######## block 1 ########
Figure 1. Placement view (block 1).
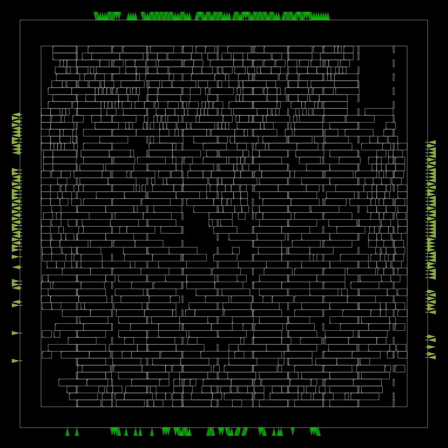

`src/rtl/frame_store_responder_pkg.sv`:
```
// Shared types for the frame-store responder: FSM states and posted-write FIFO entry.
// Latency: n/a (types only); backpressure: n/a.
package frame_store_responder_pkg;

   localparam int DE_WORD_W = 32;
   localparam int FS_ADDR_W = 18;
   localparam int NBYTE_W   = 4;

   typedef enum logic [2:0] {
      S_IDLE,
      S_DRAIN,
      S_RISSUE,
      S_RWAIT,
      S_RACK
   } state_t;

   typedef struct packed {
      logic [FS_ADDR_W-1:0] addr;
      logic [NBYTE_W-1:0]   nbyte;
      logic [DE_WORD_W-1:0] data;
   } fifo_entry_t;

   // DE byte enables are active-low, SRAM byte enables active-high
   function automatic logic [NBYTE_W-1:0] nbyte_to_be(input logic [NBYTE_W-1:0] nbyte);
      return ~nbyte;
   endfunction

endpackage

```
`src/rtl/frame_store_responder_post_fifo.sv`:
```
// Posted-write FIFO: head visible combinationally, push lands one cycle later.
// Latency: 1 cycle push-to-head; backpressure: full blocks push, pop on empty ignored.
module post_fifo
   import frame_store_responder_pkg::*;
#(
   parameter int DEPTH = 4
) (
   input  logic        clk,
   input  logic        rst_n,
   input  logic        push,
   input  fifo_entry_t push_dat,
   input  logic        pop,
   output fifo_entry_t head_dat,
   output logic        full,
   output logic        empty
);

   localparam int IW = $clog2(DEPTH);

   logic [IW:0] wr_ptr;
   logic [IW:0] rd_ptr;
   logic        do_push;
   logic        do_pop;
   fifo_entry_t mem [DEPTH];

   assign empty    = (wr_ptr == rd_ptr);
   assign full     = (wr_ptr[IW] != rd_ptr[IW]) && (wr_ptr[IW-1:0] == rd_ptr[IW-1:0]);
   assign do_push  = push && !full;
   assign do_pop   = pop && !empty;
   assign head_dat = mem[rd_ptr[IW-1:0]];

   always_ff @(posedge clk or negedge rst_n) begin
      if (!rst_n) begin
         wr_ptr <= '0;
         rd_ptr <= '0;
      end else begin
         if (do_push) wr_ptr <= wr_ptr + 1'b1;
         if (do_pop)  rd_ptr <= rd_ptr + 1'b1;
      end
   end

   // storage needs no reset; pointers define what is valid
   always_ff @(posedge clk) begin
      if (do_push) mem[wr_ptr[IW-1:0]] <= push_dat;
   end

endmodule

```
`src/rtl/frame_store_responder.sv`:
```
// DE frame-store responder: posts writes, orders reads behind them, shares SRAM with priority scan.
// Latency: write ack same cycle, read ack 3 cycles (empty FIFO), scan 2 cycles; backpressure: full FIFO or busy FSM holds de_ack low.
module frame_store_responder
   import frame_store_responder_pkg::*;
#(
   parameter int FIFO_DEPTH = 4,
   parameter int ADDR_W     = FS_ADDR_W
) (
   input  logic                 clk,
   input  logic                 rst_n,
   input  logic                 de_req,
   output logic                 de_ack,
   input  logic [ADDR_W-1:0]    de_addr,
   input  logic [NBYTE_W-1:0]   de_nbyte,
   input  logic                 de_rnw,
   input  logic [DE_WORD_W-1:0] de_w_data,
   output logic [DE_WORD_W-1:0] de_r_data,
   input  logic                 scan_req,
   input  logic [ADDR_W-1:0]    scan_addr,
   output logic                 scan_valid,
   output logic [DE_WORD_W-1:0] scan_data,
   output logic                 sram_cs,
   output logic                 sram_we,
   output logic [NBYTE_W-1:0]   sram_be,
   output logic [ADDR_W-1:0]    sram_addr,
   output logic [DE_WORD_W-1:0] sram_wdata,
   input  logic [DE_WORD_W-1:0] sram_rdata
);

   state_t      state;
   state_t      state_nxt;
   logic        wr_ack;
   logic        fifo_push;
   logic        fifo_pop;
   logic        fifo_full;
   logic        fifo_empty;
   fifo_entry_t push_dat;
   fifo_entry_t head_dat;
   logic        scan_issue;
   logic        rd_issue;
   logic        drain_issue;
   logic        scan_inflight;

   // all-ones nbyte is a null write: acknowledged but never posted
   assign fifo_push = wr_ack && (de_nbyte != '1);
   assign push_dat  = '{addr: FS_ADDR_W'(de_addr), nbyte: de_nbyte, data: de_w_data};

   post_fifo #(
      .DEPTH(FIFO_DEPTH)
   ) u_post_fifo (
      .clk     (clk),
      .rst_n   (rst_n),
      .push    (fifo_push),
      .push_dat(push_dat),
      .pop     (fifo_pop),
      .head_dat(head_dat),
      .full    (fifo_full),
      .empty   (fifo_empty)
   );

   // slot priority: scan, then DE read issue, then posted-write drain
   assign scan_issue  = rst_n && scan_req;
   assign rd_issue    = rst_n && !scan_req && (state == S_RISSUE);
   assign drain_issue = rst_n && !scan_req && (state != S_RISSUE) && !fifo_empty;
   assign fifo_pop    = drain_issue;

   always_comb begin
      sram_cs    = scan_issue || rd_issue || drain_issue;
      sram_we    = drain_issue;
      sram_be    = '0;
      sram_addr  = '0;
      sram_wdata = '0;
      if (scan_issue) begin
         sram_addr = scan_addr;
      end else if (rd_issue) begin
         sram_addr = de_addr;
      end else if (drain_issue) begin
         sram_addr  = ADDR_W'(head_dat.addr);
         sram_be    = nbyte_to_be(head_dat.nbyte);
         sram_wdata = head_dat.data;
      end
   end

   always_comb begin
      state_nxt = state;
      wr_ack    = rst_n && de_req && !de_rnw && !fifo_full && (state == S_IDLE);
      de_ack    = wr_ack || (state == S_RACK);
      unique case (state)
         // an empty FIFO has nothing to wait for, so go straight to issue
         S_IDLE:   if (rst_n && de_req && de_rnw) state_nxt = fifo_empty ? S_RISSUE : S_DRAIN;
         S_DRAIN:  if (fifo_empty) state_nxt = S_RISSUE;
         S_RISSUE: if (!scan_req) state_nxt = S_RWAIT;
         S_RWAIT:  state_nxt = S_RACK;
         S_RACK:   state_nxt = S_IDLE;
         default:  state_nxt = S_IDLE;
      endcase
   end

   always_ff @(posedge clk or negedge rst_n) begin
      if (!rst_n) begin
         state         <= S_IDLE;
         de_r_data     <= '0;
         scan_inflight <= 1'b0;
         scan_valid    <= 1'b0;
         scan_data     <= '0;
      end else begin
         state         <= state_nxt;
         scan_inflight <= scan_issue;
         scan_valid    <= scan_inflight;
         if (scan_inflight)     scan_data <= sram_rdata;
         if (state == S_RWAIT)  de_r_data <= sram_rdata;
      end
   end

endmodule
```
`config.mk`:
```
export PLATFORM = sky130hd
export DESIGN_NAME = frame_store_responder
export DESIGN_NICKNAME = d
export VERILOG_FILES = /design/src/rtl/frame_store_responder_pkg.sv /design/src/rtl/frame_store_responder_post_fifo.sv /design/src/rtl/frame_store_responder.sv
export SDC_FILE = /design/constraint.sdc
export NUM_CORES = 1
export LEC_CHECK = 0
export CAP_MARGIN = 0
export CORE_MARGIN = 8
export CORE_UTILIZATION = 55
export DETAILED_ROUTE_END_ITERATION = 10
export PLACE_DENSITY_LB_ADDON = 0.25
export SLEW_MARGIN = 15
export SYNTH_ARGS = -nofsm -noshare
export SYNTH_HDL_FRONTEND = slang
export SYNTH_SLANG_ARGS = --single-unit
```
`constraint.sdc`:
```
create_clock -name clk -period 6.8 [get_ports clk]
set_clock_uncertainty 0.1 [all_clocks]
set_input_delay 1.02 -clock clk [delete_from_list [all_inputs] [get_ports clk]]
set_output_delay 1.02 -clock clk [all_outputs]
set_load 0.02 [all_outputs]
```
######## block 2 ########
## config.mk

```make
export PLATFORM = sky130hd
export DESIGN_NAME = color_stabilizer
export DESIGN_NICKNAME = d
export VERILOG_FILES = /design/src/rtl/color_stabilizer.sv
export SDC_FILE = /design/constraint.sdc
export NUM_CORES = 1
export LEC_CHECK = 0
export CELL_PAD_IN_SITES_DETAIL_PLACEMENT = 2
export CELL_PAD_IN_SITES_GLOBAL_PLACEMENT = 2
export CORE_ASPECT_RATIO = 1.1
export CORE_MARGIN = 3
export CORE_UTILIZATION = 34
export DETAILED_ROUTE_END_ITERATION = 8
export PLACE_DENSITY = 0.78
export REMOVE_ABC_BUFFERS = 1
export SETUP_SLACK_MARGIN = 0.3
export SLEW_MARGIN = 10
export SYNTH_ARGS = -nofsm -noshare
export SYNTH_HDL_FRONTEND = slang
export SYNTH_SLANG_ARGS = --single-unit
```

## constraint.sdc

```tcl
create_clock -name clock -period 2.59 [get_ports clock]
set_input_delay 0.259 -clock clock [delete_from_list [all_inputs] [get_ports clock]]
set_output_delay 0.259 -clock clock [all_outputs]
set_load 0.01 [all_outputs]
```

## src/rtl/color_stabilizer.sv

```systemverilog
// Purpose: classify edge/corner RGB samples into cube colour codes and qualify a repeatable pair after each move batch.
// Latency: class registered 1 clk after sample_valid; stable rises on the clk that consumes the qualifying class pair.
// Backpressure: none; samples outside QUALIFY are dropped, outputs frozen in HOLD until the next moves_start.
module color_stabilizer #(
  parameter logic [31:0] SETTLE_CYCLES   = 32'd500000,
  parameter int          STABLE_COUNT    = 4,
  parameter int          TIMEOUT_SAMPLES = 64,
  parameter logic [7:0]  WHITE_MIN       = 8'd200,
  parameter logic [7:0]  COLOR_MIN       = 8'd40
) (
  input  logic        clock,
  input  logic        reset,
  input  logic        moves_start,
  input  logic        motor_done,
  input  logic        sample_valid,
  input  logic [23:0] edge_rgb,
  input  logic [23:0] corner_rgb,
  output logic [2:0]  edge_color_sensor,
  output logic [2:0]  corner_color_sensor,
  output logic        color_sensor_stable,
  output logic        sensor_timeout
);

  localparam logic [2:0] CLR_W    = 3'd0;
  localparam logic [2:0] CLR_O    = 3'd1;
  localparam logic [2:0] CLR_G    = 3'd2;
  localparam logic [2:0] CLR_RED  = 3'd3;
  localparam logic [2:0] CLR_BLUE = 3'd4;
  localparam logic [2:0] CLR_Y    = 3'd5;
  localparam logic [2:0] CLR_NULL = 3'd7;

  localparam logic [31:0] SETTLE_LAST = SETTLE_CYCLES - 32'd1;
  localparam logic [15:0] STABLE_W    = 16'(STABLE_COUNT);
  localparam logic [15:0] TIMEOUT_W   = 16'(TIMEOUT_SAMPLES);

  typedef enum logic [2:0] {
    ST_IDLE, ST_BUSY, ST_SETTLE, ST_QUALIFY, ST_HOLD
  } state_t;

  // Ratio products are 11 bits wide so 8*g cannot overflow for any 8-bit g.
  function automatic logic [2:0] classify(input logic [23:0] rgb);
    logic [7:0]  r, g, b, mx;
    logic [10:0] g4, g8, r3;
    logic [2:0]  cls;
    r  = rgb[23:16];
    g  = rgb[15:8];
    b  = rgb[7:0];
    mx = r;
    if (g > mx) mx = g;
    if (b > mx) mx = b;
    g4 = {1'b0, g, 2'b00};
    g8 = {g, 3'b000};
    r3 = {3'b000, r} + {2'b00, r, 1'b0};
    if (r >= WHITE_MIN && g >= WHITE_MIN && b >= WHITE_MIN) cls = CLR_W;
    else if (mx < COLOR_MIN)                                cls = CLR_NULL;
    else if (r >= g && r >= b) begin
      if (g4 >= r3)      cls = CLR_Y;
      else if (g8 >= r3) cls = CLR_O;
      else               cls = CLR_RED;
    end
    else if (g >= b)     cls = CLR_G;
    else                 cls = CLR_BLUE;
    return cls;
  endfunction

  state_t      state_q;
  logic [2:0]  edge_cls_q, corner_cls_q, edge_cls_d, corner_cls_d;
  logic        cls_vld_q;
  logic [2:0]  cand_edge_q, cand_corner_q;
  logic [2:0]  edge_out_q, corner_out_q;
  logic        stable_q, timeout_q;
  logic [31:0] settle_q;
  logic [15:0] run_q, run_d, samp_q, samp_d;
  logic        pair_null, pair_match;

  assign edge_color_sensor   = edge_out_q;
  assign corner_color_sensor = corner_out_q;
  assign color_sensor_stable = stable_q;
  assign sensor_timeout      = timeout_q;

  // Combinational classification and next run/sample counts for the registered pair.
  always_comb begin
    edge_cls_d   = classify(edge_rgb);
    corner_cls_d = classify(corner_rgb);
    pair_null    = (edge_cls_q == CLR_NULL) || (corner_cls_q == CLR_NULL);
    pair_match   = !pair_null && (edge_cls_q == cand_edge_q) && (corner_cls_q == cand_corner_q);
    samp_d       = (samp_q == 16'hFFFF) ? samp_q : samp_q + 16'd1;
    if (pair_match) run_d = (run_q == 16'hFFFF) ? run_q : run_q + 16'd1;
    else            run_d = pair_null ? 16'd0 : 16'd1;
  end

  // Register the class pair one clock after each sample strobe.
  always_ff @(posedge clock or negedge reset) begin
    if (!reset) begin
      edge_cls_q   <= CLR_NULL;
      corner_cls_q <= CLR_NULL;
      cls_vld_q    <= 1'b0;
    end else begin
      cls_vld_q <= sample_valid;
      if (sample_valid) begin
        edge_cls_q   <= edge_cls_d;
        corner_cls_q <= corner_cls_d;
      end
    end
  end

  // Batch sequencing, settle timing, run qualification and the registered outputs.
  always_ff @(posedge clock or negedge reset) begin
    if (!reset) begin
      state_q       <= ST_IDLE;
      settle_q      <= 32'd0;
      run_q         <= 16'd0;
      samp_q        <= 16'd0;
      cand_edge_q   <= CLR_NULL;
      cand_corner_q <= CLR_NULL;
      edge_out_q    <= CLR_NULL;
      corner_out_q  <= CLR_NULL;
      stable_q      <= 1'b0;
      timeout_q     <= 1'b0;
    end else if (moves_start) begin
      // A new batch always wins; a coincident motor_done belongs to the old batch.
      state_q   <= ST_BUSY;
      stable_q  <= 1'b0;
      timeout_q <= 1'b0;
    end else begin
      case (state_q)
        ST_IDLE: ;
        ST_BUSY: begin
          if (motor_done) begin
            state_q  <= ST_SETTLE;
            settle_q <= 32'd0;
          end
        end
        ST_SETTLE: begin
          if (settle_q != 32'hFFFF_FFFF) settle_q <= settle_q + 32'd1;
          if (settle_q >= SETTLE_LAST) begin
            state_q <= ST_QUALIFY;
            run_q   <= 16'd0;
            samp_q  <= 16'd0;
          end
        end
        ST_QUALIFY: begin
          if (cls_vld_q) begin
            samp_q <= samp_d;
            run_q  <= run_d;
            if (!pair_match) begin
              cand_edge_q   <= edge_cls_q;
              cand_corner_q <= corner_cls_q;
            end
            // Whenever the run qualifies the current pair equals the candidate.
            if (run_d >= STABLE_W) begin
              edge_out_q   <= edge_cls_q;
              corner_out_q <= corner_cls_q;
              stable_q     <= 1'b1;
              state_q      <= ST_HOLD;
            end else if (samp_d >= TIMEOUT_W) begin
              edge_out_q   <= edge_cls_q;
              corner_out_q <= corner_cls_q;
              stable_q     <= 1'b1;
              timeout_q    <= 1'b1;
              state_q      <= ST_HOLD;
            end
          end
        end
        ST_HOLD: ;
        default: state_q <= ST_IDLE;
      endcase
    end
  end

endmodule

```

######## block 3 ########
==> config.mk <==
export PLATFORM = sky130hd
export DESIGN_NAME = fetch_queue_unit_flat
export DESIGN_NICKNAME = d
export VERILOG_FILES = /design/src/rtl/fetch_queue_unit_pkg.sv /design/src/rtl/fetch_queue_unit_if.sv /design/src/rtl/fetch_entry_fifo.sv /design/src/rtl/fetch_queue_unit.sv /design/src/flat_wrapper.sv
export SDC_FILE = /design/constraint.sdc
export NUM_CORES = 1
export LEC_CHECK = 0
export ABC_AREA = 1
export CAP_MARGIN = 20
export CORE_MARGIN = 2
export CORE_UTILIZATION = 55
export CTS_CLUSTER_SIZE = 40
export DETAILED_ROUTE_END_ITERATION = 8
export GPL_ROUTABILITY_DRIVEN = 0
export HOLD_SLACK_MARGIN = 0.08
export MAX_ROUTING_LAYER = met4
export PLACE_DENSITY = 0.84
export SYNTH_ARGS = -nofsm -noshare
export SYNTH_HDL_FRONTEND = slang
export SYNTH_SLANG_ARGS = --single-unit
==> constraint.sdc <==
create_clock -name clk -period 17.9 [get_ports clk]
set_clock_uncertainty 0.1 [all_clocks]
set_input_delay 2.685 -clock clk [delete_from_list [all_inputs] [get_ports clk]]
set_output_delay 2.685 -clock clk [all_outputs]
set_load 0.1 [all_outputs]
==> src/rtl/fetch_queue_unit_pkg.sv <==
// fetch_pkg: shared definitions for the fetch queue unit.
//   - fetch_state_e   : fetch FSM encoding (IDLE / WAIT / DISCARD)
//   - ENT_*           : field indices of a queue entry; a field is XLEN wide,
//                       so field f lives at [f*XLEN +: XLEN]
//   - INST_ALIGN_MASK : clears the two low PC bits (word-aligned fetch)
package fetch_pkg;

    typedef enum logic [1:0] {
        S_IDLE    = 2'd0,
        S_WAIT    = 2'd1,
        S_DISCARD = 2'd2
    } fetch_state_e;

    localparam int ENT_PC_IDX   = 0;
    localparam int ENT_INST_IDX = 1;
    localparam int ENT_PRED_IDX = 2;
    localparam int ENT_FIELDS   = 3;

    // Sliced to XLEN at the point of use.
    localparam logic [63:0] INST_ALIGN_MASK = ~64'h3;

endpackage

==> src/rtl/fetch_queue_unit_if.sv <==
// fetch_queue_unit_if: bundle of the fetch unit's non-clock signals.
//   master : the fetch unit (drives ICache request, predictor query, queue head)
//   slave  : the surroundings (flow controller, ICache, predictor, decoder)
interface fetch_queue_unit_if #(
    parameter int XLEN = 32
);
    logic            flush;
    logic [XLEN-1:0] flush_pc;
    logic            ic_req_valid;
    logic [XLEN-1:0] ic_req_addr;
    logic            ic_resp_valid;
    logic [XLEN-1:0] ic_resp_inst;
    logic [XLEN-1:0] bp_pc;
    logic [XLEN-1:0] bp_inst;
    logic [XLEN-1:0] bp_next_pc;
    logic            out_valid;
    logic [XLEN-1:0] out_inst;
    logic [XLEN-1:0] out_pc;
    logic [XLEN-1:0] out_pred_pc;
    logic            out_ready;

    modport master (
        input  flush, flush_pc, ic_resp_valid, ic_resp_inst, bp_next_pc, out_ready,
        output ic_req_valid, ic_req_addr, bp_pc, bp_inst,
               out_valid, out_inst, out_pc, out_pred_pc
    );

    modport slave (
        output flush, flush_pc, ic_resp_valid, ic_resp_inst, bp_next_pc, out_ready,
        input  ic_req_valid, ic_req_addr, bp_pc, bp_inst,
               out_valid, out_inst, out_pc, out_pred_pc
    );
endinterface

==> src/rtl/fetch_entry_fifo.sv <==
// fetch_entry_fifo: DEPTH-entry circular buffer of WIDTH-bit entries.
//   clk, rst : clock, synchronous active-high reset
//   clear_i  : empty the buffer; wins over push_i and pop_i
//   push_i   : write data_i at the tail
//   pop_i    : drop the head (ignored when empty)
//   data_o   : head entry (registered storage)
//   count_o  : number of valid entries, 0..DEPTH
module fetch_entry_fifo #(
    parameter int WIDTH = 96,
    parameter int DEPTH = 4
) (
    input  logic                       clk,
    input  logic                       rst,
    input  logic                       clear_i,
    input  logic                       push_i,
    input  logic                       pop_i,
    input  logic [WIDTH-1:0]           data_i,
    output logic [WIDTH-1:0]           data_o,
    output logic [$clog2(DEPTH):0]     count_o
);
    localparam int AW = $clog2(DEPTH);
    localparam int CW = AW + 1;

    logic [WIDTH-1:0] mem_q [DEPTH];
    logic [AW-1:0]    wr_ptr_q, rd_ptr_q;
    logic [CW-1:0]    count_q;
    logic             do_push, do_pop;

    assign do_pop  = pop_i && (count_q != '0);
    assign do_push = push_i && (count_q != CW'(DEPTH));

    always_ff @(posedge clk) begin
        if (rst) begin
            wr_ptr_q <= '0;
            rd_ptr_q <= '0;
            count_q  <= '0;
            for (int i = 0; i < DEPTH; i++) mem_q[i] <= '0;
        end else if (clear_i) begin
            wr_ptr_q <= '0;
            rd_ptr_q <= '0;
            count_q  <= '0;
        end else begin
            if (do_push) begin
                mem_q[wr_ptr_q] <= data_i;
                wr_ptr_q        <= wr_ptr_q + AW'(1);
            end
            if (do_pop) rd_ptr_q <= rd_ptr_q + AW'(1);
            case ({do_push, do_pop})
                2'b10:   count_q <= count_q + CW'(1);
                2'b01:   count_q <= count_q - CW'(1);
                default: count_q <= count_q;
            endcase
        end
    end

    assign data_o  = mem_q[rd_ptr_q];
    assign count_o = count_q;
endmodule

==> src/rtl/fetch_queue_unit.sv <==
// fetch_queue_unit: single-outstanding ICache fetcher with branch-predictor
// lookup and a DEPTH-entry {pc, inst, pred_next_pc} queue toward decode.
//   clk, rst : clock, synchronous active-high reset
//   rdy      : global enable; when low nothing advances
//   bus      : flush/redirect, ICache req/resp, predictor query, queue head
module fetch_queue_unit
    import fetch_pkg::*;
#(
    parameter int              XLEN     = 32,
    parameter int              DEPTH    = 4,
    parameter logic [XLEN-1:0] RESET_PC = '0
) (
    input  logic                clk,
    input  logic                rst,
    input  logic                rdy,
    fetch_queue_unit_if.master  bus
);
    localparam int CW = $clog2(DEPTH) + 1;
    localparam int EW = ENT_FIELDS * XLEN;

    fetch_state_e    state_q;
    logic [XLEN-1:0] fetch_pc_q;
    logic [CW-1:0]   count;
    logic [EW-1:0]   head, push_data;
    logic            push, pop, clear, resp_take, req_valid;
    logic [XLEN-1:0] req_addr, flush_pc_al;

    assign flush_pc_al = bus.flush_pc & INST_ALIGN_MASK[XLEN-1:0];

    // The response is paired with fetch_pc_q, which still holds the
    // address of the outstanding request.
    assign bus.bp_pc   = fetch_pc_q;
    assign bus.bp_inst = bus.ic_resp_inst;

    assign resp_take = rdy && !bus.flush && (state_q == S_WAIT) && bus.ic_resp_valid;
    assign push      = resp_take;
    assign pop       = rdy && !bus.flush && bus.out_valid && bus.out_ready;
    assign clear     = rdy && bus.flush;

    always_comb begin
        push_data = '0;
        push_data[ENT_PC_IDX*XLEN   +: XLEN] = fetch_pc_q;
        push_data[ENT_INST_IDX*XLEN +: XLEN] = bus.ic_resp_inst;
        push_data[ENT_PRED_IDX*XLEN +: XLEN] = bus.bp_next_pc;
    end

    // Request is combinational so a response can re-issue in the same
    // cycle (one instruction per ICache latency). Credits use the
    // registered count only; a same-cycle pop frees nothing until later.
    always_comb begin
        req_valid = 1'b0;
        req_addr  = fetch_pc_q;
        if (rst) begin
            req_addr = RESET_PC;
        end else if (!bus.flush) begin
            case (state_q)
                S_IDLE: req_valid = (count < CW'(DEPTH));
                S_WAIT: if (bus.ic_resp_valid) begin
                    req_addr  = bus.bp_next_pc;
                    req_valid = ((count + CW'(1)) < CW'(DEPTH));
                end
                default: ;
            endcase
        end
    end

    assign bus.ic_req_valid = req_valid;
    assign bus.ic_req_addr  = req_addr;

    always_ff @(posedge clk) begin
        if (rst) begin
            state_q    <= S_IDLE;
            fetch_pc_q <= RESET_PC;
        end else if (rdy) begin
            if (bus.flush) begin
                fetch_pc_q <= flush_pc_al;
                case (state_q)
                    // A response coinciding with the flush retires the
                    // outstanding request, so nothing is left to discard.
                    S_WAIT, S_DISCARD: state_q <= bus.ic_resp_valid ? S_IDLE : S_DISCARD;
                    default:           state_q <= S_IDLE;
                endcase
            end else begin
                case (state_q)
                    S_IDLE:    if (req_valid) state_q <= S_WAIT;
                    S_WAIT:    if (bus.ic_resp_valid) begin
                        fetch_pc_q <= bus.bp_next_pc;
                        state_q    <= req_valid ? S_WAIT : S_IDLE;
                    end
                    S_DISCARD: if (bus.ic_resp_valid) state_q <= S_IDLE;
                    default:   state_q <= S_IDLE;
                endcase
            end
        end
    end

    // A response with nothing outstanding is an ICache protocol error.
    always_ff @(posedge clk) begin
        if (!rst && rdy && state_q == S_IDLE) assert (!bus.ic_resp_valid);
    end

    fetch_entry_fifo #(.WIDTH(EW), .DEPTH(DEPTH)) u_fifo (
        .clk     (clk),
        .rst     (rst),
        .clear_i (clear),
        .push_i  (push),
        .pop_i   (pop),
        .data_i  (push_data),
        .data_o  (head),
        .count_o (count)
    );

    assign bus.out_valid   = (count != '0);
    assign bus.out_pc      = head[ENT_PC_IDX*XLEN   +: XLEN];
    assign bus.out_inst    = head[ENT_INST_IDX*XLEN +: XLEN];
    assign bus.out_pred_pc = head[ENT_PRED_IDX*XLEN +: XLEN];
endmodule

==> src/flat_wrapper.sv <==
// flat-port wrapper written by rule: the top's interface ports become plain ports
module fetch_queue_unit_flat import fetch_pkg::*;
#(
    parameter int              XLEN     = 32,
    parameter int              DEPTH    = 4,
    parameter logic [XLEN-1:0] RESET_PC = '0
)
  (clk, rst, rdy, bus_flush, bus_flush_pc, bus_ic_resp_valid, bus_ic_resp_inst, bus_bp_next_pc, bus_out_ready, bus_ic_req_valid, bus_ic_req_addr, bus_bp_pc, bus_bp_inst, bus_out_valid, bus_out_inst, bus_out_pc, bus_out_pred_pc);
  fetch_queue_unit_if #(.XLEN(XLEN)) bus_i ();
  input  logic clk;
  input  logic rst;
  input  logic rdy;
  input wire logic [$bits(bus_i.flush)-1:0] bus_flush;
  input wire logic [$bits(bus_i.flush_pc)-1:0] bus_flush_pc;
  input wire logic [$bits(bus_i.ic_resp_valid)-1:0] bus_ic_resp_valid;
  input wire logic [$bits(bus_i.ic_resp_inst)-1:0] bus_ic_resp_inst;
  input wire logic [$bits(bus_i.bp_next_pc)-1:0] bus_bp_next_pc;
  input wire logic [$bits(bus_i.out_ready)-1:0] bus_out_ready;
  output wire logic [$bits(bus_i.ic_req_valid)-1:0] bus_ic_req_valid;
  output wire logic [$bits(bus_i.ic_req_addr)-1:0] bus_ic_req_addr;
  output wire logic [$bits(bus_i.bp_pc)-1:0] bus_bp_pc;
  output wire logic [$bits(bus_i.bp_inst)-1:0] bus_bp_inst;
  output wire logic [$bits(bus_i.out_valid)-1:0] bus_out_valid;
  output wire logic [$bits(bus_i.out_inst)-1:0] bus_out_inst;
  output wire logic [$bits(bus_i.out_pc)-1:0] bus_out_pc;
  output wire logic [$bits(bus_i.out_pred_pc)-1:0] bus_out_pred_pc;
  assign bus_i.flush = bus_flush;
  assign bus_i.flush_pc = bus_flush_pc;
  assign bus_i.ic_resp_valid = bus_ic_resp_valid;
  assign bus_i.ic_resp_inst = bus_ic_resp_inst;
  assign bus_i.bp_next_pc = bus_bp_next_pc;
  assign bus_i.out_ready = bus_out_ready;
  assign bus_ic_req_valid = bus_i.ic_req_valid;
  assign bus_ic_req_addr = bus_i.ic_req_addr;
  assign bus_bp_pc = bus_i.bp_pc;
  assign bus_bp_inst = bus_i.bp_inst;
  assign bus_out_valid = bus_i.out_valid;
  assign bus_out_inst = bus_i.out_inst;
  assign bus_out_pc = bus_i.out_pc;
  assign bus_out_pred_pc = bus_i.out_pred_pc;
  fetch_queue_unit #(.XLEN(XLEN), .DEPTH(DEPTH), .RESET_PC(RESET_PC)) u_core (.clk(clk), .rst(rst), .rdy(rdy), .bus(bus_i));
endmodule
######## block 4 ########
--- src/rtl/uart_rx_fifo.sv ---
// Synchronous first-word-fall-through byte FIFO between uart_rx and ram_rw.
// Occupancy is tracked in an explicit level register, and the flags are decoded from it.
// Overflow is a sticky flag.
// Flush clears pointers and level but leaves the overflow flag alone.
module uart_rx_fifo #(
  parameter int unsigned DEPTH = 16,
  parameter int unsigned DW    = 8,
  parameter int unsigned LW    = $clog2(DEPTH) + 1
) (
  input  logic          clk_i,
  input  logic          rst_i,
  input  logic          flush_i,
  input  logic [DW-1:0] in_data_i,
  input  logic          in_data_vld_i,
  output logic          in_data_rdy_o,
  output logic [DW-1:0] out_data_o,
  output logic          out_data_vld_o,
  input  logic          out_data_rdy_i,
  output logic [LW-1:0] level_o,
  output logic          full_o,
  output logic          empty_o,
  output logic          overflow_o,
  input  logic          overflow_clr_i
);

  localparam int unsigned AW = $clog2(DEPTH);

  logic [DW-1:0] mem_q [DEPTH];
  logic [AW-1:0] wptr_q, wptr_d;
  logic [AW-1:0] rptr_q, rptr_d;
  logic [LW-1:0] level_q, level_d;
  logic          ovf_q, ovf_d;
  logic          full, empty;
  logic          wr_en, rd_en;

  assign full  = (level_q == LW'(DEPTH));
  assign empty = (level_q == '0);

  // Writes are refused when full even if a pop happens on the same edge.
  // Flush and reset discard any transfer.
  assign wr_en = in_data_vld_i && !full && !flush_i && !rst_i;
  assign rd_en = out_data_rdy_i && !empty && !flush_i;

  // Next-state computation for the pointers, the level and the sticky overflow flag
  always_comb begin
    wptr_d  = wptr_q;
    rptr_d  = rptr_q;
    level_d = level_q;
    ovf_d   = ovf_q;
    if (flush_i) begin
      wptr_d  = '0;
      rptr_d  = '0;
      level_d = '0;
    end else begin
      if (wr_en) wptr_d = wptr_q + AW'(1);
      if (rd_en) rptr_d = rptr_q + AW'(1);
      unique case ({wr_en, rd_en})
        2'b10:   level_d = level_q + LW'(1);
        2'b01:   level_d = level_q - LW'(1);
        default: level_d = level_q;
      endcase
    end
    // A set takes priority over a clear on the same edge.
    if (overflow_clr_i) ovf_d = 1'b0;
    if (in_data_vld_i && full) ovf_d = 1'b1;
  end

  // Control state register with synchronous reset
  always_ff @(posedge clk_i) begin
    if (rst_i) begin
      wptr_q  <= '0;
      rptr_q  <= '0;
      level_q <= '0;
      ovf_q   <= 1'b0;
    end else begin
      wptr_q  <= wptr_d;
      rptr_q  <= rptr_d;
      level_q <= level_d;
      ovf_q   <= ovf_d;
    end
  end

  // Storage array; contents are never reset
  always_ff @(posedge clk_i) begin
    if (wr_en) mem_q[wptr_q] <= in_data_i;
  end

  // The head is forced to zero while empty, so that reset yields a defined output.
  assign out_data_o     = empty ? '0 : mem_q[rptr_q];
  assign out_data_vld_o = ~empty;
  assign in_data_rdy_o  = ~full;
  assign full_o         = full;
  assign empty_o        = empty;
  assign level_o        = level_q;
  assign overflow_o     = ovf_q;

endmodule
--- config.mk ---
export PLATFORM = sky130hd
export DESIGN_NAME = uart_rx_fifo
export DESIGN_NICKNAME = d
export VERILOG_FILES = /design/src/rtl/uart_rx_fifo.sv
export SDC_FILE = /design/constraint.sdc
export NUM_CORES = 1
export LEC_CHECK = 0
export ABC_AREA = 1
export CORE_ASPECT_RATIO = 0.7
export CORE_MARGIN = 3
export CORE_UTILIZATION = 30
export CTS_CLUSTER_DIAMETER = 100
export CTS_CLUSTER_SIZE = 14
export DETAILED_ROUTE_END_ITERATION = 10
export GPL_TIMING_DRIVEN = 0
export PLACE_DENSITY = 0.53
export REMOVE_ABC_BUFFERS = 1
export SETUP_SLACK_MARGIN = 0.5
export SLEW_MARGIN = 5
export SYNTH_ARGS = -nofsm -noshare
export SYNTH_HDL_FRONTEND = slang
export SYNTH_SLANG_ARGS = --single-unit
--- constraint.sdc ---
create_clock -name clk_i -period 2.4 [get_ports clk_i]
set_input_delay 0.48 -clock clk_i [delete_from_list [all_inputs] [get_ports clk_i]]
set_output_delay 0.48 -clock clk_i [all_outputs]
set_load 0.02 [all_outputs]
Figure 2. Wiring heat map (block 3).
The die is cut into 38 by 38 equal tiles; dark blue is low, red is high, scaled to the fullest tile. Values are wire area over tile area, all layers added.
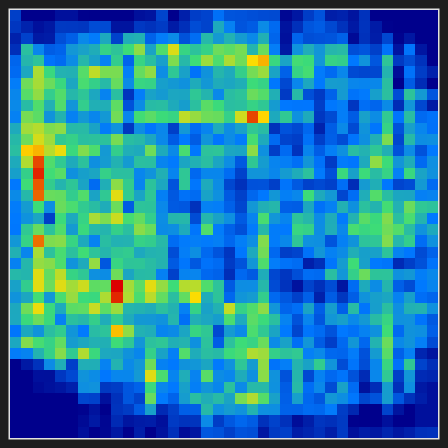
mean over tiles: 0.26
densest ninth of the die: left middle
nearly empty tiles: 5.0%
tiles over half the peak: 14%
fullest tile: 0.82

==> impl_metrics.ini, block 3 <==
; implementation run metrics
[clock_tree]
postCtsSetupRepairBufs = 0
cts.sinks = 427

[die]
die_h_um = 191

[final_layout]
fin_area_um2 = 23700
final_util_pct = 68.5

[worst_setup_path]
critPathKind = input port to primary output
r2r_cells = 14
start_kind = input port
slowest_stage = clkdlybuf4s50_1
worstPathRequired_ns = 15.11

[placed_design]
portBuffers = 293

[final_timing]
drv_slew = 0
hold_slack_ns = 0.388
rsz0062_at_grt = false

[flow_run]
warning_count = 36

[pwr]
power.leakage_uw = 0.00899

[global_route]
grt_pass1_vias = 15103

[synthesis]
top_area_share_pct = 59.8
synth_flops = 427

[outcome]
status = finished clean
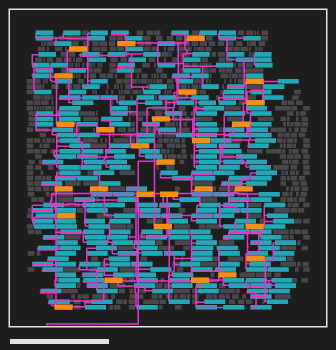
Figure 3: block 1, clock wires, drivers and flops.
Bar = 50 um.
[orange] clock-net drivers | count: 28
[cyan] flip-flops | count: 291
[magenta] clock wires | length: 2940 um
routed clock nets: 29

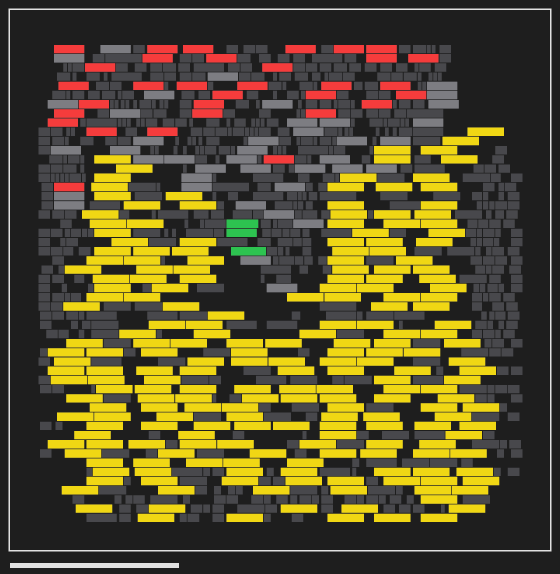
Figure 4: block 1, where the registers sit.
Bar = 50 um. Other sequential cells in the stronger gray, the rest of the logic in the fainter gray.
| color | signal | flops |
|---|---|---|
| yellow | u_post_fifo.mem | 216 |
| red | scan_data | 32 |
| green | u_post_fifo.rd_ptr | 3 |
not colored: 40

About Figure 1:
Row Count: 52
Post-Layout Cell Count: 1170
fraction of area in registers: 56.1%
# Taps: 270
Fill cells: 1230

==> impl_metrics.ini, block 1 <==
; implementation run metrics
[synthesis]
syn_area_per_cell_um2 = 17.7
synthArstFlopShare_pct = 25.8
synth_top_cell_by_count = edfxtp_1

[worst_setup_path]
r2r_cells = 4
cpMostUsedCell = clkdlybuf4s50_1

[outcome]
status = finished clean

[final_layout]
seq_area_um2 = 8370
areaGrowthSynthToFinish_pct = 31.1
flop-count = 291

[pwr]
top_power_group = registers
pg_seq_uw = 2280

[clock_tree]
clk_pin_slew_ns = 0.06
cts_buffer_depth = 3

[final_timing]
drv_slew = 0
fin_crit_ns = 4.68

[flow_run]
warning_count = 29

[placed_design]
portBuffers = 230
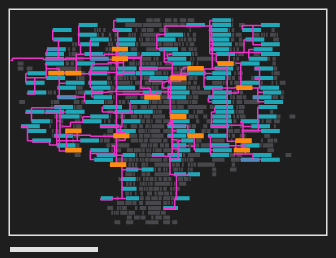
Figure 5: block 4, clock wires, drivers and flops.
Bar = 50 um.
[magenta] clock wires | length: 1820 um
[orange] clock-net drivers | count: 17
[cyan] flip-flops | count: 146
routed clock nets: 18

==> impl_metrics.ini, block 4 <==
; implementation run metrics
[outcome]
status = finished clean

[die]
chipArea_um2 = 22700
die_h_um = 127

[synthesis]
synthArstFlopShare_pct = 0
flop_cell = edfxtp_1
synth_flops = 146
synth.cell_area_um2 = 6260

[worst_setup_path]
slowest_delay_ns = 0.37

[placed_design]
place_ws_ns = -1.93
portBuffers = 31

[global_route]
grt_pass1_vias = 4365
met2_usage_pct = 23.9
use_met3_pct = 3.38

[final_layout]
fin_area_um2 = 9320
flop-count = 146
regMostFlops = mem_q

[pwr]
top_power_group = clock

[route]
vias = 4663
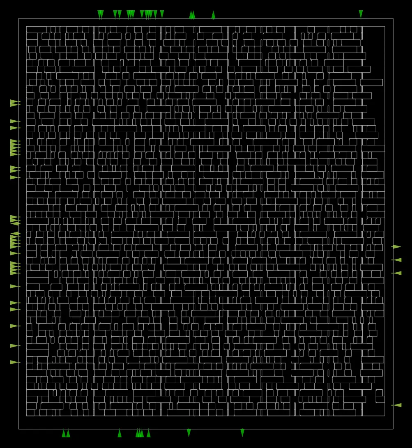
Figure 6: block 2, placement view.
total core area: 23700 um^2
fraction of area in registers: 17.1%
Post-Layout Cell Count: 1593
Layout Utilization: 55.0%

==> impl_metrics.ini, block 2 <==
; implementation run metrics
[outcome]
status = finished with violations
violations = negative setup slack

[final_layout]
largestRegisters = settle_q x32, run_q x16, samp_q x16
diodes = 0

[die]
rows = 59
boundaryPins = 61

[final_timing]
finalSetupViolCount = 22
worst-slew-pin-transition_ns = 0.707
final.setup.worst_slack_ns = -0.783

[route]
wl_met1_um = 19400
wl_met3_um = 2620

[pwr]
pwr-share-seq_pct = 27.3

[worst_setup_path]
start_kind = input port
critPathCaptureType = register
worstSetupEndpoint = corner_cls_q[1]

[synthesis]
edf_count = 0
flop_cell = dfrtp_1
synth_cells = 960

[global_route]
antenna_found_initial = 0

[clock_tree]
cts_buffer_depth = 2

==> notes/layouts.md <==
Pictures saved along the way, in no particular order.

Cell sizes after repair.
panel A
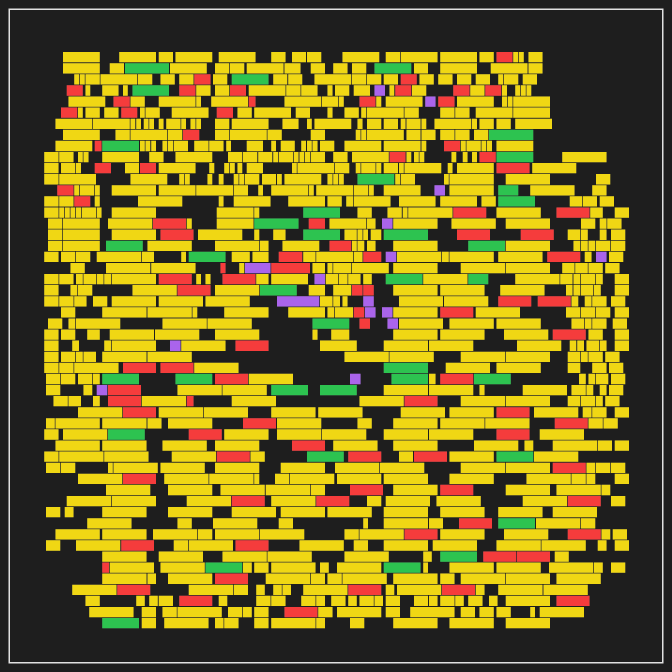
panel B
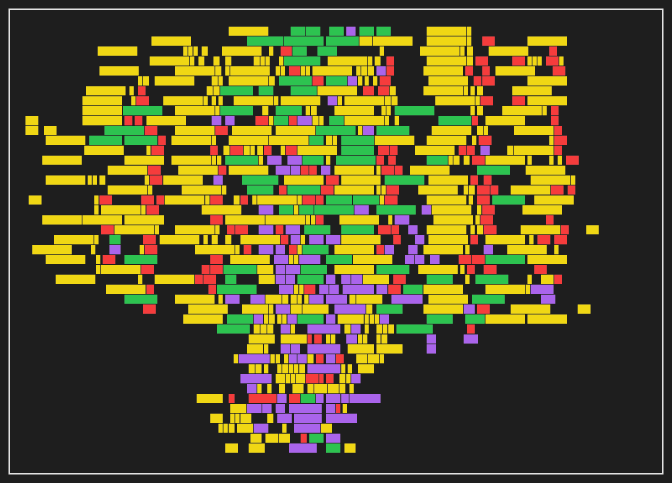
panel C
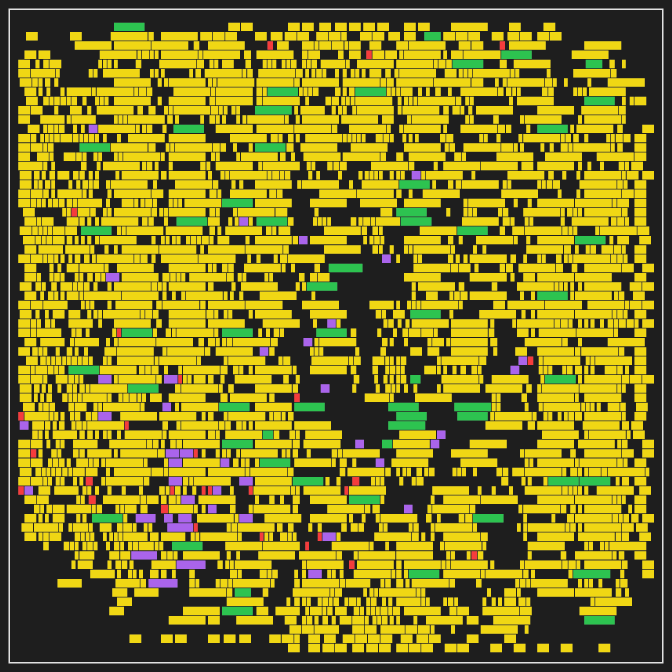
panel D
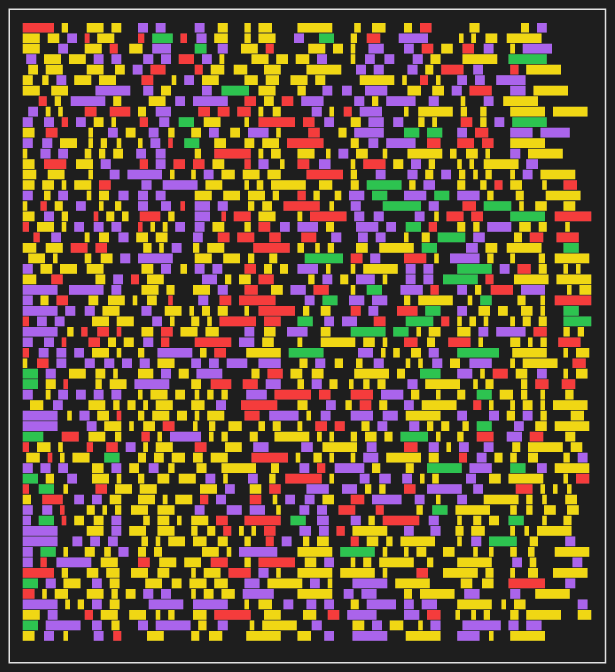
The one with the fewest cells is panel B.
The one with the most cells is panel C.
| picture | from |
|---|---|
| panel B | block 4 |
| panel D | block 2 |
| panel C | block 3 |
| panel A | block 1 |


######## block 5 ########
Figure 7. Wiring heat map (block 5).
The die is cut into 9 by 18 equal tiles; dark blue is low, red is high, scaled to the fullest tile. Values are wire area over tile area, all layers added.
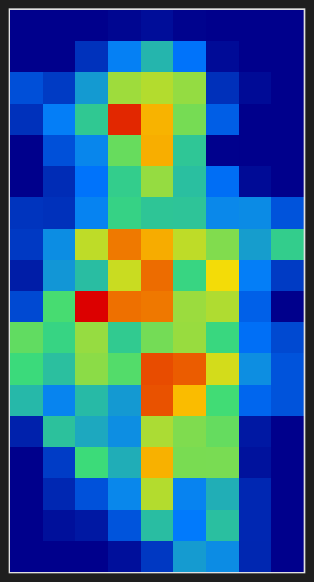

<file path="config.mk">
export PLATFORM = sky130hd
export DESIGN_NAME = multicycle_control_fsm
export DESIGN_NICKNAME = d
export VERILOG_FILES = /design/src/rtl/multicycle_control_fsm.sv
export SDC_FILE = /design/constraint.sdc
export NUM_CORES = 1
export LEC_CHECK = 0
export ABC_CLOCK_PERIOD_IN_PS = 2690
export CELL_PAD_IN_SITES_DETAIL_PLACEMENT = 2
export CELL_PAD_IN_SITES_GLOBAL_PLACEMENT = 2
export CORE_AREA = 2 2 44 86
export CTS_BUF_LIST = sky130_fd_sc_hd__clkbuf_4
export DETAILED_ROUTE_END_ITERATION = 8
export DIE_AREA = 0 0 46 88
export HOLD_SLACK_MARGIN = 0.06
export PLACE_DENSITY = 0.9
export SLEW_MARGIN = 0
export SYNTH_ARGS = -nofsm -noshare
export SYNTH_HDL_FRONTEND = slang
export SYNTH_SLANG_ARGS = --single-unit
</file>
<file path="constraint.sdc">
create_clock -name clk -period 2.69 [get_ports clk]
set_clock_uncertainty 0.1 [all_clocks]
set_input_delay 0.538 -clock clk [delete_from_list [all_inputs] [get_ports clk]]
set_output_delay 0.538 -clock clk [all_outputs]
set_load 0.01 [all_outputs]
</file>
<file path="src/rtl/multicycle_control_fsm.sv">
`default_nettype none
// ============================================================================
// Module   : multicycle_control_fsm
// Purpose  : Moore sequencing controller for the multi-cycle RV64 core.
//            FETCH -> DECODE -> EXEC -> (MEM) -> (WB), with a sticky TRAP
//            state for illegal opcodes and memory handshake timeouts.
// Options  : PERF_COUNTERS_EN adds CycleCount / RetiredCount outputs.
// Revision : 1.0 - initial release
// ============================================================================
module multicycle_control_fsm #(
  parameter int MEM_TIMEOUT = 15,  // 1..255 cycles allowed per memory state
  parameter int CNT_W       = 8    // must be wide enough to hold MEM_TIMEOUT
) (
  input  logic        clk,
  input  logic        reset,
  input  logic [6:0]  Opcode,
  input  logic        Zero,
  input  logic        MemReady,
  output logic        PCWrite,
  output logic        PCWriteCond,
  output logic        IorD,
  output logic        IRWrite,
  output logic        Branch,
  output logic        MemRead,
  output logic        MemWrite,
  output logic        MemtoReg,
  output logic        ALUSrc,
  output logic [1:0]  ALUOp,
  output logic        RegWrite,
  output logic        InstrDone,
  output logic        Fault,
  output logic [2:0]  State
`ifdef PERF_COUNTERS_EN
  ,
  output logic [63:0] CycleCount,
  output logic [63:0] RetiredCount
`endif
);

  typedef enum logic [2:0] {
    S_FETCH  = 3'd0,
    S_DECODE = 3'd1,
    S_EXEC   = 3'd2,
    S_MEM    = 3'd3,
    S_WB     = 3'd4,
    S_TRAP   = 3'd5
  } state_t;

  // CLS_NONE doubles as the cleared value and the ILLEGAL class.
  typedef enum logic [2:0] {
    CLS_NONE   = 3'd0,
    CLS_R      = 3'd1,
    CLS_I      = 3'd2,
    CLS_LOAD   = 3'd3,
    CLS_STORE  = 3'd4,
    CLS_BRANCH = 3'd5
  } class_t;

  // The wait counter holds the number of cycles already spent waiting, so
  // the current cycle is the last permitted one when it equals TIMEOUT-1.
  localparam logic [CNT_W-1:0] WAIT_LAST = CNT_W'(MEM_TIMEOUT - 1);

  state_t           state;
  state_t           next_state;
  class_t           op_class;
  class_t           dec_class;
  logic [CNT_W-1:0] wait_cnt;
  logic             wait_expired;

  // Zero gates the branch PC load in the datapath, not here.
  logic unused_zero;
  assign unused_zero = Zero;

  assign State        = state;
  assign wait_expired = (wait_cnt == WAIT_LAST);

  // Classify the raw opcode; only consumed in DECODE.
  always_comb begin
    dec_class = CLS_NONE;
    case (Opcode)
      7'b0110011: dec_class = CLS_R;
      7'b0010011: dec_class = CLS_I;
      7'b0000011: dec_class = CLS_LOAD;
      7'b0100011: dec_class = CLS_STORE;
      7'b1100011: dec_class = CLS_BRANCH;
      default:    dec_class = CLS_NONE;
    endcase
  end

  // State register.
  always_ff @(posedge clk) begin
    if (reset) state <= S_FETCH;
    else       state <= next_state;
  end

  // Latch the instruction class at the DECODE edge.
  always_ff @(posedge clk) begin
    if (reset)                 op_class <= CLS_NONE;
    else if (state == S_DECODE) op_class <= dec_class;
  end

  // Memory wait counter: counts only while staying in FETCH/MEM without
  // MemReady; any other situation (ready, leaving, other states) clears it.
  always_ff @(posedge clk) begin
    if (reset)
      wait_cnt <= '0;
    else if ((state == S_FETCH || state == S_MEM) && !MemReady && next_state == state)
      wait_cnt <= wait_cnt + CNT_W'(1);
    else
      wait_cnt <= '0;
  end

  // Next-state and control outputs; reset forces every control low.
  always_comb begin
    next_state  = state;
    PCWrite     = 1'b0;
    PCWriteCond = 1'b0;
    IorD        = 1'b0;
    IRWrite     = 1'b0;
    Branch      = 1'b0;
    MemRead     = 1'b0;
    MemWrite    = 1'b0;
    MemtoReg    = 1'b0;
    ALUSrc      = 1'b0;
    ALUOp       = 2'b00;
    RegWrite    = 1'b0;
    InstrDone   = 1'b0;
    Fault       = 1'b0;
    if (!reset) begin
      case (state)
        S_FETCH: begin
          MemRead = 1'b1;
          if (MemReady) begin
            IRWrite    = 1'b1;
            PCWrite    = 1'b1;
            next_state = S_DECODE;
          end else if (wait_expired) begin
            next_state = S_TRAP;
          end
        end
        S_DECODE: begin
          next_state = (dec_class == CLS_NONE) ? S_TRAP : S_EXEC;
        end
        S_EXEC: begin
          case (op_class)
            CLS_R: begin
              ALUOp      = 2'b10;
              next_state = S_WB;
            end
            CLS_I: begin
              ALUOp      = 2'b10;
              ALUSrc     = 1'b1;
              next_state = S_WB;
            end
            CLS_LOAD, CLS_STORE: begin
              ALUSrc     = 1'b1;
              next_state = S_MEM;
            end
            CLS_BRANCH: begin
              ALUOp       = 2'b01;
              Branch      = 1'b1;
              PCWriteCond = 1'b1;
              InstrDone   = 1'b1;
              next_state  = S_FETCH;
            end
            default: next_state = S_TRAP;
          endcase
        end
        S_MEM: begin
          IorD = 1'b1;
          if (op_class == CLS_LOAD)       MemRead  = 1'b1;
          else if (op_class == CLS_STORE) MemWrite = 1'b1;
          if (op_class != CLS_LOAD && op_class != CLS_STORE) begin
            next_state = S_TRAP;
          end else if (MemReady) begin
            if (op_class == CLS_LOAD) begin
              next_state = S_WB;
            end else begin
              InstrDone  = 1'b1;
              next_state = S_FETCH;
            end
          end else if (wait_expired) begin
            next_state = S_TRAP;
          end
        end
        S_WB: begin
          RegWrite   = 1'b1;
          InstrDone  = 1'b1;
          MemtoReg   = (op_class == CLS_LOAD);
          next_state = S_FETCH;
        end
        S_TRAP: begin
          Fault = 1'b1;
        end
        default: next_state = S_TRAP;
      endcase
    end
  end

`ifdef PERF_COUNTERS_EN
  // Free-running cycle counter (frozen in TRAP) and retired-instruction count.
  always_ff @(posedge clk) begin
    if (reset) begin
      CycleCount   <= 64'd0;
      RetiredCount <= 64'd0;
    end else begin
      if (state != S_TRAP) CycleCount   <= CycleCount + 64'd1;
      if (InstrDone)       RetiredCount <= RetiredCount + 64'd1;
    end
  end
`endif

endmodule
`default_nettype wire

</file>
######## block 6 ########
==> config.mk <==
export PLATFORM = sky130hd
export DESIGN_NAME = uart9_master_tx
export DESIGN_NICKNAME = d
export VERILOG_FILES = /design/src/rtl/uart9_pkg.sv /design/src/rtl/uart9_tx_fifo.sv /design/src/rtl/uart9_master_tx.sv
export SDC_FILE = /design/constraint.sdc
export NUM_CORES = 1
export LEC_CHECK = 0
export ABC_AREA = 1
export CAP_MARGIN = 20
export CORE_MARGIN = 8
export CORE_UTILIZATION = 49
export CTS_CLUSTER_SIZE = 20
export DETAILED_ROUTE_END_ITERATION = 8
export PLACE_DENSITY_LB_ADDON = 0.25
export SETUP_SLACK_MARGIN = 0.15
export SYNTH_ARGS = -nofsm -noshare
export SYNTH_HDL_FRONTEND = slang
export SYNTH_HIERARCHICAL = 1
export SYNTH_SLANG_ARGS = --single-unit
==> constraint.sdc <==
create_clock -name clk -period 4.25 [get_ports clk]
set_input_delay 0.85 -clock clk [delete_from_list [all_inputs] [get_ports clk]]
set_output_delay 0.85 -clock clk [all_outputs]
set_load 0.005 [all_outputs]
==> src/rtl/uart9_pkg.sv <==
// Shared types and constants for the 9-bit multidrop UART transmitter.
package uart9_pkg;

  typedef enum logic [2:0] {IDLE, START, DATA, STOP, WAIT} state_e;

  localparam int unsigned FRAME_BITS = 9;
  localparam int unsigned FLAG_BIT   = 8;
  localparam int unsigned BYTE_W     = 8;
  localparam int unsigned LEN_W      = 4;

  localparam logic FLAG_ADDR = 1'b1;
  localparam logic FLAG_DATA = 1'b0;

  // Payload of one serial frame, flag in the MSB so it is shifted out last.
  typedef struct packed {
    logic                flag;
    logic [FLAG_BIT-1:0] payload;
  } frame_t;

endpackage

==> src/rtl/uart9_tx_fifo.sv <==
// Synchronous byte FIFO feeding data frames to the transmitter; flags are registered.
module uart9_tx_fifo
  import uart9_pkg::*;
#(
  parameter int unsigned DEPTH = 8
) (
  input  logic              clk,
  input  logic              rst_n,
  input  logic              push,
  input  logic [BYTE_W-1:0] push_data,
  input  logic              pop,
  output logic [BYTE_W-1:0] pop_data_c,
  output logic              full,
  output logic              empty
);

  localparam int unsigned PTR_W = $clog2(DEPTH);
  localparam int unsigned CNT_W = $clog2(DEPTH) + 1;

  logic [BYTE_W-1:0] mem [DEPTH];
  logic [PTR_W-1:0]  wr_ptr;
  logic [PTR_W-1:0]  rd_ptr;
  logic [CNT_W-1:0]  count;
  logic [CNT_W-1:0]  count_d;
  logic              push_ok;
  logic              pop_ok;

  // A push on a full FIFO only lands if a pop frees the slot in the same cycle.
  assign pop_ok  = pop && !empty;
  assign push_ok = push && (!full || pop_ok);

  always_comb begin
    count_d = count;
    if (push_ok && !pop_ok) begin
      count_d = count + CNT_W'(1);
    end else if (pop_ok && !push_ok) begin
      count_d = count - CNT_W'(1);
    end
  end

  always_ff @(posedge clk or negedge rst_n) begin
    if (!rst_n) begin
      wr_ptr <= '0;
      rd_ptr <= '0;
      count  <= '0;
      full   <= 1'b0;
      empty  <= 1'b1;
    end else begin
      if (push_ok) wr_ptr <= wr_ptr + PTR_W'(1);
      if (pop_ok)  rd_ptr <= rd_ptr + PTR_W'(1);
      count <= count_d;
      full  <= (count_d == CNT_W'(DEPTH));
      empty <= (count_d == '0);
    end
  end

  always_ff @(posedge clk) begin
    if (push_ok) mem[wr_ptr] <= push_data;
  end

  assign pop_data_c = mem[rd_ptr];

endmodule

==> src/rtl/uart9_master_tx.sv <==
// Sends one address frame followed by cmd_len data frames drawn from the internal FIFO.
module uart9_master_tx
  import uart9_pkg::*;
#(
  parameter int unsigned CLKS_PER_BIT = 16,
  parameter int unsigned FIFO_DEPTH   = 8
) (
  input  logic              clk,
  input  logic              rst_n,
  input  logic              wr_en,
  input  logic [BYTE_W-1:0] wr_data,
  output logic              fifo_full,
  output logic              fifo_empty,
  input  logic              cmd_valid,
  output logic              cmd_ready,
  input  logic [BYTE_W-1:0] cmd_addr,
  input  logic [LEN_W-1:0]  cmd_len,
  output logic              tx,
  output logic              busy,
  output logic              done
);

  localparam int unsigned       CNT_W     = $clog2(CLKS_PER_BIT);
  localparam logic [CNT_W-1:0]  BAUD_LAST = CNT_W'(CLKS_PER_BIT - 1);
  localparam logic [3:0]        IDX_LAST  = 4'(FRAME_BITS - 1);

  state_e            state_q, state_d;
  logic [CNT_W-1:0]  baud_q, baud_d;
  logic [3:0]        idx_q, idx_d;
  frame_t            shift_q, shift_d;
  logic [LEN_W-1:0]  rem_q, rem_d;
  logic              tx_d, busy_d, done_d;
  logic              last_c, next_data_c, pop_c;
  logic [BYTE_W-1:0] pop_data_c;

  uart9_tx_fifo #(
    .DEPTH (FIFO_DEPTH)
  ) u_fifo (
    .clk        (clk),
    .rst_n      (rst_n),
    .push       (wr_en),
    .push_data  (wr_data),
    .pop        (pop_c),
    .pop_data_c (pop_data_c),
    .full       (fifo_full),
    .empty      (fifo_empty)
  );

  // Next-state logic; tx_d is the line level for the cycle after the edge.
  always_comb begin
    state_d     = state_q;
    baud_d      = baud_q;
    idx_d       = idx_q;
    shift_d     = shift_q;
    rem_d       = rem_q;
    tx_d        = tx;
    busy_d      = busy;
    done_d      = 1'b0;
    next_data_c = 1'b0;
    pop_c       = 1'b0;
    last_c      = (baud_q == BAUD_LAST);

    if (state_q != IDLE && state_q != WAIT) begin
      baud_d = last_c ? '0 : baud_q + CNT_W'(1);
    end

    unique case (state_q)
      IDLE: begin
        if (cmd_valid && cmd_ready) begin
          state_d = START;
          shift_d = '{flag: FLAG_ADDR, payload: cmd_addr};
          rem_d   = cmd_len;
          baud_d  = '0;
          tx_d    = 1'b0;
          busy_d  = 1'b1;
        end
      end
      START: begin
        if (last_c) begin
          state_d = DATA;
          idx_d   = '0;
          tx_d    = shift_q[0];
        end
      end
      DATA: begin
        if (last_c) begin
          if (idx_q == IDX_LAST) begin
            state_d = STOP;
            tx_d    = 1'b1;
          end else begin
            idx_d   = idx_q + 4'd1;
            shift_d = frame_t'(shift_q >> 1);
            tx_d    = shift_q[1];
          end
        end
      end
      STOP: begin
        if (last_c) begin
          if (rem_q == '0) begin
            state_d = IDLE;
            busy_d  = 1'b0;
            done_d  = 1'b1;
          end else if (!fifo_empty) begin
            next_data_c = 1'b1;
          end else begin
            state_d = WAIT;
          end
        end
      end
      WAIT: begin
        if (!fifo_empty) next_data_c = 1'b1;
      end
      default: state_d = IDLE;
    endcase

    // Pop happens on the last stop-bit (or WAIT) cycle so the start bit follows with no gap.
    if (next_data_c) begin
      pop_c   = 1'b1;
      shift_d = '{flag: FLAG_DATA, payload: pop_data_c};
      rem_d   = rem_q - LEN_W'(1);
      baud_d  = '0;
      state_d = START;
      tx_d    = 1'b0;
    end
  end

  always_ff @(posedge clk or negedge rst_n) begin
    if (!rst_n) begin
      state_q   <= IDLE;
      baud_q    <= '0;
      idx_q     <= '0;
      shift_q   <= '0;
      rem_q     <= '0;
      tx        <= 1'b1;
      busy      <= 1'b0;
      done      <= 1'b0;
      cmd_ready <= 1'b1;
    end else begin
      state_q   <= state_d;
      baud_q    <= baud_d;
      idx_q     <= idx_d;
      shift_q   <= shift_d;
      rem_q     <= rem_d;
      tx        <= tx_d;
      busy      <= busy_d;
      done      <= done_d;
      cmd_ready <= !busy_d;
    end
  end

endmodule
Figure 8. Clock wires, drivers and flops (block 5).
Bar = 10 um.
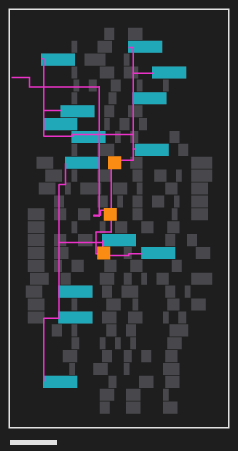
[orange] clock-net drivers | count: 3
[cyan] flip-flops | count: 14
[magenta] clock wires | length: 217 um
routed clock nets: 4

About Figure 7:
mean over tiles: 0.11
emptiest ninth of the die: top right
tiles over half the peak: 26%
fullest tile: 0.34
nearly empty tiles: 20%
densest ninth of the die: middle

==> impl_metrics.ini, block 5 <==
; implementation run metrics
[clock_tree]
cts_resized = 12
insertion_delay_ns = 0.27
ctsHoldBuffers = 0
cts_buffer_depth = 2

[outcome]
status = finished clean

[final_timing]
worst-slew-pin-transition_ns = 0.369
final_hold_viol_count = 0

[worst_setup_path]
cp_cell_sequence = clkdlybuf4s50_1 > buf_4 > nor2_2 > o21a_1 > clkdlybuf4s50_1
worstPathRequired_ns = 2.05
cpMostUsedCell = clkdlybuf4s50_1

[synthesis]
syn_area_per_cell_um2 = 7.81
yosysUniqueCellTypes = 43
synthArstFlopShare_pct = 0
synth_top_cell_by_count = nor2_1

[pwr]
power_density_nw_per_um2 = 344
p_comb_share_pct = 20.6

[final_layout]
nNonClkBuffers = 34
fin_area_um2 = 1240
stdcell_count = 178

[global_route]
grt_use_met1_pct = 17.1
grt_usage_pct = 15.8

[placed_design]
place.gp.congestion = 0.767
dp_cells = 174

[hold_path]
hold_depth = 1

[die]
boundaryPins = 28
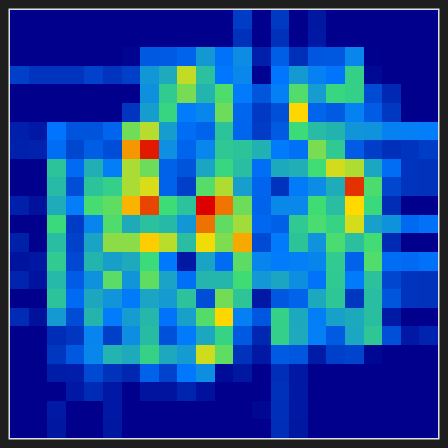
Figure 9: block 6, wiring heat map.
The die is cut into 23 by 23 equal tiles; dark blue is low, red is high, scaled to the fullest tile. Values are wire area over tile area, all layers added.
mean over tiles: 0.12
tiles over half the peak: 11%
fullest tile: 0.54
nearly empty tiles: 30%

==> impl_metrics.ini, block 6 <==
; implementation run metrics
[synthesis]
flop_cell = edfxtp_1
yosys_area_um2 = 4930
fa_ha_area_share_pct = 2.03
synthArstFlopShare_pct = 38.5
aoi_share_pct = 5.59
synth_flops = 104

[global_route]
grt_usage_pct = 15.5
met2_usage_pct = 25.1

[outcome]
status = finished clean

[flow_run]
maxCapViolCount = 0
warning_count = 28

[final_layout]
mostFrequentLayoutCells = nand2_1, edfxtp_1, nor2_1
lay_top_count = nand2_1
clkCellAreaFrac_pct = 3.56
nonClockInverterCount = 42
flop-count = 104

[hold_path]
min_path_type = register to register

[pwr]
power_density_nw_per_um2 = 399
p_switching_uw = 645
peakVddDrop_mv = 0.221
top_power_group = registers

[die]
die-width_um = 116

[final_timing]
fin_skew_ns = 0.00723
fmax_mhz = 329

[route]
via_per_inst = 5.10

[worst_setup_path]
cp_cell_sequence = ha_1 > nand3_1 > inv_1 > nand4_1 > nand2_1 > inv_2 > nor2_4 > o21ai_1 > or2_1 > nor2_1
critPathCaptureType = register
cp_max_fo = 13

[clock_tree]
cts_buffer_depth = 2

## Gallery

Cell sizes after repair.
image #1
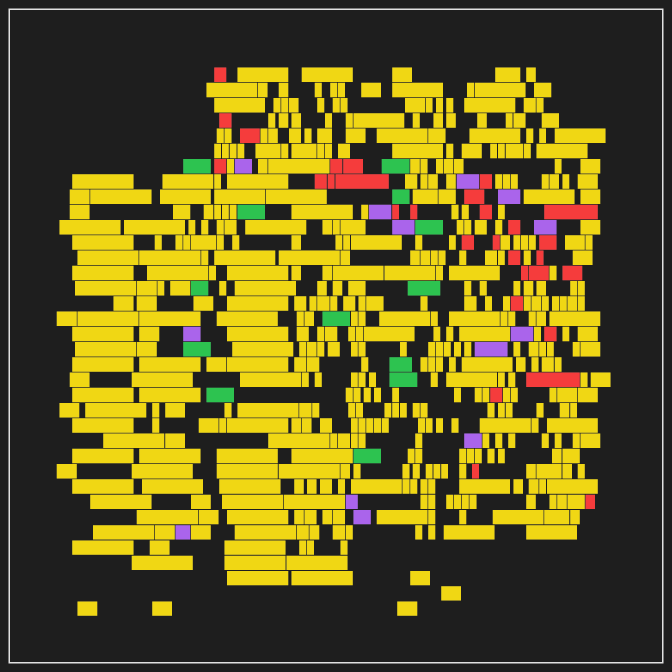
image #2
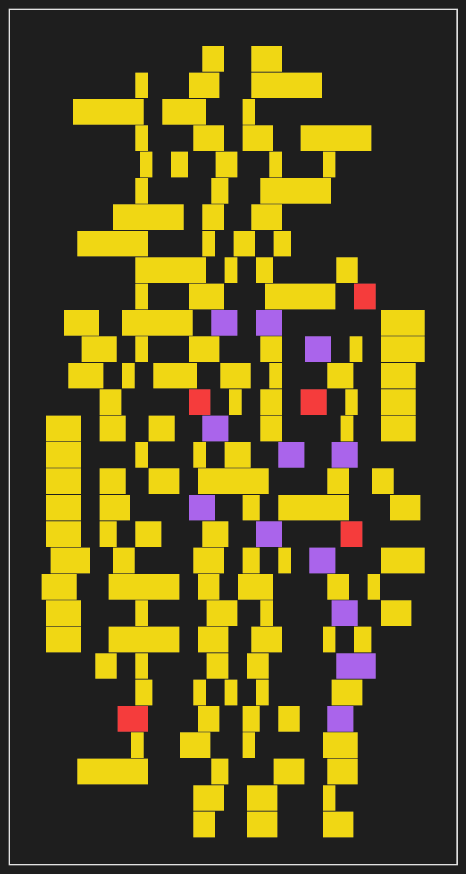
- image #2 = block 5
- image #1 = block 6
Of these, most cells: image #1

Key to image #2:
| color | size | cells |
|---|---|---|
| yellow | x1 and smaller | 129 |
| red | x2 | 5 |
| purple | x3 and x4 | 12 |


######## block 7 ########
Figure 10. Placement view (block 7).
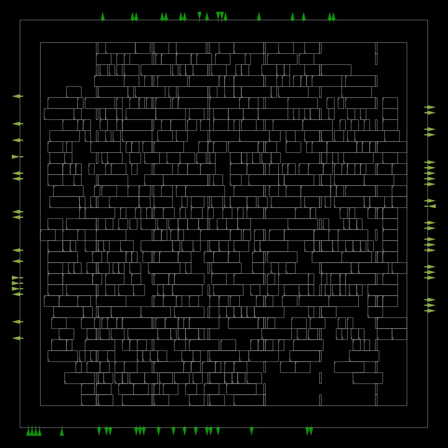

### config.mk
export PLATFORM = sky130hd
export DESIGN_NAME = feature_packer_flat
export DESIGN_NICKNAME = d
export VERILOG_FILES = /design/src/rtl/feature_packer_if.sv /design/src/rtl/feature_packer.sv /design/src/flat_wrapper.sv
export SDC_FILE = /design/constraint.sdc
export NUM_CORES = 1
export LEC_CHECK = 0
export CORE_MARGIN = 5
export CORE_UTILIZATION = 54
export CTS_BUF_LIST = sky130_fd_sc_hd__clkbuf_4
export CTS_CLUSTER_SIZE = 12
export DETAILED_ROUTE_END_ITERATION = 10
export PLACE_DENSITY = 0.8
export SYNTH_ARGS = -nofsm -noshare
export SYNTH_HDL_FRONTEND = slang
export SYNTH_SLANG_ARGS = --single-unit
### constraint.sdc
create_clock -name clk -period 2.8 [get_ports clk]
set_input_delay 0.28 -clock clk [delete_from_list [all_inputs] [get_ports clk]]
set_output_delay 0.28 -clock clk [all_outputs]
set_load 0.05 [all_outputs]
### src/rtl/feature_packer_if.sv
// Handshake bundle for feature_packer: raw sample stream in, packed 44-bit vector out.
interface feature_packer_if;
  logic        s_valid;
  logic        s_ready;
  logic [7:0]  s_data;
  logic        s_last;
  logic        m_valid;
  logic        m_ready;
  logic [43:0] m_data;

  modport master (
    output s_valid, s_data, s_last, m_ready,
    input  s_ready, m_valid, m_data
  );

  modport slave (
    input  s_valid, s_data, s_last, m_ready,
    output s_ready, m_valid, m_data
  );
endinterface

### src/rtl/feature_packer.sv
// Packs 11 quantised 4-bit features into one 44-bit vector and checks frame framing.
// Optional macro FEAT_CLAMP_EN selects saturating clamp instead of upper-nibble truncation.
module feature_packer (
  input  logic             clk,
  input  logic             rst,
  feature_packer_if.slave  bus,
  output logic             err,
  output logic [15:0]      frame_cnt
);

  typedef enum logic [0:0] {StFill, StLast} state_e;

  state_e      state_q, state_d;
  logic [3:0]  idx_q, idx_d;
  logic [39:0] asm_q, asm_d;
  logic [43:0] mdata_q, mdata_d;
  logic        mvalid_q, mvalid_d;
  logic        err_q, err_d;
  logic [15:0] cnt_q, cnt_d;
  logic [3:0]  feat;
  logic        s_fire, m_fire;

`ifdef FEAT_CLAMP_EN
  assign feat = (bus.s_data > 8'd15) ? 4'd15 : bus.s_data[3:0];
`else
  logic unused_low_bits;
  assign feat            = bus.s_data[7:4];
  assign unused_low_bits = ^bus.s_data[3:0];
`endif

  // Only a held vector blocks the frame-completing sample; fill slots never stall.
  assign bus.s_ready = !(state_q == StLast && mvalid_q && !bus.m_ready);
  assign s_fire      = bus.s_valid && bus.s_ready;
  assign m_fire      = mvalid_q && bus.m_ready;

  always_comb begin
    state_d  = state_q;
    idx_d    = idx_q;
    asm_d    = asm_q;
    mdata_d  = mdata_q;
    mvalid_d = mvalid_q;
    err_d    = err_q;
    cnt_d    = cnt_q;

    if (m_fire) begin
      mvalid_d = 1'b0;
      cnt_d    = cnt_q + 16'd1;
    end

    if (s_fire) begin
      unique case (state_q)
        StFill: begin
          if (bus.s_last) begin
            idx_d = 4'd0;
            err_d = 1'b1;
          end else begin
            asm_d[{idx_q, 2'b00} +: 4] = feat;
            idx_d = idx_q + 4'd1;
            if (idx_q == 4'd9) state_d = StLast;
          end
        end
        StLast: begin
          if (bus.s_last) begin
            mdata_d  = {feat, asm_q};
            mvalid_d = 1'b1;
          end else begin
            err_d = 1'b1;
          end
          idx_d   = 4'd0;
          state_d = StFill;
        end
        default: begin
          idx_d   = 4'd0;
          state_d = StFill;
        end
      endcase
    end
  end

  always_ff @(posedge clk) begin
    if (rst) begin
      state_q  <= StFill;
      idx_q    <= 4'd0;
      asm_q    <= 40'd0;
      mdata_q  <= 44'd0;
      mvalid_q <= 1'b0;
      err_q    <= 1'b0;
      cnt_q    <= 16'd0;
    end else begin
      state_q  <= state_d;
      idx_q    <= idx_d;
      asm_q    <= asm_d;
      mdata_q  <= mdata_d;
      mvalid_q <= mvalid_d;
      err_q    <= err_d;
      cnt_q    <= cnt_d;
    end
  end

  assign bus.m_valid = mvalid_q;
  assign bus.m_data  = mdata_q;
  assign err         = err_q;
  assign frame_cnt   = cnt_q;

endmodule
### src/flat_wrapper.sv
// flat-port wrapper written by rule: the top's interface ports become plain ports
module feature_packer_flat 
  (clk, rst, err, frame_cnt, bus_s_valid, bus_s_data, bus_s_last, bus_m_ready, bus_s_ready, bus_m_valid, bus_m_data);
  feature_packer_if bus_i ();
  input  logic clk;
  input  logic rst;
  output logic err;
  output logic [15:0] frame_cnt;
  input wire logic [$bits(bus_i.s_valid)-1:0] bus_s_valid;
  input wire logic [$bits(bus_i.s_data)-1:0] bus_s_data;
  input wire logic [$bits(bus_i.s_last)-1:0] bus_s_last;
  input wire logic [$bits(bus_i.m_ready)-1:0] bus_m_ready;
  output wire logic [$bits(bus_i.s_ready)-1:0] bus_s_ready;
  output wire logic [$bits(bus_i.m_valid)-1:0] bus_m_valid;
  output wire logic [$bits(bus_i.m_data)-1:0] bus_m_data;
  assign bus_i.s_valid = bus_s_valid;
  assign bus_i.s_data = bus_s_data;
  assign bus_i.s_last = bus_s_last;
  assign bus_i.m_ready = bus_m_ready;
  assign bus_s_ready = bus_i.s_ready;
  assign bus_m_valid = bus_i.m_valid;
  assign bus_m_data = bus_i.m_data;
  feature_packer u_core (.clk(clk), .rst(rst), .bus(bus_i), .err(err), .frame_cnt(frame_cnt));
endmodule
######## block 8 ########
`src/rtl/ddr2_sys_st_timing_adapter_fifo_pkg.sv`:
```
// Shared types and helpers for the DDR2 debug-master Avalon-ST timing adapter.
// Pure declarations: no logic, no latency, no flow control.
package ddr2_sys_st_pkg;

    localparam int ST_MAX_RL = 3;
    localparam int ST_FILL_W = 8;

    typedef logic [ST_FILL_W-1:0] st_fill_t;

    function automatic int clog2_w(input int n);
        int w;
        w = 0;
        while ((1 << w) < n) begin
            w++;
        end
        return w;
    endfunction

endpackage

```
`src/rtl/ddr2_sys_st_timing_adapter_fifo_if.sv`:
```
// Avalon-ST valid/ready/data bundle; master drives valid and data, slave drives ready.
// Pure wiring: no latency, ready semantics defined by the connected modules.
interface ddr2_sys_st_timing_adapter_fifo_if #(
    parameter int DATA_W = 8
);
    logic              valid;
    logic              ready;
    logic [DATA_W-1:0] data;

    modport master (output valid, output data, input ready);
    modport slave  (input valid, input data, output ready);
endinterface

```
`src/rtl/ddr2_sys_st_timing_adapter_fifo_mem.sv`:
```
// DEPTH x DATA_W register array, one write port, asynchronous read port.
// Write lands on the next clk edge; read is combinational; no flow control.
module ddr2_sys_st_fifo_mem
    import ddr2_sys_st_pkg::*;
#(
    parameter int DATA_W = 8,
    parameter int DEPTH  = 4,
    localparam int AW    = clog2_w(DEPTH)
) (
    input  logic              clk,
    input  logic              we,
    input  logic [AW-1:0]     waddr,
    input  logic [DATA_W-1:0] wdata,
    input  logic [AW-1:0]     raddr,
    output logic [DATA_W-1:0] rdata
);

    logic [DATA_W-1:0] mem [DEPTH];

    // Contents are deliberately left unreset; occupancy alone decides validity.
    always_ff @(posedge clk) begin
        if (we) begin
            mem[waddr] <= wdata;
        end
    end

    assign rdata = mem[raddr];

endmodule

```
`src/rtl/ddr2_sys_st_timing_adapter_fifo.sv`:
```
// Ready-latency IN_RL to ready-latency 0 adapter with a DEPTH-entry FIFO; push-to-output latency 1 cycle.
// in_ready drops once headroom can no longer absorb IN_RL in-flight beats; beats into a full FIFO set sticky overflow.
module ddr2_sys_st_timing_adapter_fifo
    import ddr2_sys_st_pkg::*;
#(
    parameter int DATA_W = 8,
    parameter int DEPTH  = 4,
    parameter int IN_RL  = 1,
    localparam int CNT_W = clog2_w(DEPTH) + 1
) (
    input  logic                                     clk,
    input  logic                                     reset,
    ddr2_sys_st_timing_adapter_fifo_if.slave         up,
    ddr2_sys_st_timing_adapter_fifo_if.master        dn,
    output logic [CNT_W-1:0]                         fill_level,
    output logic                                     overflow
);

    localparam int AW = clog2_w(DEPTH);

    if (DEPTH < IN_RL + 2 || (DEPTH & (DEPTH - 1)) != 0 || IN_RL < 0 || IN_RL > ST_MAX_RL) begin : g_bad_cfg
        $error("ddr2_sys_st_timing_adapter_fifo: illegal DEPTH/IN_RL combination");
    end

    logic [AW-1:0]    rd_ptr;
    logic [AW-1:0]    wr_ptr;
    logic [CNT_W-1:0] count;
    logic             push;
    logic             pop;
    logic             full;
    logic             accept;
    logic             drop;
    st_fill_t         headroom;

    assign push   = up.valid;
    assign pop    = dn.valid && dn.ready;
    assign full   = (count == CNT_W'(DEPTH));
    assign accept = push && (!full || pop);
    assign drop   = push && full && !pop;

    always_ff @(posedge clk) begin
        if (reset) begin
            rd_ptr   <= '0;
            wr_ptr   <= '0;
            count    <= '0;
            overflow <= 1'b0;
        end else begin
            if (accept) begin
                wr_ptr <= wr_ptr + AW'(1);
            end
            if (pop) begin
                rd_ptr <= rd_ptr + AW'(1);
            end
            case ({accept, pop})
                2'b10:   count <= count + CNT_W'(1);
                2'b01:   count <= count - CNT_W'(1);
                default: count <= count;
            endcase
            if (drop) begin
                overflow <= 1'b1;
            end
        end
    end

    ddr2_sys_st_fifo_mem #(
        .DATA_W (DATA_W),
        .DEPTH  (DEPTH)
    ) u_mem (
        .clk   (clk),
        .we    (accept),
        .waddr (wr_ptr),
        .wdata (up.data),
        .raddr (rd_ptr),
        .rdata (dn.data)
    );

    // Ready is decoded from registered occupancy only, so it never depends on out_ready.
    assign headroom   = st_fill_t'(DEPTH) - st_fill_t'(count);
    assign up.ready   = !reset && (headroom > st_fill_t'(IN_RL));
    assign dn.valid   = (count != '0);
    assign fill_level = count;

    always_ff @(posedge clk) begin
        if (!reset) begin
            assert (!(drop && !overflow))
            else $warning("ddr2_sys_st_timing_adapter_fifo: upstream sent a beat into a full FIFO, beat dropped");
        end
    end

endmodule
```
`src/flat_wrapper.sv`:
```
// flat-port wrapper written by rule: the top's interface ports become plain ports
module ddr2_sys_st_timing_adapter_fifo_flat import ddr2_sys_st_pkg::*;
#(
    parameter int DATA_W = 8,
    parameter int DEPTH  = 4,
    parameter int IN_RL  = 1,
    localparam int CNT_W = clog2_w(DEPTH) + 1
)
  (clk, reset, fill_level, overflow, up_valid, up_data, up_ready, dn_valid, dn_data, dn_ready);
  ddr2_sys_st_timing_adapter_fifo_if #(.DATA_W(DATA_W)) up_i ();
  ddr2_sys_st_timing_adapter_fifo_if #(.DATA_W(DATA_W)) dn_i ();
  input  logic clk;
  input  logic reset;
  output logic [CNT_W-1:0] fill_level;
  output logic overflow;
  input wire logic [$bits(up_i.valid)-1:0] up_valid;
  input wire logic [$bits(up_i.data)-1:0] up_data;
  output wire logic [$bits(up_i.ready)-1:0] up_ready;
  output wire logic [$bits(dn_i.valid)-1:0] dn_valid;
  output wire logic [$bits(dn_i.data)-1:0] dn_data;
  input wire logic [$bits(dn_i.ready)-1:0] dn_ready;
  assign up_i.valid = up_valid;
  assign up_i.data = up_data;
  assign up_ready = up_i.ready;
  assign dn_valid = dn_i.valid;
  assign dn_data = dn_i.data;
  assign dn_i.ready = dn_ready;
  ddr2_sys_st_timing_adapter_fifo #(.DATA_W(DATA_W), .DEPTH(DEPTH), .IN_RL(IN_RL)) u_core (.clk(clk), .reset(reset), .up(up_i), .dn(dn_i), .fill_level(fill_level), .overflow(overflow));
endmodule
```
`config.mk`:
```
export PLATFORM = sky130hd
export DESIGN_NAME = ddr2_sys_st_timing_adapter_fifo_flat
export DESIGN_NICKNAME = d
export VERILOG_FILES = /design/src/rtl/ddr2_sys_st_timing_adapter_fifo_pkg.sv /design/src/rtl/ddr2_sys_st_timing_adapter_fifo_if.sv /design/src/rtl/ddr2_sys_st_timing_adapter_fifo_mem.sv /design/src/rtl/ddr2_sys_st_timing_adapter_fifo.sv /design/src/flat_wrapper.sv
export SDC_FILE = /design/constraint.sdc
export NUM_CORES = 1
export LEC_CHECK = 0
export ABC_AREA = 0
export CORE_AREA = 2 2 79 81
export CTS_CLUSTER_SIZE = 20
export DETAILED_ROUTE_END_ITERATION = 7
export DIE_AREA = 0 0 81 83
export SLEW_MARGIN = 20
export SYNTH_ARGS = -nofsm -noshare
export SYNTH_HDL_FRONTEND = slang
export SYNTH_SLANG_ARGS = --single-unit
export TNS_END_PERCENT = 50
```
`constraint.sdc`:
```
create_clock -name clk -period 3.6 [get_ports clk]
set_clock_uncertainty 0.05 [all_clocks]
set_input_delay 0.36 -clock clk [delete_from_list [all_inputs] [get_ports clk]]
set_output_delay 0.36 -clock clk [all_outputs]
set_load 0.05 [all_outputs]
```
######## block 9 ########
$ cat config.mk
export PLATFORM = sky130hd
export DESIGN_NAME = gs_div_arbiter
export DESIGN_NICKNAME = d
export VERILOG_FILES = /design/src/rtl/gs_div_arbiter.sv
export SDC_FILE = /design/constraint.sdc
export NUM_CORES = 1
export LEC_CHECK = 0
export ABC_AREA = 1
export CAP_MARGIN = 20
export CORE_AREA = 2 2 305 307
export DETAILED_ROUTE_END_ITERATION = 16
export DIE_AREA = 0 0 307 309
export PLACE_DENSITY = 0.49
export RECOVER_POWER = 25
export SETUP_SLACK_MARGIN = 0.3
export SKIP_CTS_REPAIR_TIMING = 1
export SYNTH_ARGS = -nofsm -noshare
export SYNTH_HDL_FRONTEND = slang
export SYNTH_SLANG_ARGS = --single-unit
export TNS_END_PERCENT = 50
$ cat constraint.sdc
create_clock -name clk -period 3.71 [get_ports clk]
set_clock_uncertainty 0.15 [all_clocks]
set_input_delay 0.371 -clock clk [delete_from_list [all_inputs] [get_ports clk]]
set_output_delay 0.371 -clock clk [all_outputs]
set_load 0.02 [all_outputs]
$ cat src/rtl/gs_div_arbiter.sv
// gs_div_arbiter: round-robin sharing of one Goldschmidt divider between NREQ requesters
module gs_div_arbiter #(
  parameter int NREQ      = 4,
  parameter int IDW       = 2,
  parameter int GO_CYCLES = 2,
  parameter int BLANK     = 1,
  parameter int TIMEOUT   = 64
) (
  input  logic              clk,
  input  logic              rst,
  input  logic [NREQ-1:0]   req_valid,
  output logic [NREQ-1:0]   req_ready,
  input  logic [64*NREQ-1:0] req_n,
  input  logic [64*NREQ-1:0] req_d,
  output logic              div_go,
  output logic [63:0]       div_n,
  output logic [63:0]       div_d,
  input  logic [63:0]       div_q,
  input  logic              div_done,
  output logic              rsp_valid,
  input  logic              rsp_ready,
  output logic [IDW-1:0]    rsp_id,
  output logic [63:0]       rsp_q,
  output logic              rsp_err,
  output logic              busy
);
  localparam int GW = $clog2(GO_CYCLES + 1);
  localparam int WW = $clog2(TIMEOUT + 1);
  typedef enum logic [1:0] {IDLE, ISSUE, WAIT, RESP} state_t;
  state_t          r_state;
  logic [IDW-1:0]  r_ptr;
  logic [GW-1:0]   r_go_cnt;
  logic [WW-1:0]   r_wait_cnt;
  logic            r_go;
  logic [63:0]     r_n;
  logic [63:0]     r_d;
  logic            r_valid;
  logic [IDW-1:0]  r_id;
  logic [63:0]     r_q;
  logic            r_err;
  logic            r_busy;
  logic [IDW-1:0]  w_gid;
  logic [IDW:0]    w_idx;
  logic            w_any;
  logic [63:0]     w_n;
  logic [63:0]     w_d;
  assign w_any     = |req_valid;
  assign w_n       = req_n[{w_gid, 6'd0} +: 64];
  assign w_d       = req_d[{w_gid, 6'd0} +: 64];
  assign req_ready = (r_state == IDLE && w_any) ? NREQ'(1) << w_gid : '0;
  assign div_go    = r_go;
  assign div_n     = r_n;
  assign div_d     = r_d;
  assign rsp_valid = r_valid;
  assign rsp_id    = r_id;
  assign rsp_q     = r_q;
  assign rsp_err   = r_err;
  assign busy      = r_busy;
  // pick the first valid requester at or after the round-robin pointer; scanning backwards lets the nearest one win
  always_comb begin
    w_gid = '0;
    w_idx = '0;
    for (int k = NREQ - 1; k >= 0; k--) begin
      w_idx = {1'b0, r_ptr} + (IDW+1)'(k);
      if (w_idx >= (IDW+1)'(NREQ)) w_idx = w_idx - (IDW+1)'(NREQ);
      if (req_valid[w_idx[IDW-1:0]]) w_gid = w_idx[IDW-1:0];
    end
  end
  // sequencer: accept, pulse go, wait for done with blanking and timeout, hold the response until taken
  always_ff @(posedge clk or negedge rst) begin
    if (!rst) begin
      r_state    <= IDLE;
      r_ptr      <= '0;
      r_go_cnt   <= '0;
      r_wait_cnt <= '0;
      r_go       <= 1'b0;
      r_n        <= '0;
      r_d        <= '0;
      r_valid    <= 1'b0;
      r_id       <= '0;
      r_q        <= '0;
      r_err      <= 1'b0;
      r_busy     <= 1'b0;
    end else begin
      case (r_state)
        IDLE: if (w_any) begin
          r_n    <= w_n;
          r_d    <= w_d;
          r_id   <= w_gid;
          r_busy <= 1'b1;
          if (w_d == '0) begin
            r_q     <= '1;
            r_err   <= 1'b1;
            r_valid <= 1'b1;
            r_state <= RESP;
          end else begin
            r_go_cnt <= '0;
            r_go     <= 1'b1;
            r_state  <= ISSUE;
          end
        end
        ISSUE: begin
          r_go_cnt <= r_go_cnt + 1'b1;
          if (r_go_cnt == GW'(GO_CYCLES - 1)) begin
            r_go       <= 1'b0;
            r_wait_cnt <= '0;
            r_state    <= WAIT;
          end
        end
        WAIT: begin
          r_wait_cnt <= r_wait_cnt + 1'b1;
          if (div_done && r_wait_cnt >= WW'(BLANK)) begin
            r_q     <= div_q;
            r_err   <= 1'b0;
            r_valid <= 1'b1;
            r_state <= RESP;
          end else if (r_wait_cnt == WW'(TIMEOUT - 1)) begin
            r_q     <= '0;
            r_err   <= 1'b1;
            r_valid <= 1'b1;
            r_state <= RESP;
          end
        end
        RESP: if (rsp_ready) begin
          r_valid <= 1'b0;
          r_busy  <= 1'b0;
          r_ptr   <= (r_id == IDW'(NREQ - 1)) ? '0 : r_id + 1'b1;
          r_state <= IDLE;
        end
        default: r_state <= IDLE;
      endcase
    end
  end
endmodule

######## block 10 ########
### src/rtl/sdram_arbiter.sv
// sdram_arbiter: two-port Avalon-MM style arbiter in front of a single SDRAM
// controller. One command is in flight toward the controller at a time; read
// tags are queued so returning data is steered to the issuing port in order.
//
// Optional feature macro: SDRAM_ARB_RR_EN
//   defined   -> round-robin grant between simultaneous requesters
//   undefined -> fixed priority, port 0 wins
//
// Ports:
//   clk, reset_n                    clock, asynchronous active-low reset
//   s0_* / s1_*                     slave ports: address, read, write,
//                                   writedata, byteenable, waitrequest,
//                                   readdata, readdatavalid
//   m_*                             master port toward sdram_controller_0
//   err                             sticky flag: readdatavalid with no
//                                   outstanding read
module sdram_arbiter #(
  parameter int unsigned AW        = 24,
  parameter int unsigned DW        = 16,
  parameter int unsigned MAX_OUTST = 8
) (
  input  logic              clk,
  input  logic              reset_n,
  // port 0
  input  logic [AW-1:0]     s0_address,
  input  logic              s0_read,
  input  logic              s0_write,
  input  logic [DW-1:0]     s0_writedata,
  input  logic [DW/8-1:0]   s0_byteenable,
  output logic              s0_waitrequest,
  output logic [DW-1:0]     s0_readdata,
  output logic              s0_readdatavalid,
  // port 1
  input  logic [AW-1:0]     s1_address,
  input  logic              s1_read,
  input  logic              s1_write,
  input  logic [DW-1:0]     s1_writedata,
  input  logic [DW/8-1:0]   s1_byteenable,
  output logic              s1_waitrequest,
  output logic [DW-1:0]     s1_readdata,
  output logic              s1_readdatavalid,
  // master
  output logic [AW-1:0]     m_address,
  output logic              m_read,
  output logic              m_write,
  output logic [DW-1:0]     m_writedata,
  output logic [DW/8-1:0]   m_byteenable,
  input  logic              m_waitrequest,
  input  logic [DW-1:0]     m_readdata,
  input  logic              m_readdatavalid,
  output logic              err
);

  localparam int unsigned BW = DW / 8;
  localparam int unsigned PW = (MAX_OUTST > 1) ? $clog2(MAX_OUTST) : 1;
  localparam int unsigned CW = PW + 1;

  typedef enum logic {
    IDLE  = 1'b0,
    ISSUE = 1'b1
  } state_t;

  state_t                 state_q, state_d;
  logic [AW-1:0]          m_address_q, m_address_d;
  logic [DW-1:0]          m_writedata_q, m_writedata_d;
  logic [BW-1:0]          m_byteenable_q, m_byteenable_d;
  logic                   m_read_q, m_read_d;
  logic                   m_write_q, m_write_d;
  logic                   cmd_port_q, cmd_port_d;
  logic [MAX_OUTST-1:0]   tag_mem_q, tag_mem_d;
  logic [PW-1:0]          wr_ptr_q, wr_ptr_d;
  logic [PW-1:0]          rd_ptr_q, rd_ptr_d;
  logic [CW-1:0]          count_q, count_d;
  logic [DW-1:0]          rd_data_q, rd_data_d;
  logic                   rdv0_q, rdv0_d;
  logic                   rdv1_q, rdv1_d;
  logic                   err_q, err_d;
`ifdef SDRAM_ARB_RR_EN
  logic                   last_q, last_d;
`endif

  logic fifo_full, fifo_empty;
  logic elig0, elig1;
  logic grant0, grant1;
  logic can_grant;
  logic push, pop;
  logic sel_write;

  assign fifo_full  = (count_q == CW'(MAX_OUTST));
  assign fifo_empty = (count_q == '0);

  // A read blocked by a full tag FIFO makes the port ineligible; writes never are.
  assign elig0 = s0_write | (s0_read & ~fifo_full);
  assign elig1 = s1_write | (s1_read & ~fifo_full);

  // Grants are only offered in IDLE and never while reset is asserted.
  assign can_grant = (state_q == IDLE) & reset_n;

  // Arbitration between eligible ports.
  always_comb begin
    grant0 = 1'b0;
    grant1 = 1'b0;
    if (can_grant) begin
`ifdef SDRAM_ARB_RR_EN
      if (elig0 && elig1) begin
        grant0 = last_q;
        grant1 = ~last_q;
      end else begin
        grant0 = elig0;
        grant1 = elig1;
      end
`else
      grant0 = elig0;
      grant1 = elig1 & ~elig0;
`endif
    end
  end

  assign push = m_read_q & ~m_waitrequest;
  assign pop  = m_readdatavalid & ~fifo_empty;

  // Sim-and-write together is treated as a write.
  assign sel_write = grant1 ? s1_write : s0_write;

  // Next-state: command FSM, tag FIFO, read-return register, error flag.
  always_comb begin
    state_d        = state_q;
    m_address_d    = m_address_q;
    m_writedata_d  = m_writedata_q;
    m_byteenable_d = m_byteenable_q;
    m_read_d       = m_read_q;
    m_write_d      = m_write_q;
    cmd_port_d     = cmd_port_q;
    tag_mem_d      = tag_mem_q;
    wr_ptr_d       = wr_ptr_q;
    rd_ptr_d       = rd_ptr_q;
    count_d        = count_q;
    rd_data_d      = rd_data_q;
    rdv0_d         = 1'b0;
    rdv1_d         = 1'b0;
    err_d          = err_q;
`ifdef SDRAM_ARB_RR_EN
    last_d         = last_q;
`endif

    unique case (state_q)
      IDLE: begin
        if (grant0 || grant1) begin
          state_d        = ISSUE;
          cmd_port_d     = grant1;
          m_address_d    = grant1 ? s1_address    : s0_address;
          m_writedata_d  = grant1 ? s1_writedata  : s0_writedata;
          m_byteenable_d = grant1 ? s1_byteenable : s0_byteenable;
          m_write_d      = sel_write;
          m_read_d       = ~sel_write;
`ifdef SDRAM_ARB_RR_EN
          last_d         = grant1;
`endif
        end
      end
      ISSUE: begin
        if (!m_waitrequest) begin
          state_d   = IDLE;
          m_read_d  = 1'b0;
          m_write_d = 1'b0;
        end
      end
      default: state_d = IDLE;
    endcase

    if (push) begin
      tag_mem_d[wr_ptr_q] = cmd_port_q;
      wr_ptr_d            = wr_ptr_q + PW'(1);
    end

    if (pop) begin
      rd_ptr_d  = rd_ptr_q + PW'(1);
      rd_data_d = m_readdata;
      rdv0_d    = ~tag_mem_q[rd_ptr_q];
      rdv1_d    = tag_mem_q[rd_ptr_q];
    end

    unique case ({push, pop})
      2'b10:   count_d = count_q + CW'(1);
      2'b01:   count_d = count_q - CW'(1);
      default: count_d = count_q;
    endcase

    // Data with nothing outstanding is dropped and flagged.
    if (m_readdatavalid && fifo_empty) begin
      err_d = 1'b1;
    end
  end

  always_ff @(posedge clk or negedge reset_n) begin
    if (!reset_n) begin
      state_q        <= IDLE;
      m_address_q    <= '0;
      m_writedata_q  <= '0;
      m_byteenable_q <= '0;
      m_read_q       <= 1'b0;
      m_write_q      <= 1'b0;
      cmd_port_q     <= 1'b0;
      tag_mem_q      <= '0;
      wr_ptr_q       <= '0;
      rd_ptr_q       <= '0;
      count_q        <= '0;
      rd_data_q      <= '0;
      rdv0_q         <= 1'b0;
      rdv1_q         <= 1'b0;
      err_q          <= 1'b0;
`ifdef SDRAM_ARB_RR_EN
      last_q         <= 1'b1;
`endif
    end else begin
      state_q        <= state_d;
      m_address_q    <= m_address_d;
      m_writedata_q  <= m_writedata_d;
      m_byteenable_q <= m_byteenable_d;
      m_read_q       <= m_read_d;
      m_write_q      <= m_write_d;
      cmd_port_q     <= cmd_port_d;
      tag_mem_q      <= tag_mem_d;
      wr_ptr_q       <= wr_ptr_d;
      rd_ptr_q       <= rd_ptr_d;
      count_q        <= count_d;
      rd_data_q      <= rd_data_d;
      rdv0_q         <= rdv0_d;
      rdv1_q         <= rdv1_d;
      err_q          <= err_d;
`ifdef SDRAM_ARB_RR_EN
      last_q         <= last_d;
`endif
    end
  end

  // Waitrequest is combinational so the grant is visible in the request cycle.
  assign s0_waitrequest   = ~grant0;
  assign s1_waitrequest   = ~grant1;
  assign s0_readdata      = rd_data_q;
  assign s1_readdata      = rd_data_q;
  assign s0_readdatavalid = rdv0_q;
  assign s1_readdatavalid = rdv1_q;
  assign m_address        = m_address_q;
  assign m_read           = m_read_q;
  assign m_write          = m_write_q;
  assign m_writedata      = m_writedata_q;
  assign m_byteenable     = m_byteenable_q;
  assign err              = err_q;

endmodule
### config.mk
export PLATFORM = sky130hd
export DESIGN_NAME = sdram_arbiter
export DESIGN_NICKNAME = d
export VERILOG_FILES = /design/src/rtl/sdram_arbiter.sv
export SDC_FILE = /design/constraint.sdc
export NUM_CORES = 1
export LEC_CHECK = 0
export CAP_MARGIN = 20
export CORE_MARGIN = 3
export CORE_UTILIZATION = 41
export DETAILED_ROUTE_END_ITERATION = 7
export GPL_ROUTABILITY_DRIVEN = 0
export PLACE_DENSITY = 0.83
export SYNTH_ARGS = -nofsm -noshare
export SYNTH_HDL_FRONTEND = slang
export SYNTH_SLANG_ARGS = --single-unit
### constraint.sdc
create_clock -name clk -period 2.8 [get_ports clk]
set_clock_uncertainty 0.1 [all_clocks]
set_input_delay 0.28 -clock clk [delete_from_list [all_inputs] [get_ports clk]]
set_output_delay 0.28 -clock clk [all_outputs]
set_load 0.005 [all_outputs]

==> gallery <==
Placement view.
shot_01.png
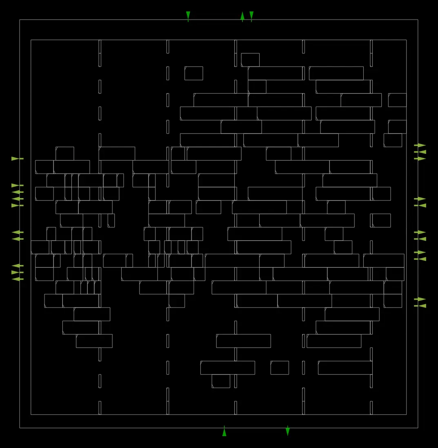
shot_02.png
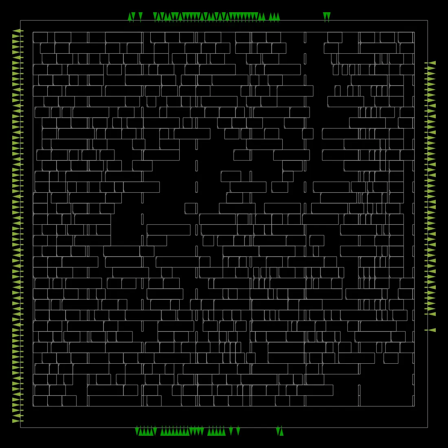
shot_03.png
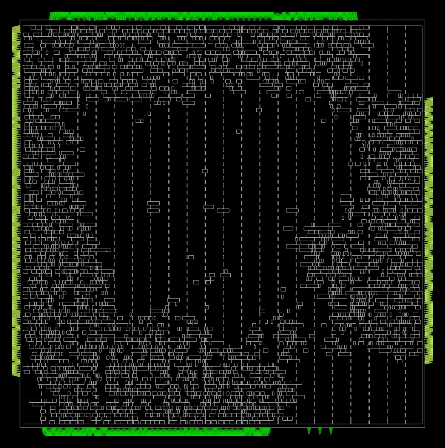
- lowest utilization: shot_03.png
- highest utilization: shot_02.png
shot_02.png -> block 10
shot_01.png -> block 8
shot_03.png -> block 9

Figure 11. Cell sizes after repair (block 9).
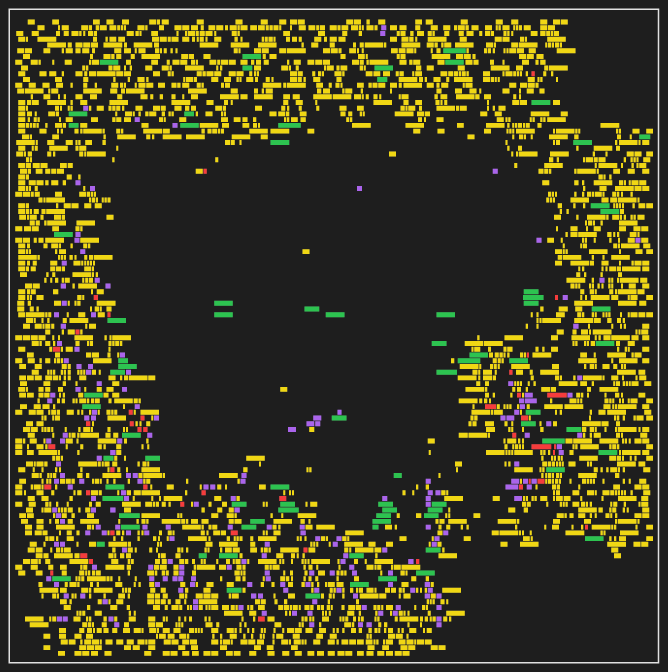
| color | size | cells |
|---|---|---|
| red | x2 | 43 |
| purple | x3 and x4 | 198 |
| green | x6 and larger | 81 |
| yellow | x1 and smaller | 2667 |

==> impl_metrics.ini, block 9 <==
; implementation run metrics
[worst_setup_path]
worstSetupEndpoint = rsp_q[8]
timing.rr.start = r_ptr[0]

[outcome]
status = finished with violations
violations = max-capacitance violations

[die]
boundaryPins = 786
tap_cells = 1186

[route]
wirelength_um = 83500
wire_per_inst_um = 20.0
dr.max_layer_used = met5

[synthesis]
synth.cell_area_um2 = 14100
edf_count = 0

[hold_path]
min_path_type = input port to asynchronous set/reset pin

[clock_tree]
cts_made_buffers = 30
cts_tree = built

[flow_run]
maxCapViolCount = 1

[final_layout]
final_util_pct = 28.6
nNonClkBuffers = 1014
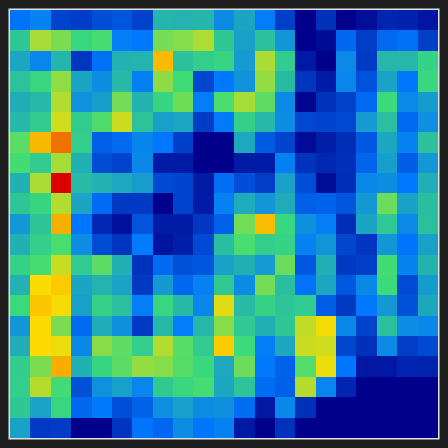
Figure 12: block 10, wiring heat map.
The die is cut into 21 by 21 equal tiles; dark blue is low, red is high, scaled to the fullest tile. Values are wire area over tile area, all layers added.
fullest tile: 0.51
mean over tiles: 0.16
nearly empty tiles: 6.8%
tiles over half the peak: 17%

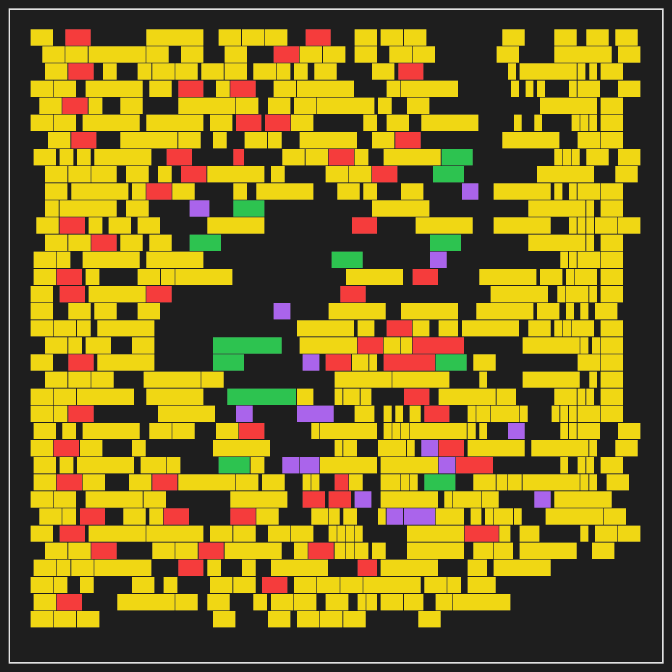
Figure 13: block 10, cell sizes after repair.
| color | size | cells |
|---|---|---|
| yellow | x1 and smaller | 436 |
| red | x2 | 56 |
| green | x6 and larger | 12 |
| purple | x3 and x4 | 16 |

==> impl_metrics.ini, block 10 <==
; implementation run metrics
[die]
die_h_um = 104
die-width_um = 104
core_area_um2 = 9240
tap_cells = 129
boundaryPins = 189

[placed_design]
place_ws_ns = 0.371

[worst_setup_path]
worstSetupEndpoint = s0_waitrequest
cp.arrival_ns = 2.31
cp_max_fo = 10
critical_path_buf_inv_count = 1

[final_layout]
areaGrowthSynthToFinish_pct = 54.0

[synthesis]
synth.cellmix.simpleShare_pct = 18.0
edf_count = 0
ys_warn_count = 0

[global_route]
grt_max_degree = 45

[route]
vias = 3341
wirelength_um = 10800

[outcome]
status = finished clean

[clock_tree]
cts_root_buf = clkbuf_8
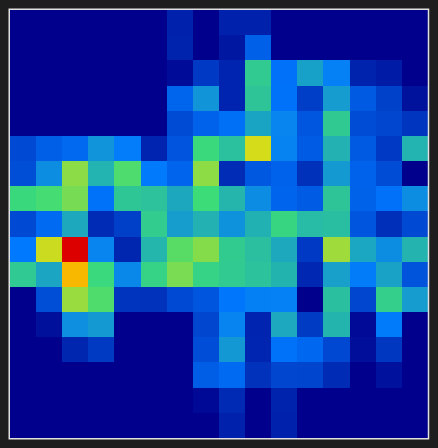
Figure 14: block 8, wiring heat map.
The die is cut into 16 by 17 equal tiles; dark blue is low, red is high, scaled to the fullest tile. Values are wire area over tile area, all layers added.
mean over tiles: 0.067
tiles over half the peak: 5.5%
fullest tile: 0.38
nearly empty tiles: 35%
emptiest ninth of the die: top left

==> impl_metrics.ini, block 8 <==
; implementation run metrics
[synthesis]
yosys_area_um2 = 1720
synth.cell_area_um2 = 1720
synth.cellmix.simpleShare_pct = 6.17
syn_area_per_cell_um2 = 16.7
synth_cells = 103

[final_layout]
drive_gt1_share_pct = 14.3
flop-count = 42

[global_route]
grt_usage_pct = 9.51
met2_usage_pct = 15.9
grt_pass1_wl_um = 4730
antenna_found_initial = 0

[clock_tree]
cts.sinks = 42
cts_resized = 0
insertion_delay_ns = 0.29

[route]
firstDrtPassIters = 4
wire_per_inst_um = 13.7
via_per_inst = 4.39
drt_iter0_drc = 63
wl_met2_um = 1480

[final_timing]
maxSlewHeadroom_pct = 63.2
hold_slack_ns = 0.443

[placed_design]
portBuffers = 25
place_ws_ns = 1.07

[worst_setup_path]
timing.rr.end = u_core.fill_level[2]
critPathCaptureType = primary output

[die]
tap_cells = 75

[pwr]
peakVddDrop_mv = 0.457
fin_total_pwr_uw = 1650

[outcome]
status = finished clean
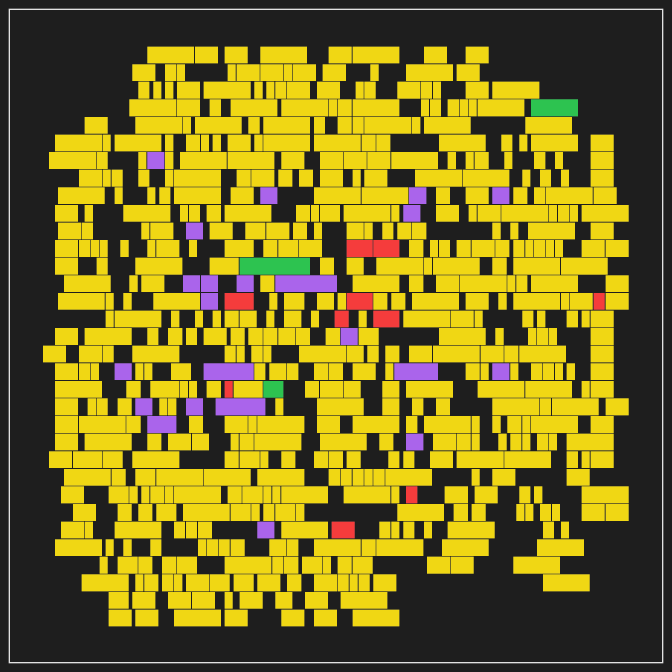
Figure 15: block 7, cell sizes after repair.
| color | size | cells |
|---|---|---|
| yellow | x1 and smaller | 529 |
| purple | x3 and x4 | 22 |
| red | x2 | 10 |
| green | x6 and larger | 3 |

Notes on Figure 10 above:
fraction of area in registers: 39.9%
Post-Layout Cell Count: 669
# Taps: 105

==> impl_metrics.ini, block 7 <==
; implementation run metrics
[synthesis]
top_logic_kind = simple AND/OR/NAND/NOR gates
yosys-mux-area-fraction_pct = 8.21
fa_ha_area_share_pct = 1.41
ys_warn_count = 0
synth.cellmix.simpleShare_pct = 26.5
edf_count = 0
yosysUniqueCellTypes = 46
flop_cell = dfxtp_1

[pwr]
swShare_pct = 23.1

[final_layout]
nonClockInverterCount = 7
comb_share_pct = 40.2
logic_area_um2 = 2160
nNonClkBuffers = 79

[clock_tree]
postCtsSetupRepairBufs = 0
ctsHoldBuffers = 0
cts.sinks = 107

[route]
ant_nets = 0
via_per_inst = 5.47
wl_met3_um = 456

[placed_design]
portBuffers = 71
place_hpwl_um = 6870

[hold_path]
hold_depth = 2

[die]
rows = 33
chipArea_um2 = 10200
initial_core_util_pct = 54.7

[worst_setup_path]
slowest_delay_ns = 0.84
start_kind = input port

[outcome]
status = finished clean

[global_route]
overflow = 0
grt_pass1_vias = 3535


==> gallery <==
Where the registers sit.
Plate I
Bar = 10 um. Other sequential cells in the stronger gray, the rest of the logic in the fainter gray.
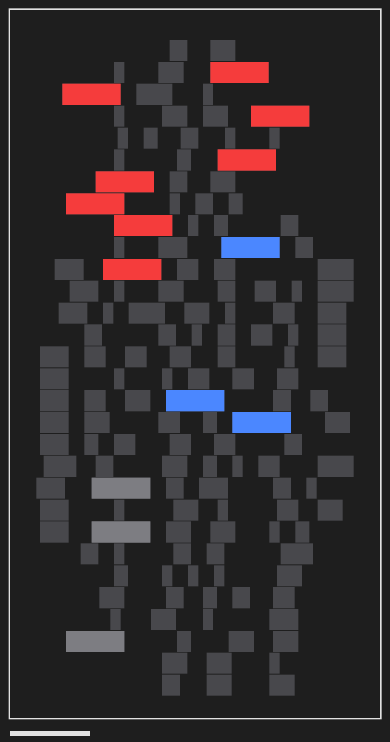
Plate II
Bar = 20 um. Other sequential cells in the stronger gray, the rest of the logic in the fainter gray.
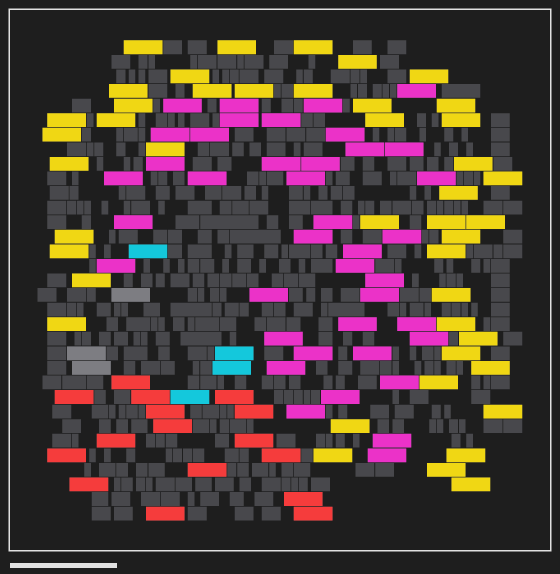
Plate III
Bar = 20 um. Other sequential cells in the stronger gray, the rest of the logic in the fainter gray.
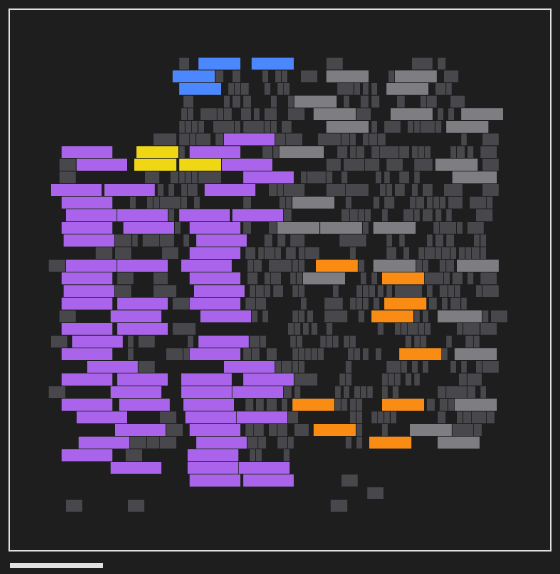
Plate IV
Bar = 20 um. Other sequential cells in the stronger gray, the rest of the logic in the fainter gray.
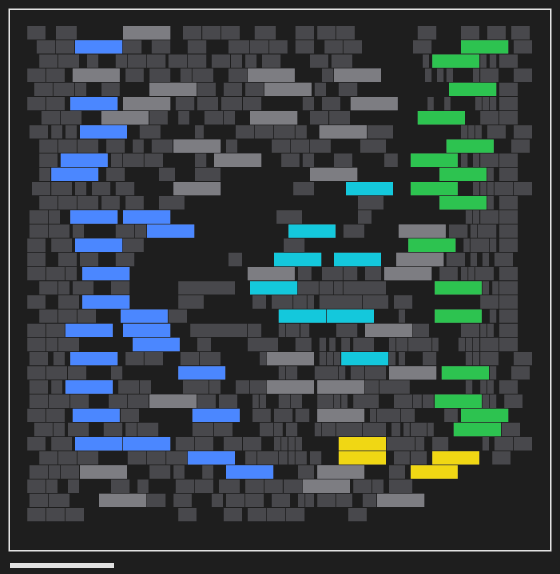
Plate V
Bar = 50 um. Other sequential cells in the stronger gray, the rest of the logic in the fainter gray.
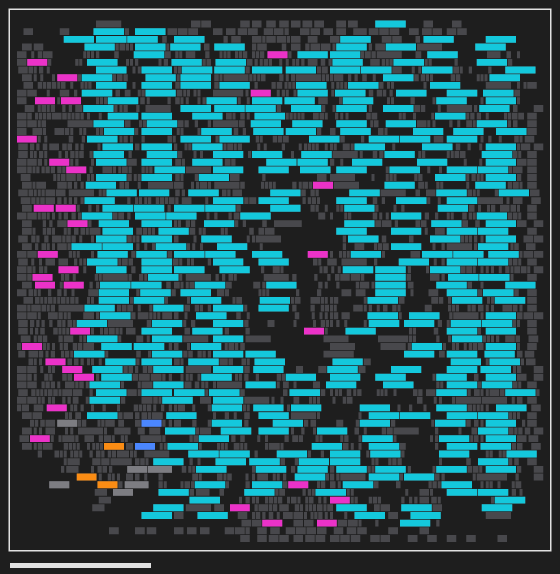
Plate VI
Bar = 50 um. Other sequential cells in the stronger gray, the rest of the logic in the fainter gray.
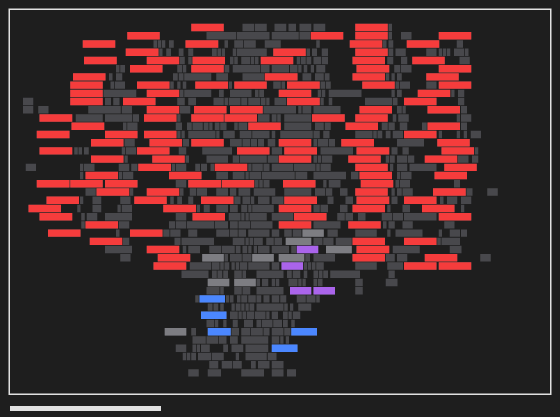
Block 7 is Plate II.
Block 4 is Plate VI.
Block 5 is Plate I.
Block 10 is Plate IV.
Block 3 is Plate V.
Block 6 is Plate III.
Of these, fewest sequential cells: Plate I


==> notes/layouts.md <==
Pictures saved along the way, in no particular order.

Placement view.
(a)
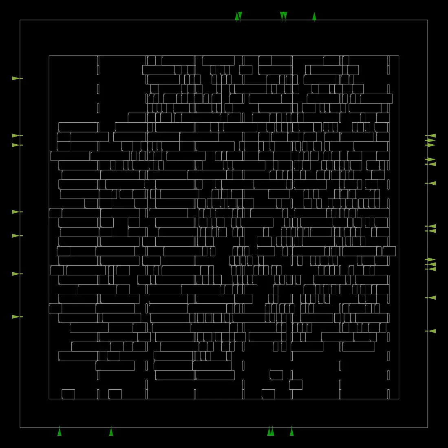
(b)
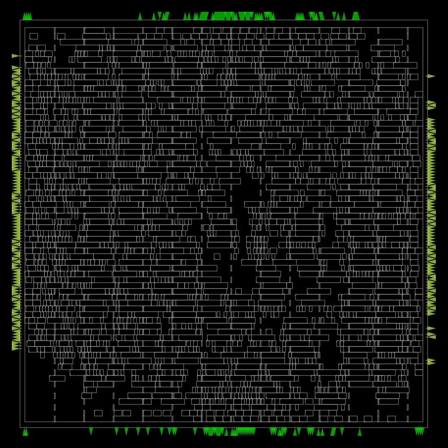
(c)
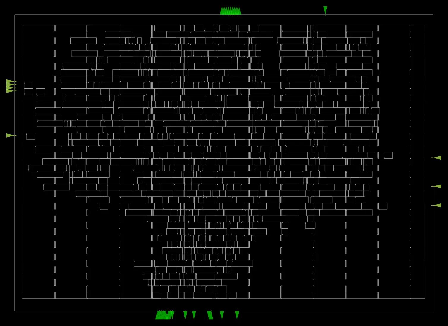
(a) comes from block 6.
(c) comes from block 4.
(b) comes from block 3.
Of these, fewest cells: (a)
Of these, lowest utilization: (c)

Power figures rest on the tool's default switching activity, not on a simulated workload.
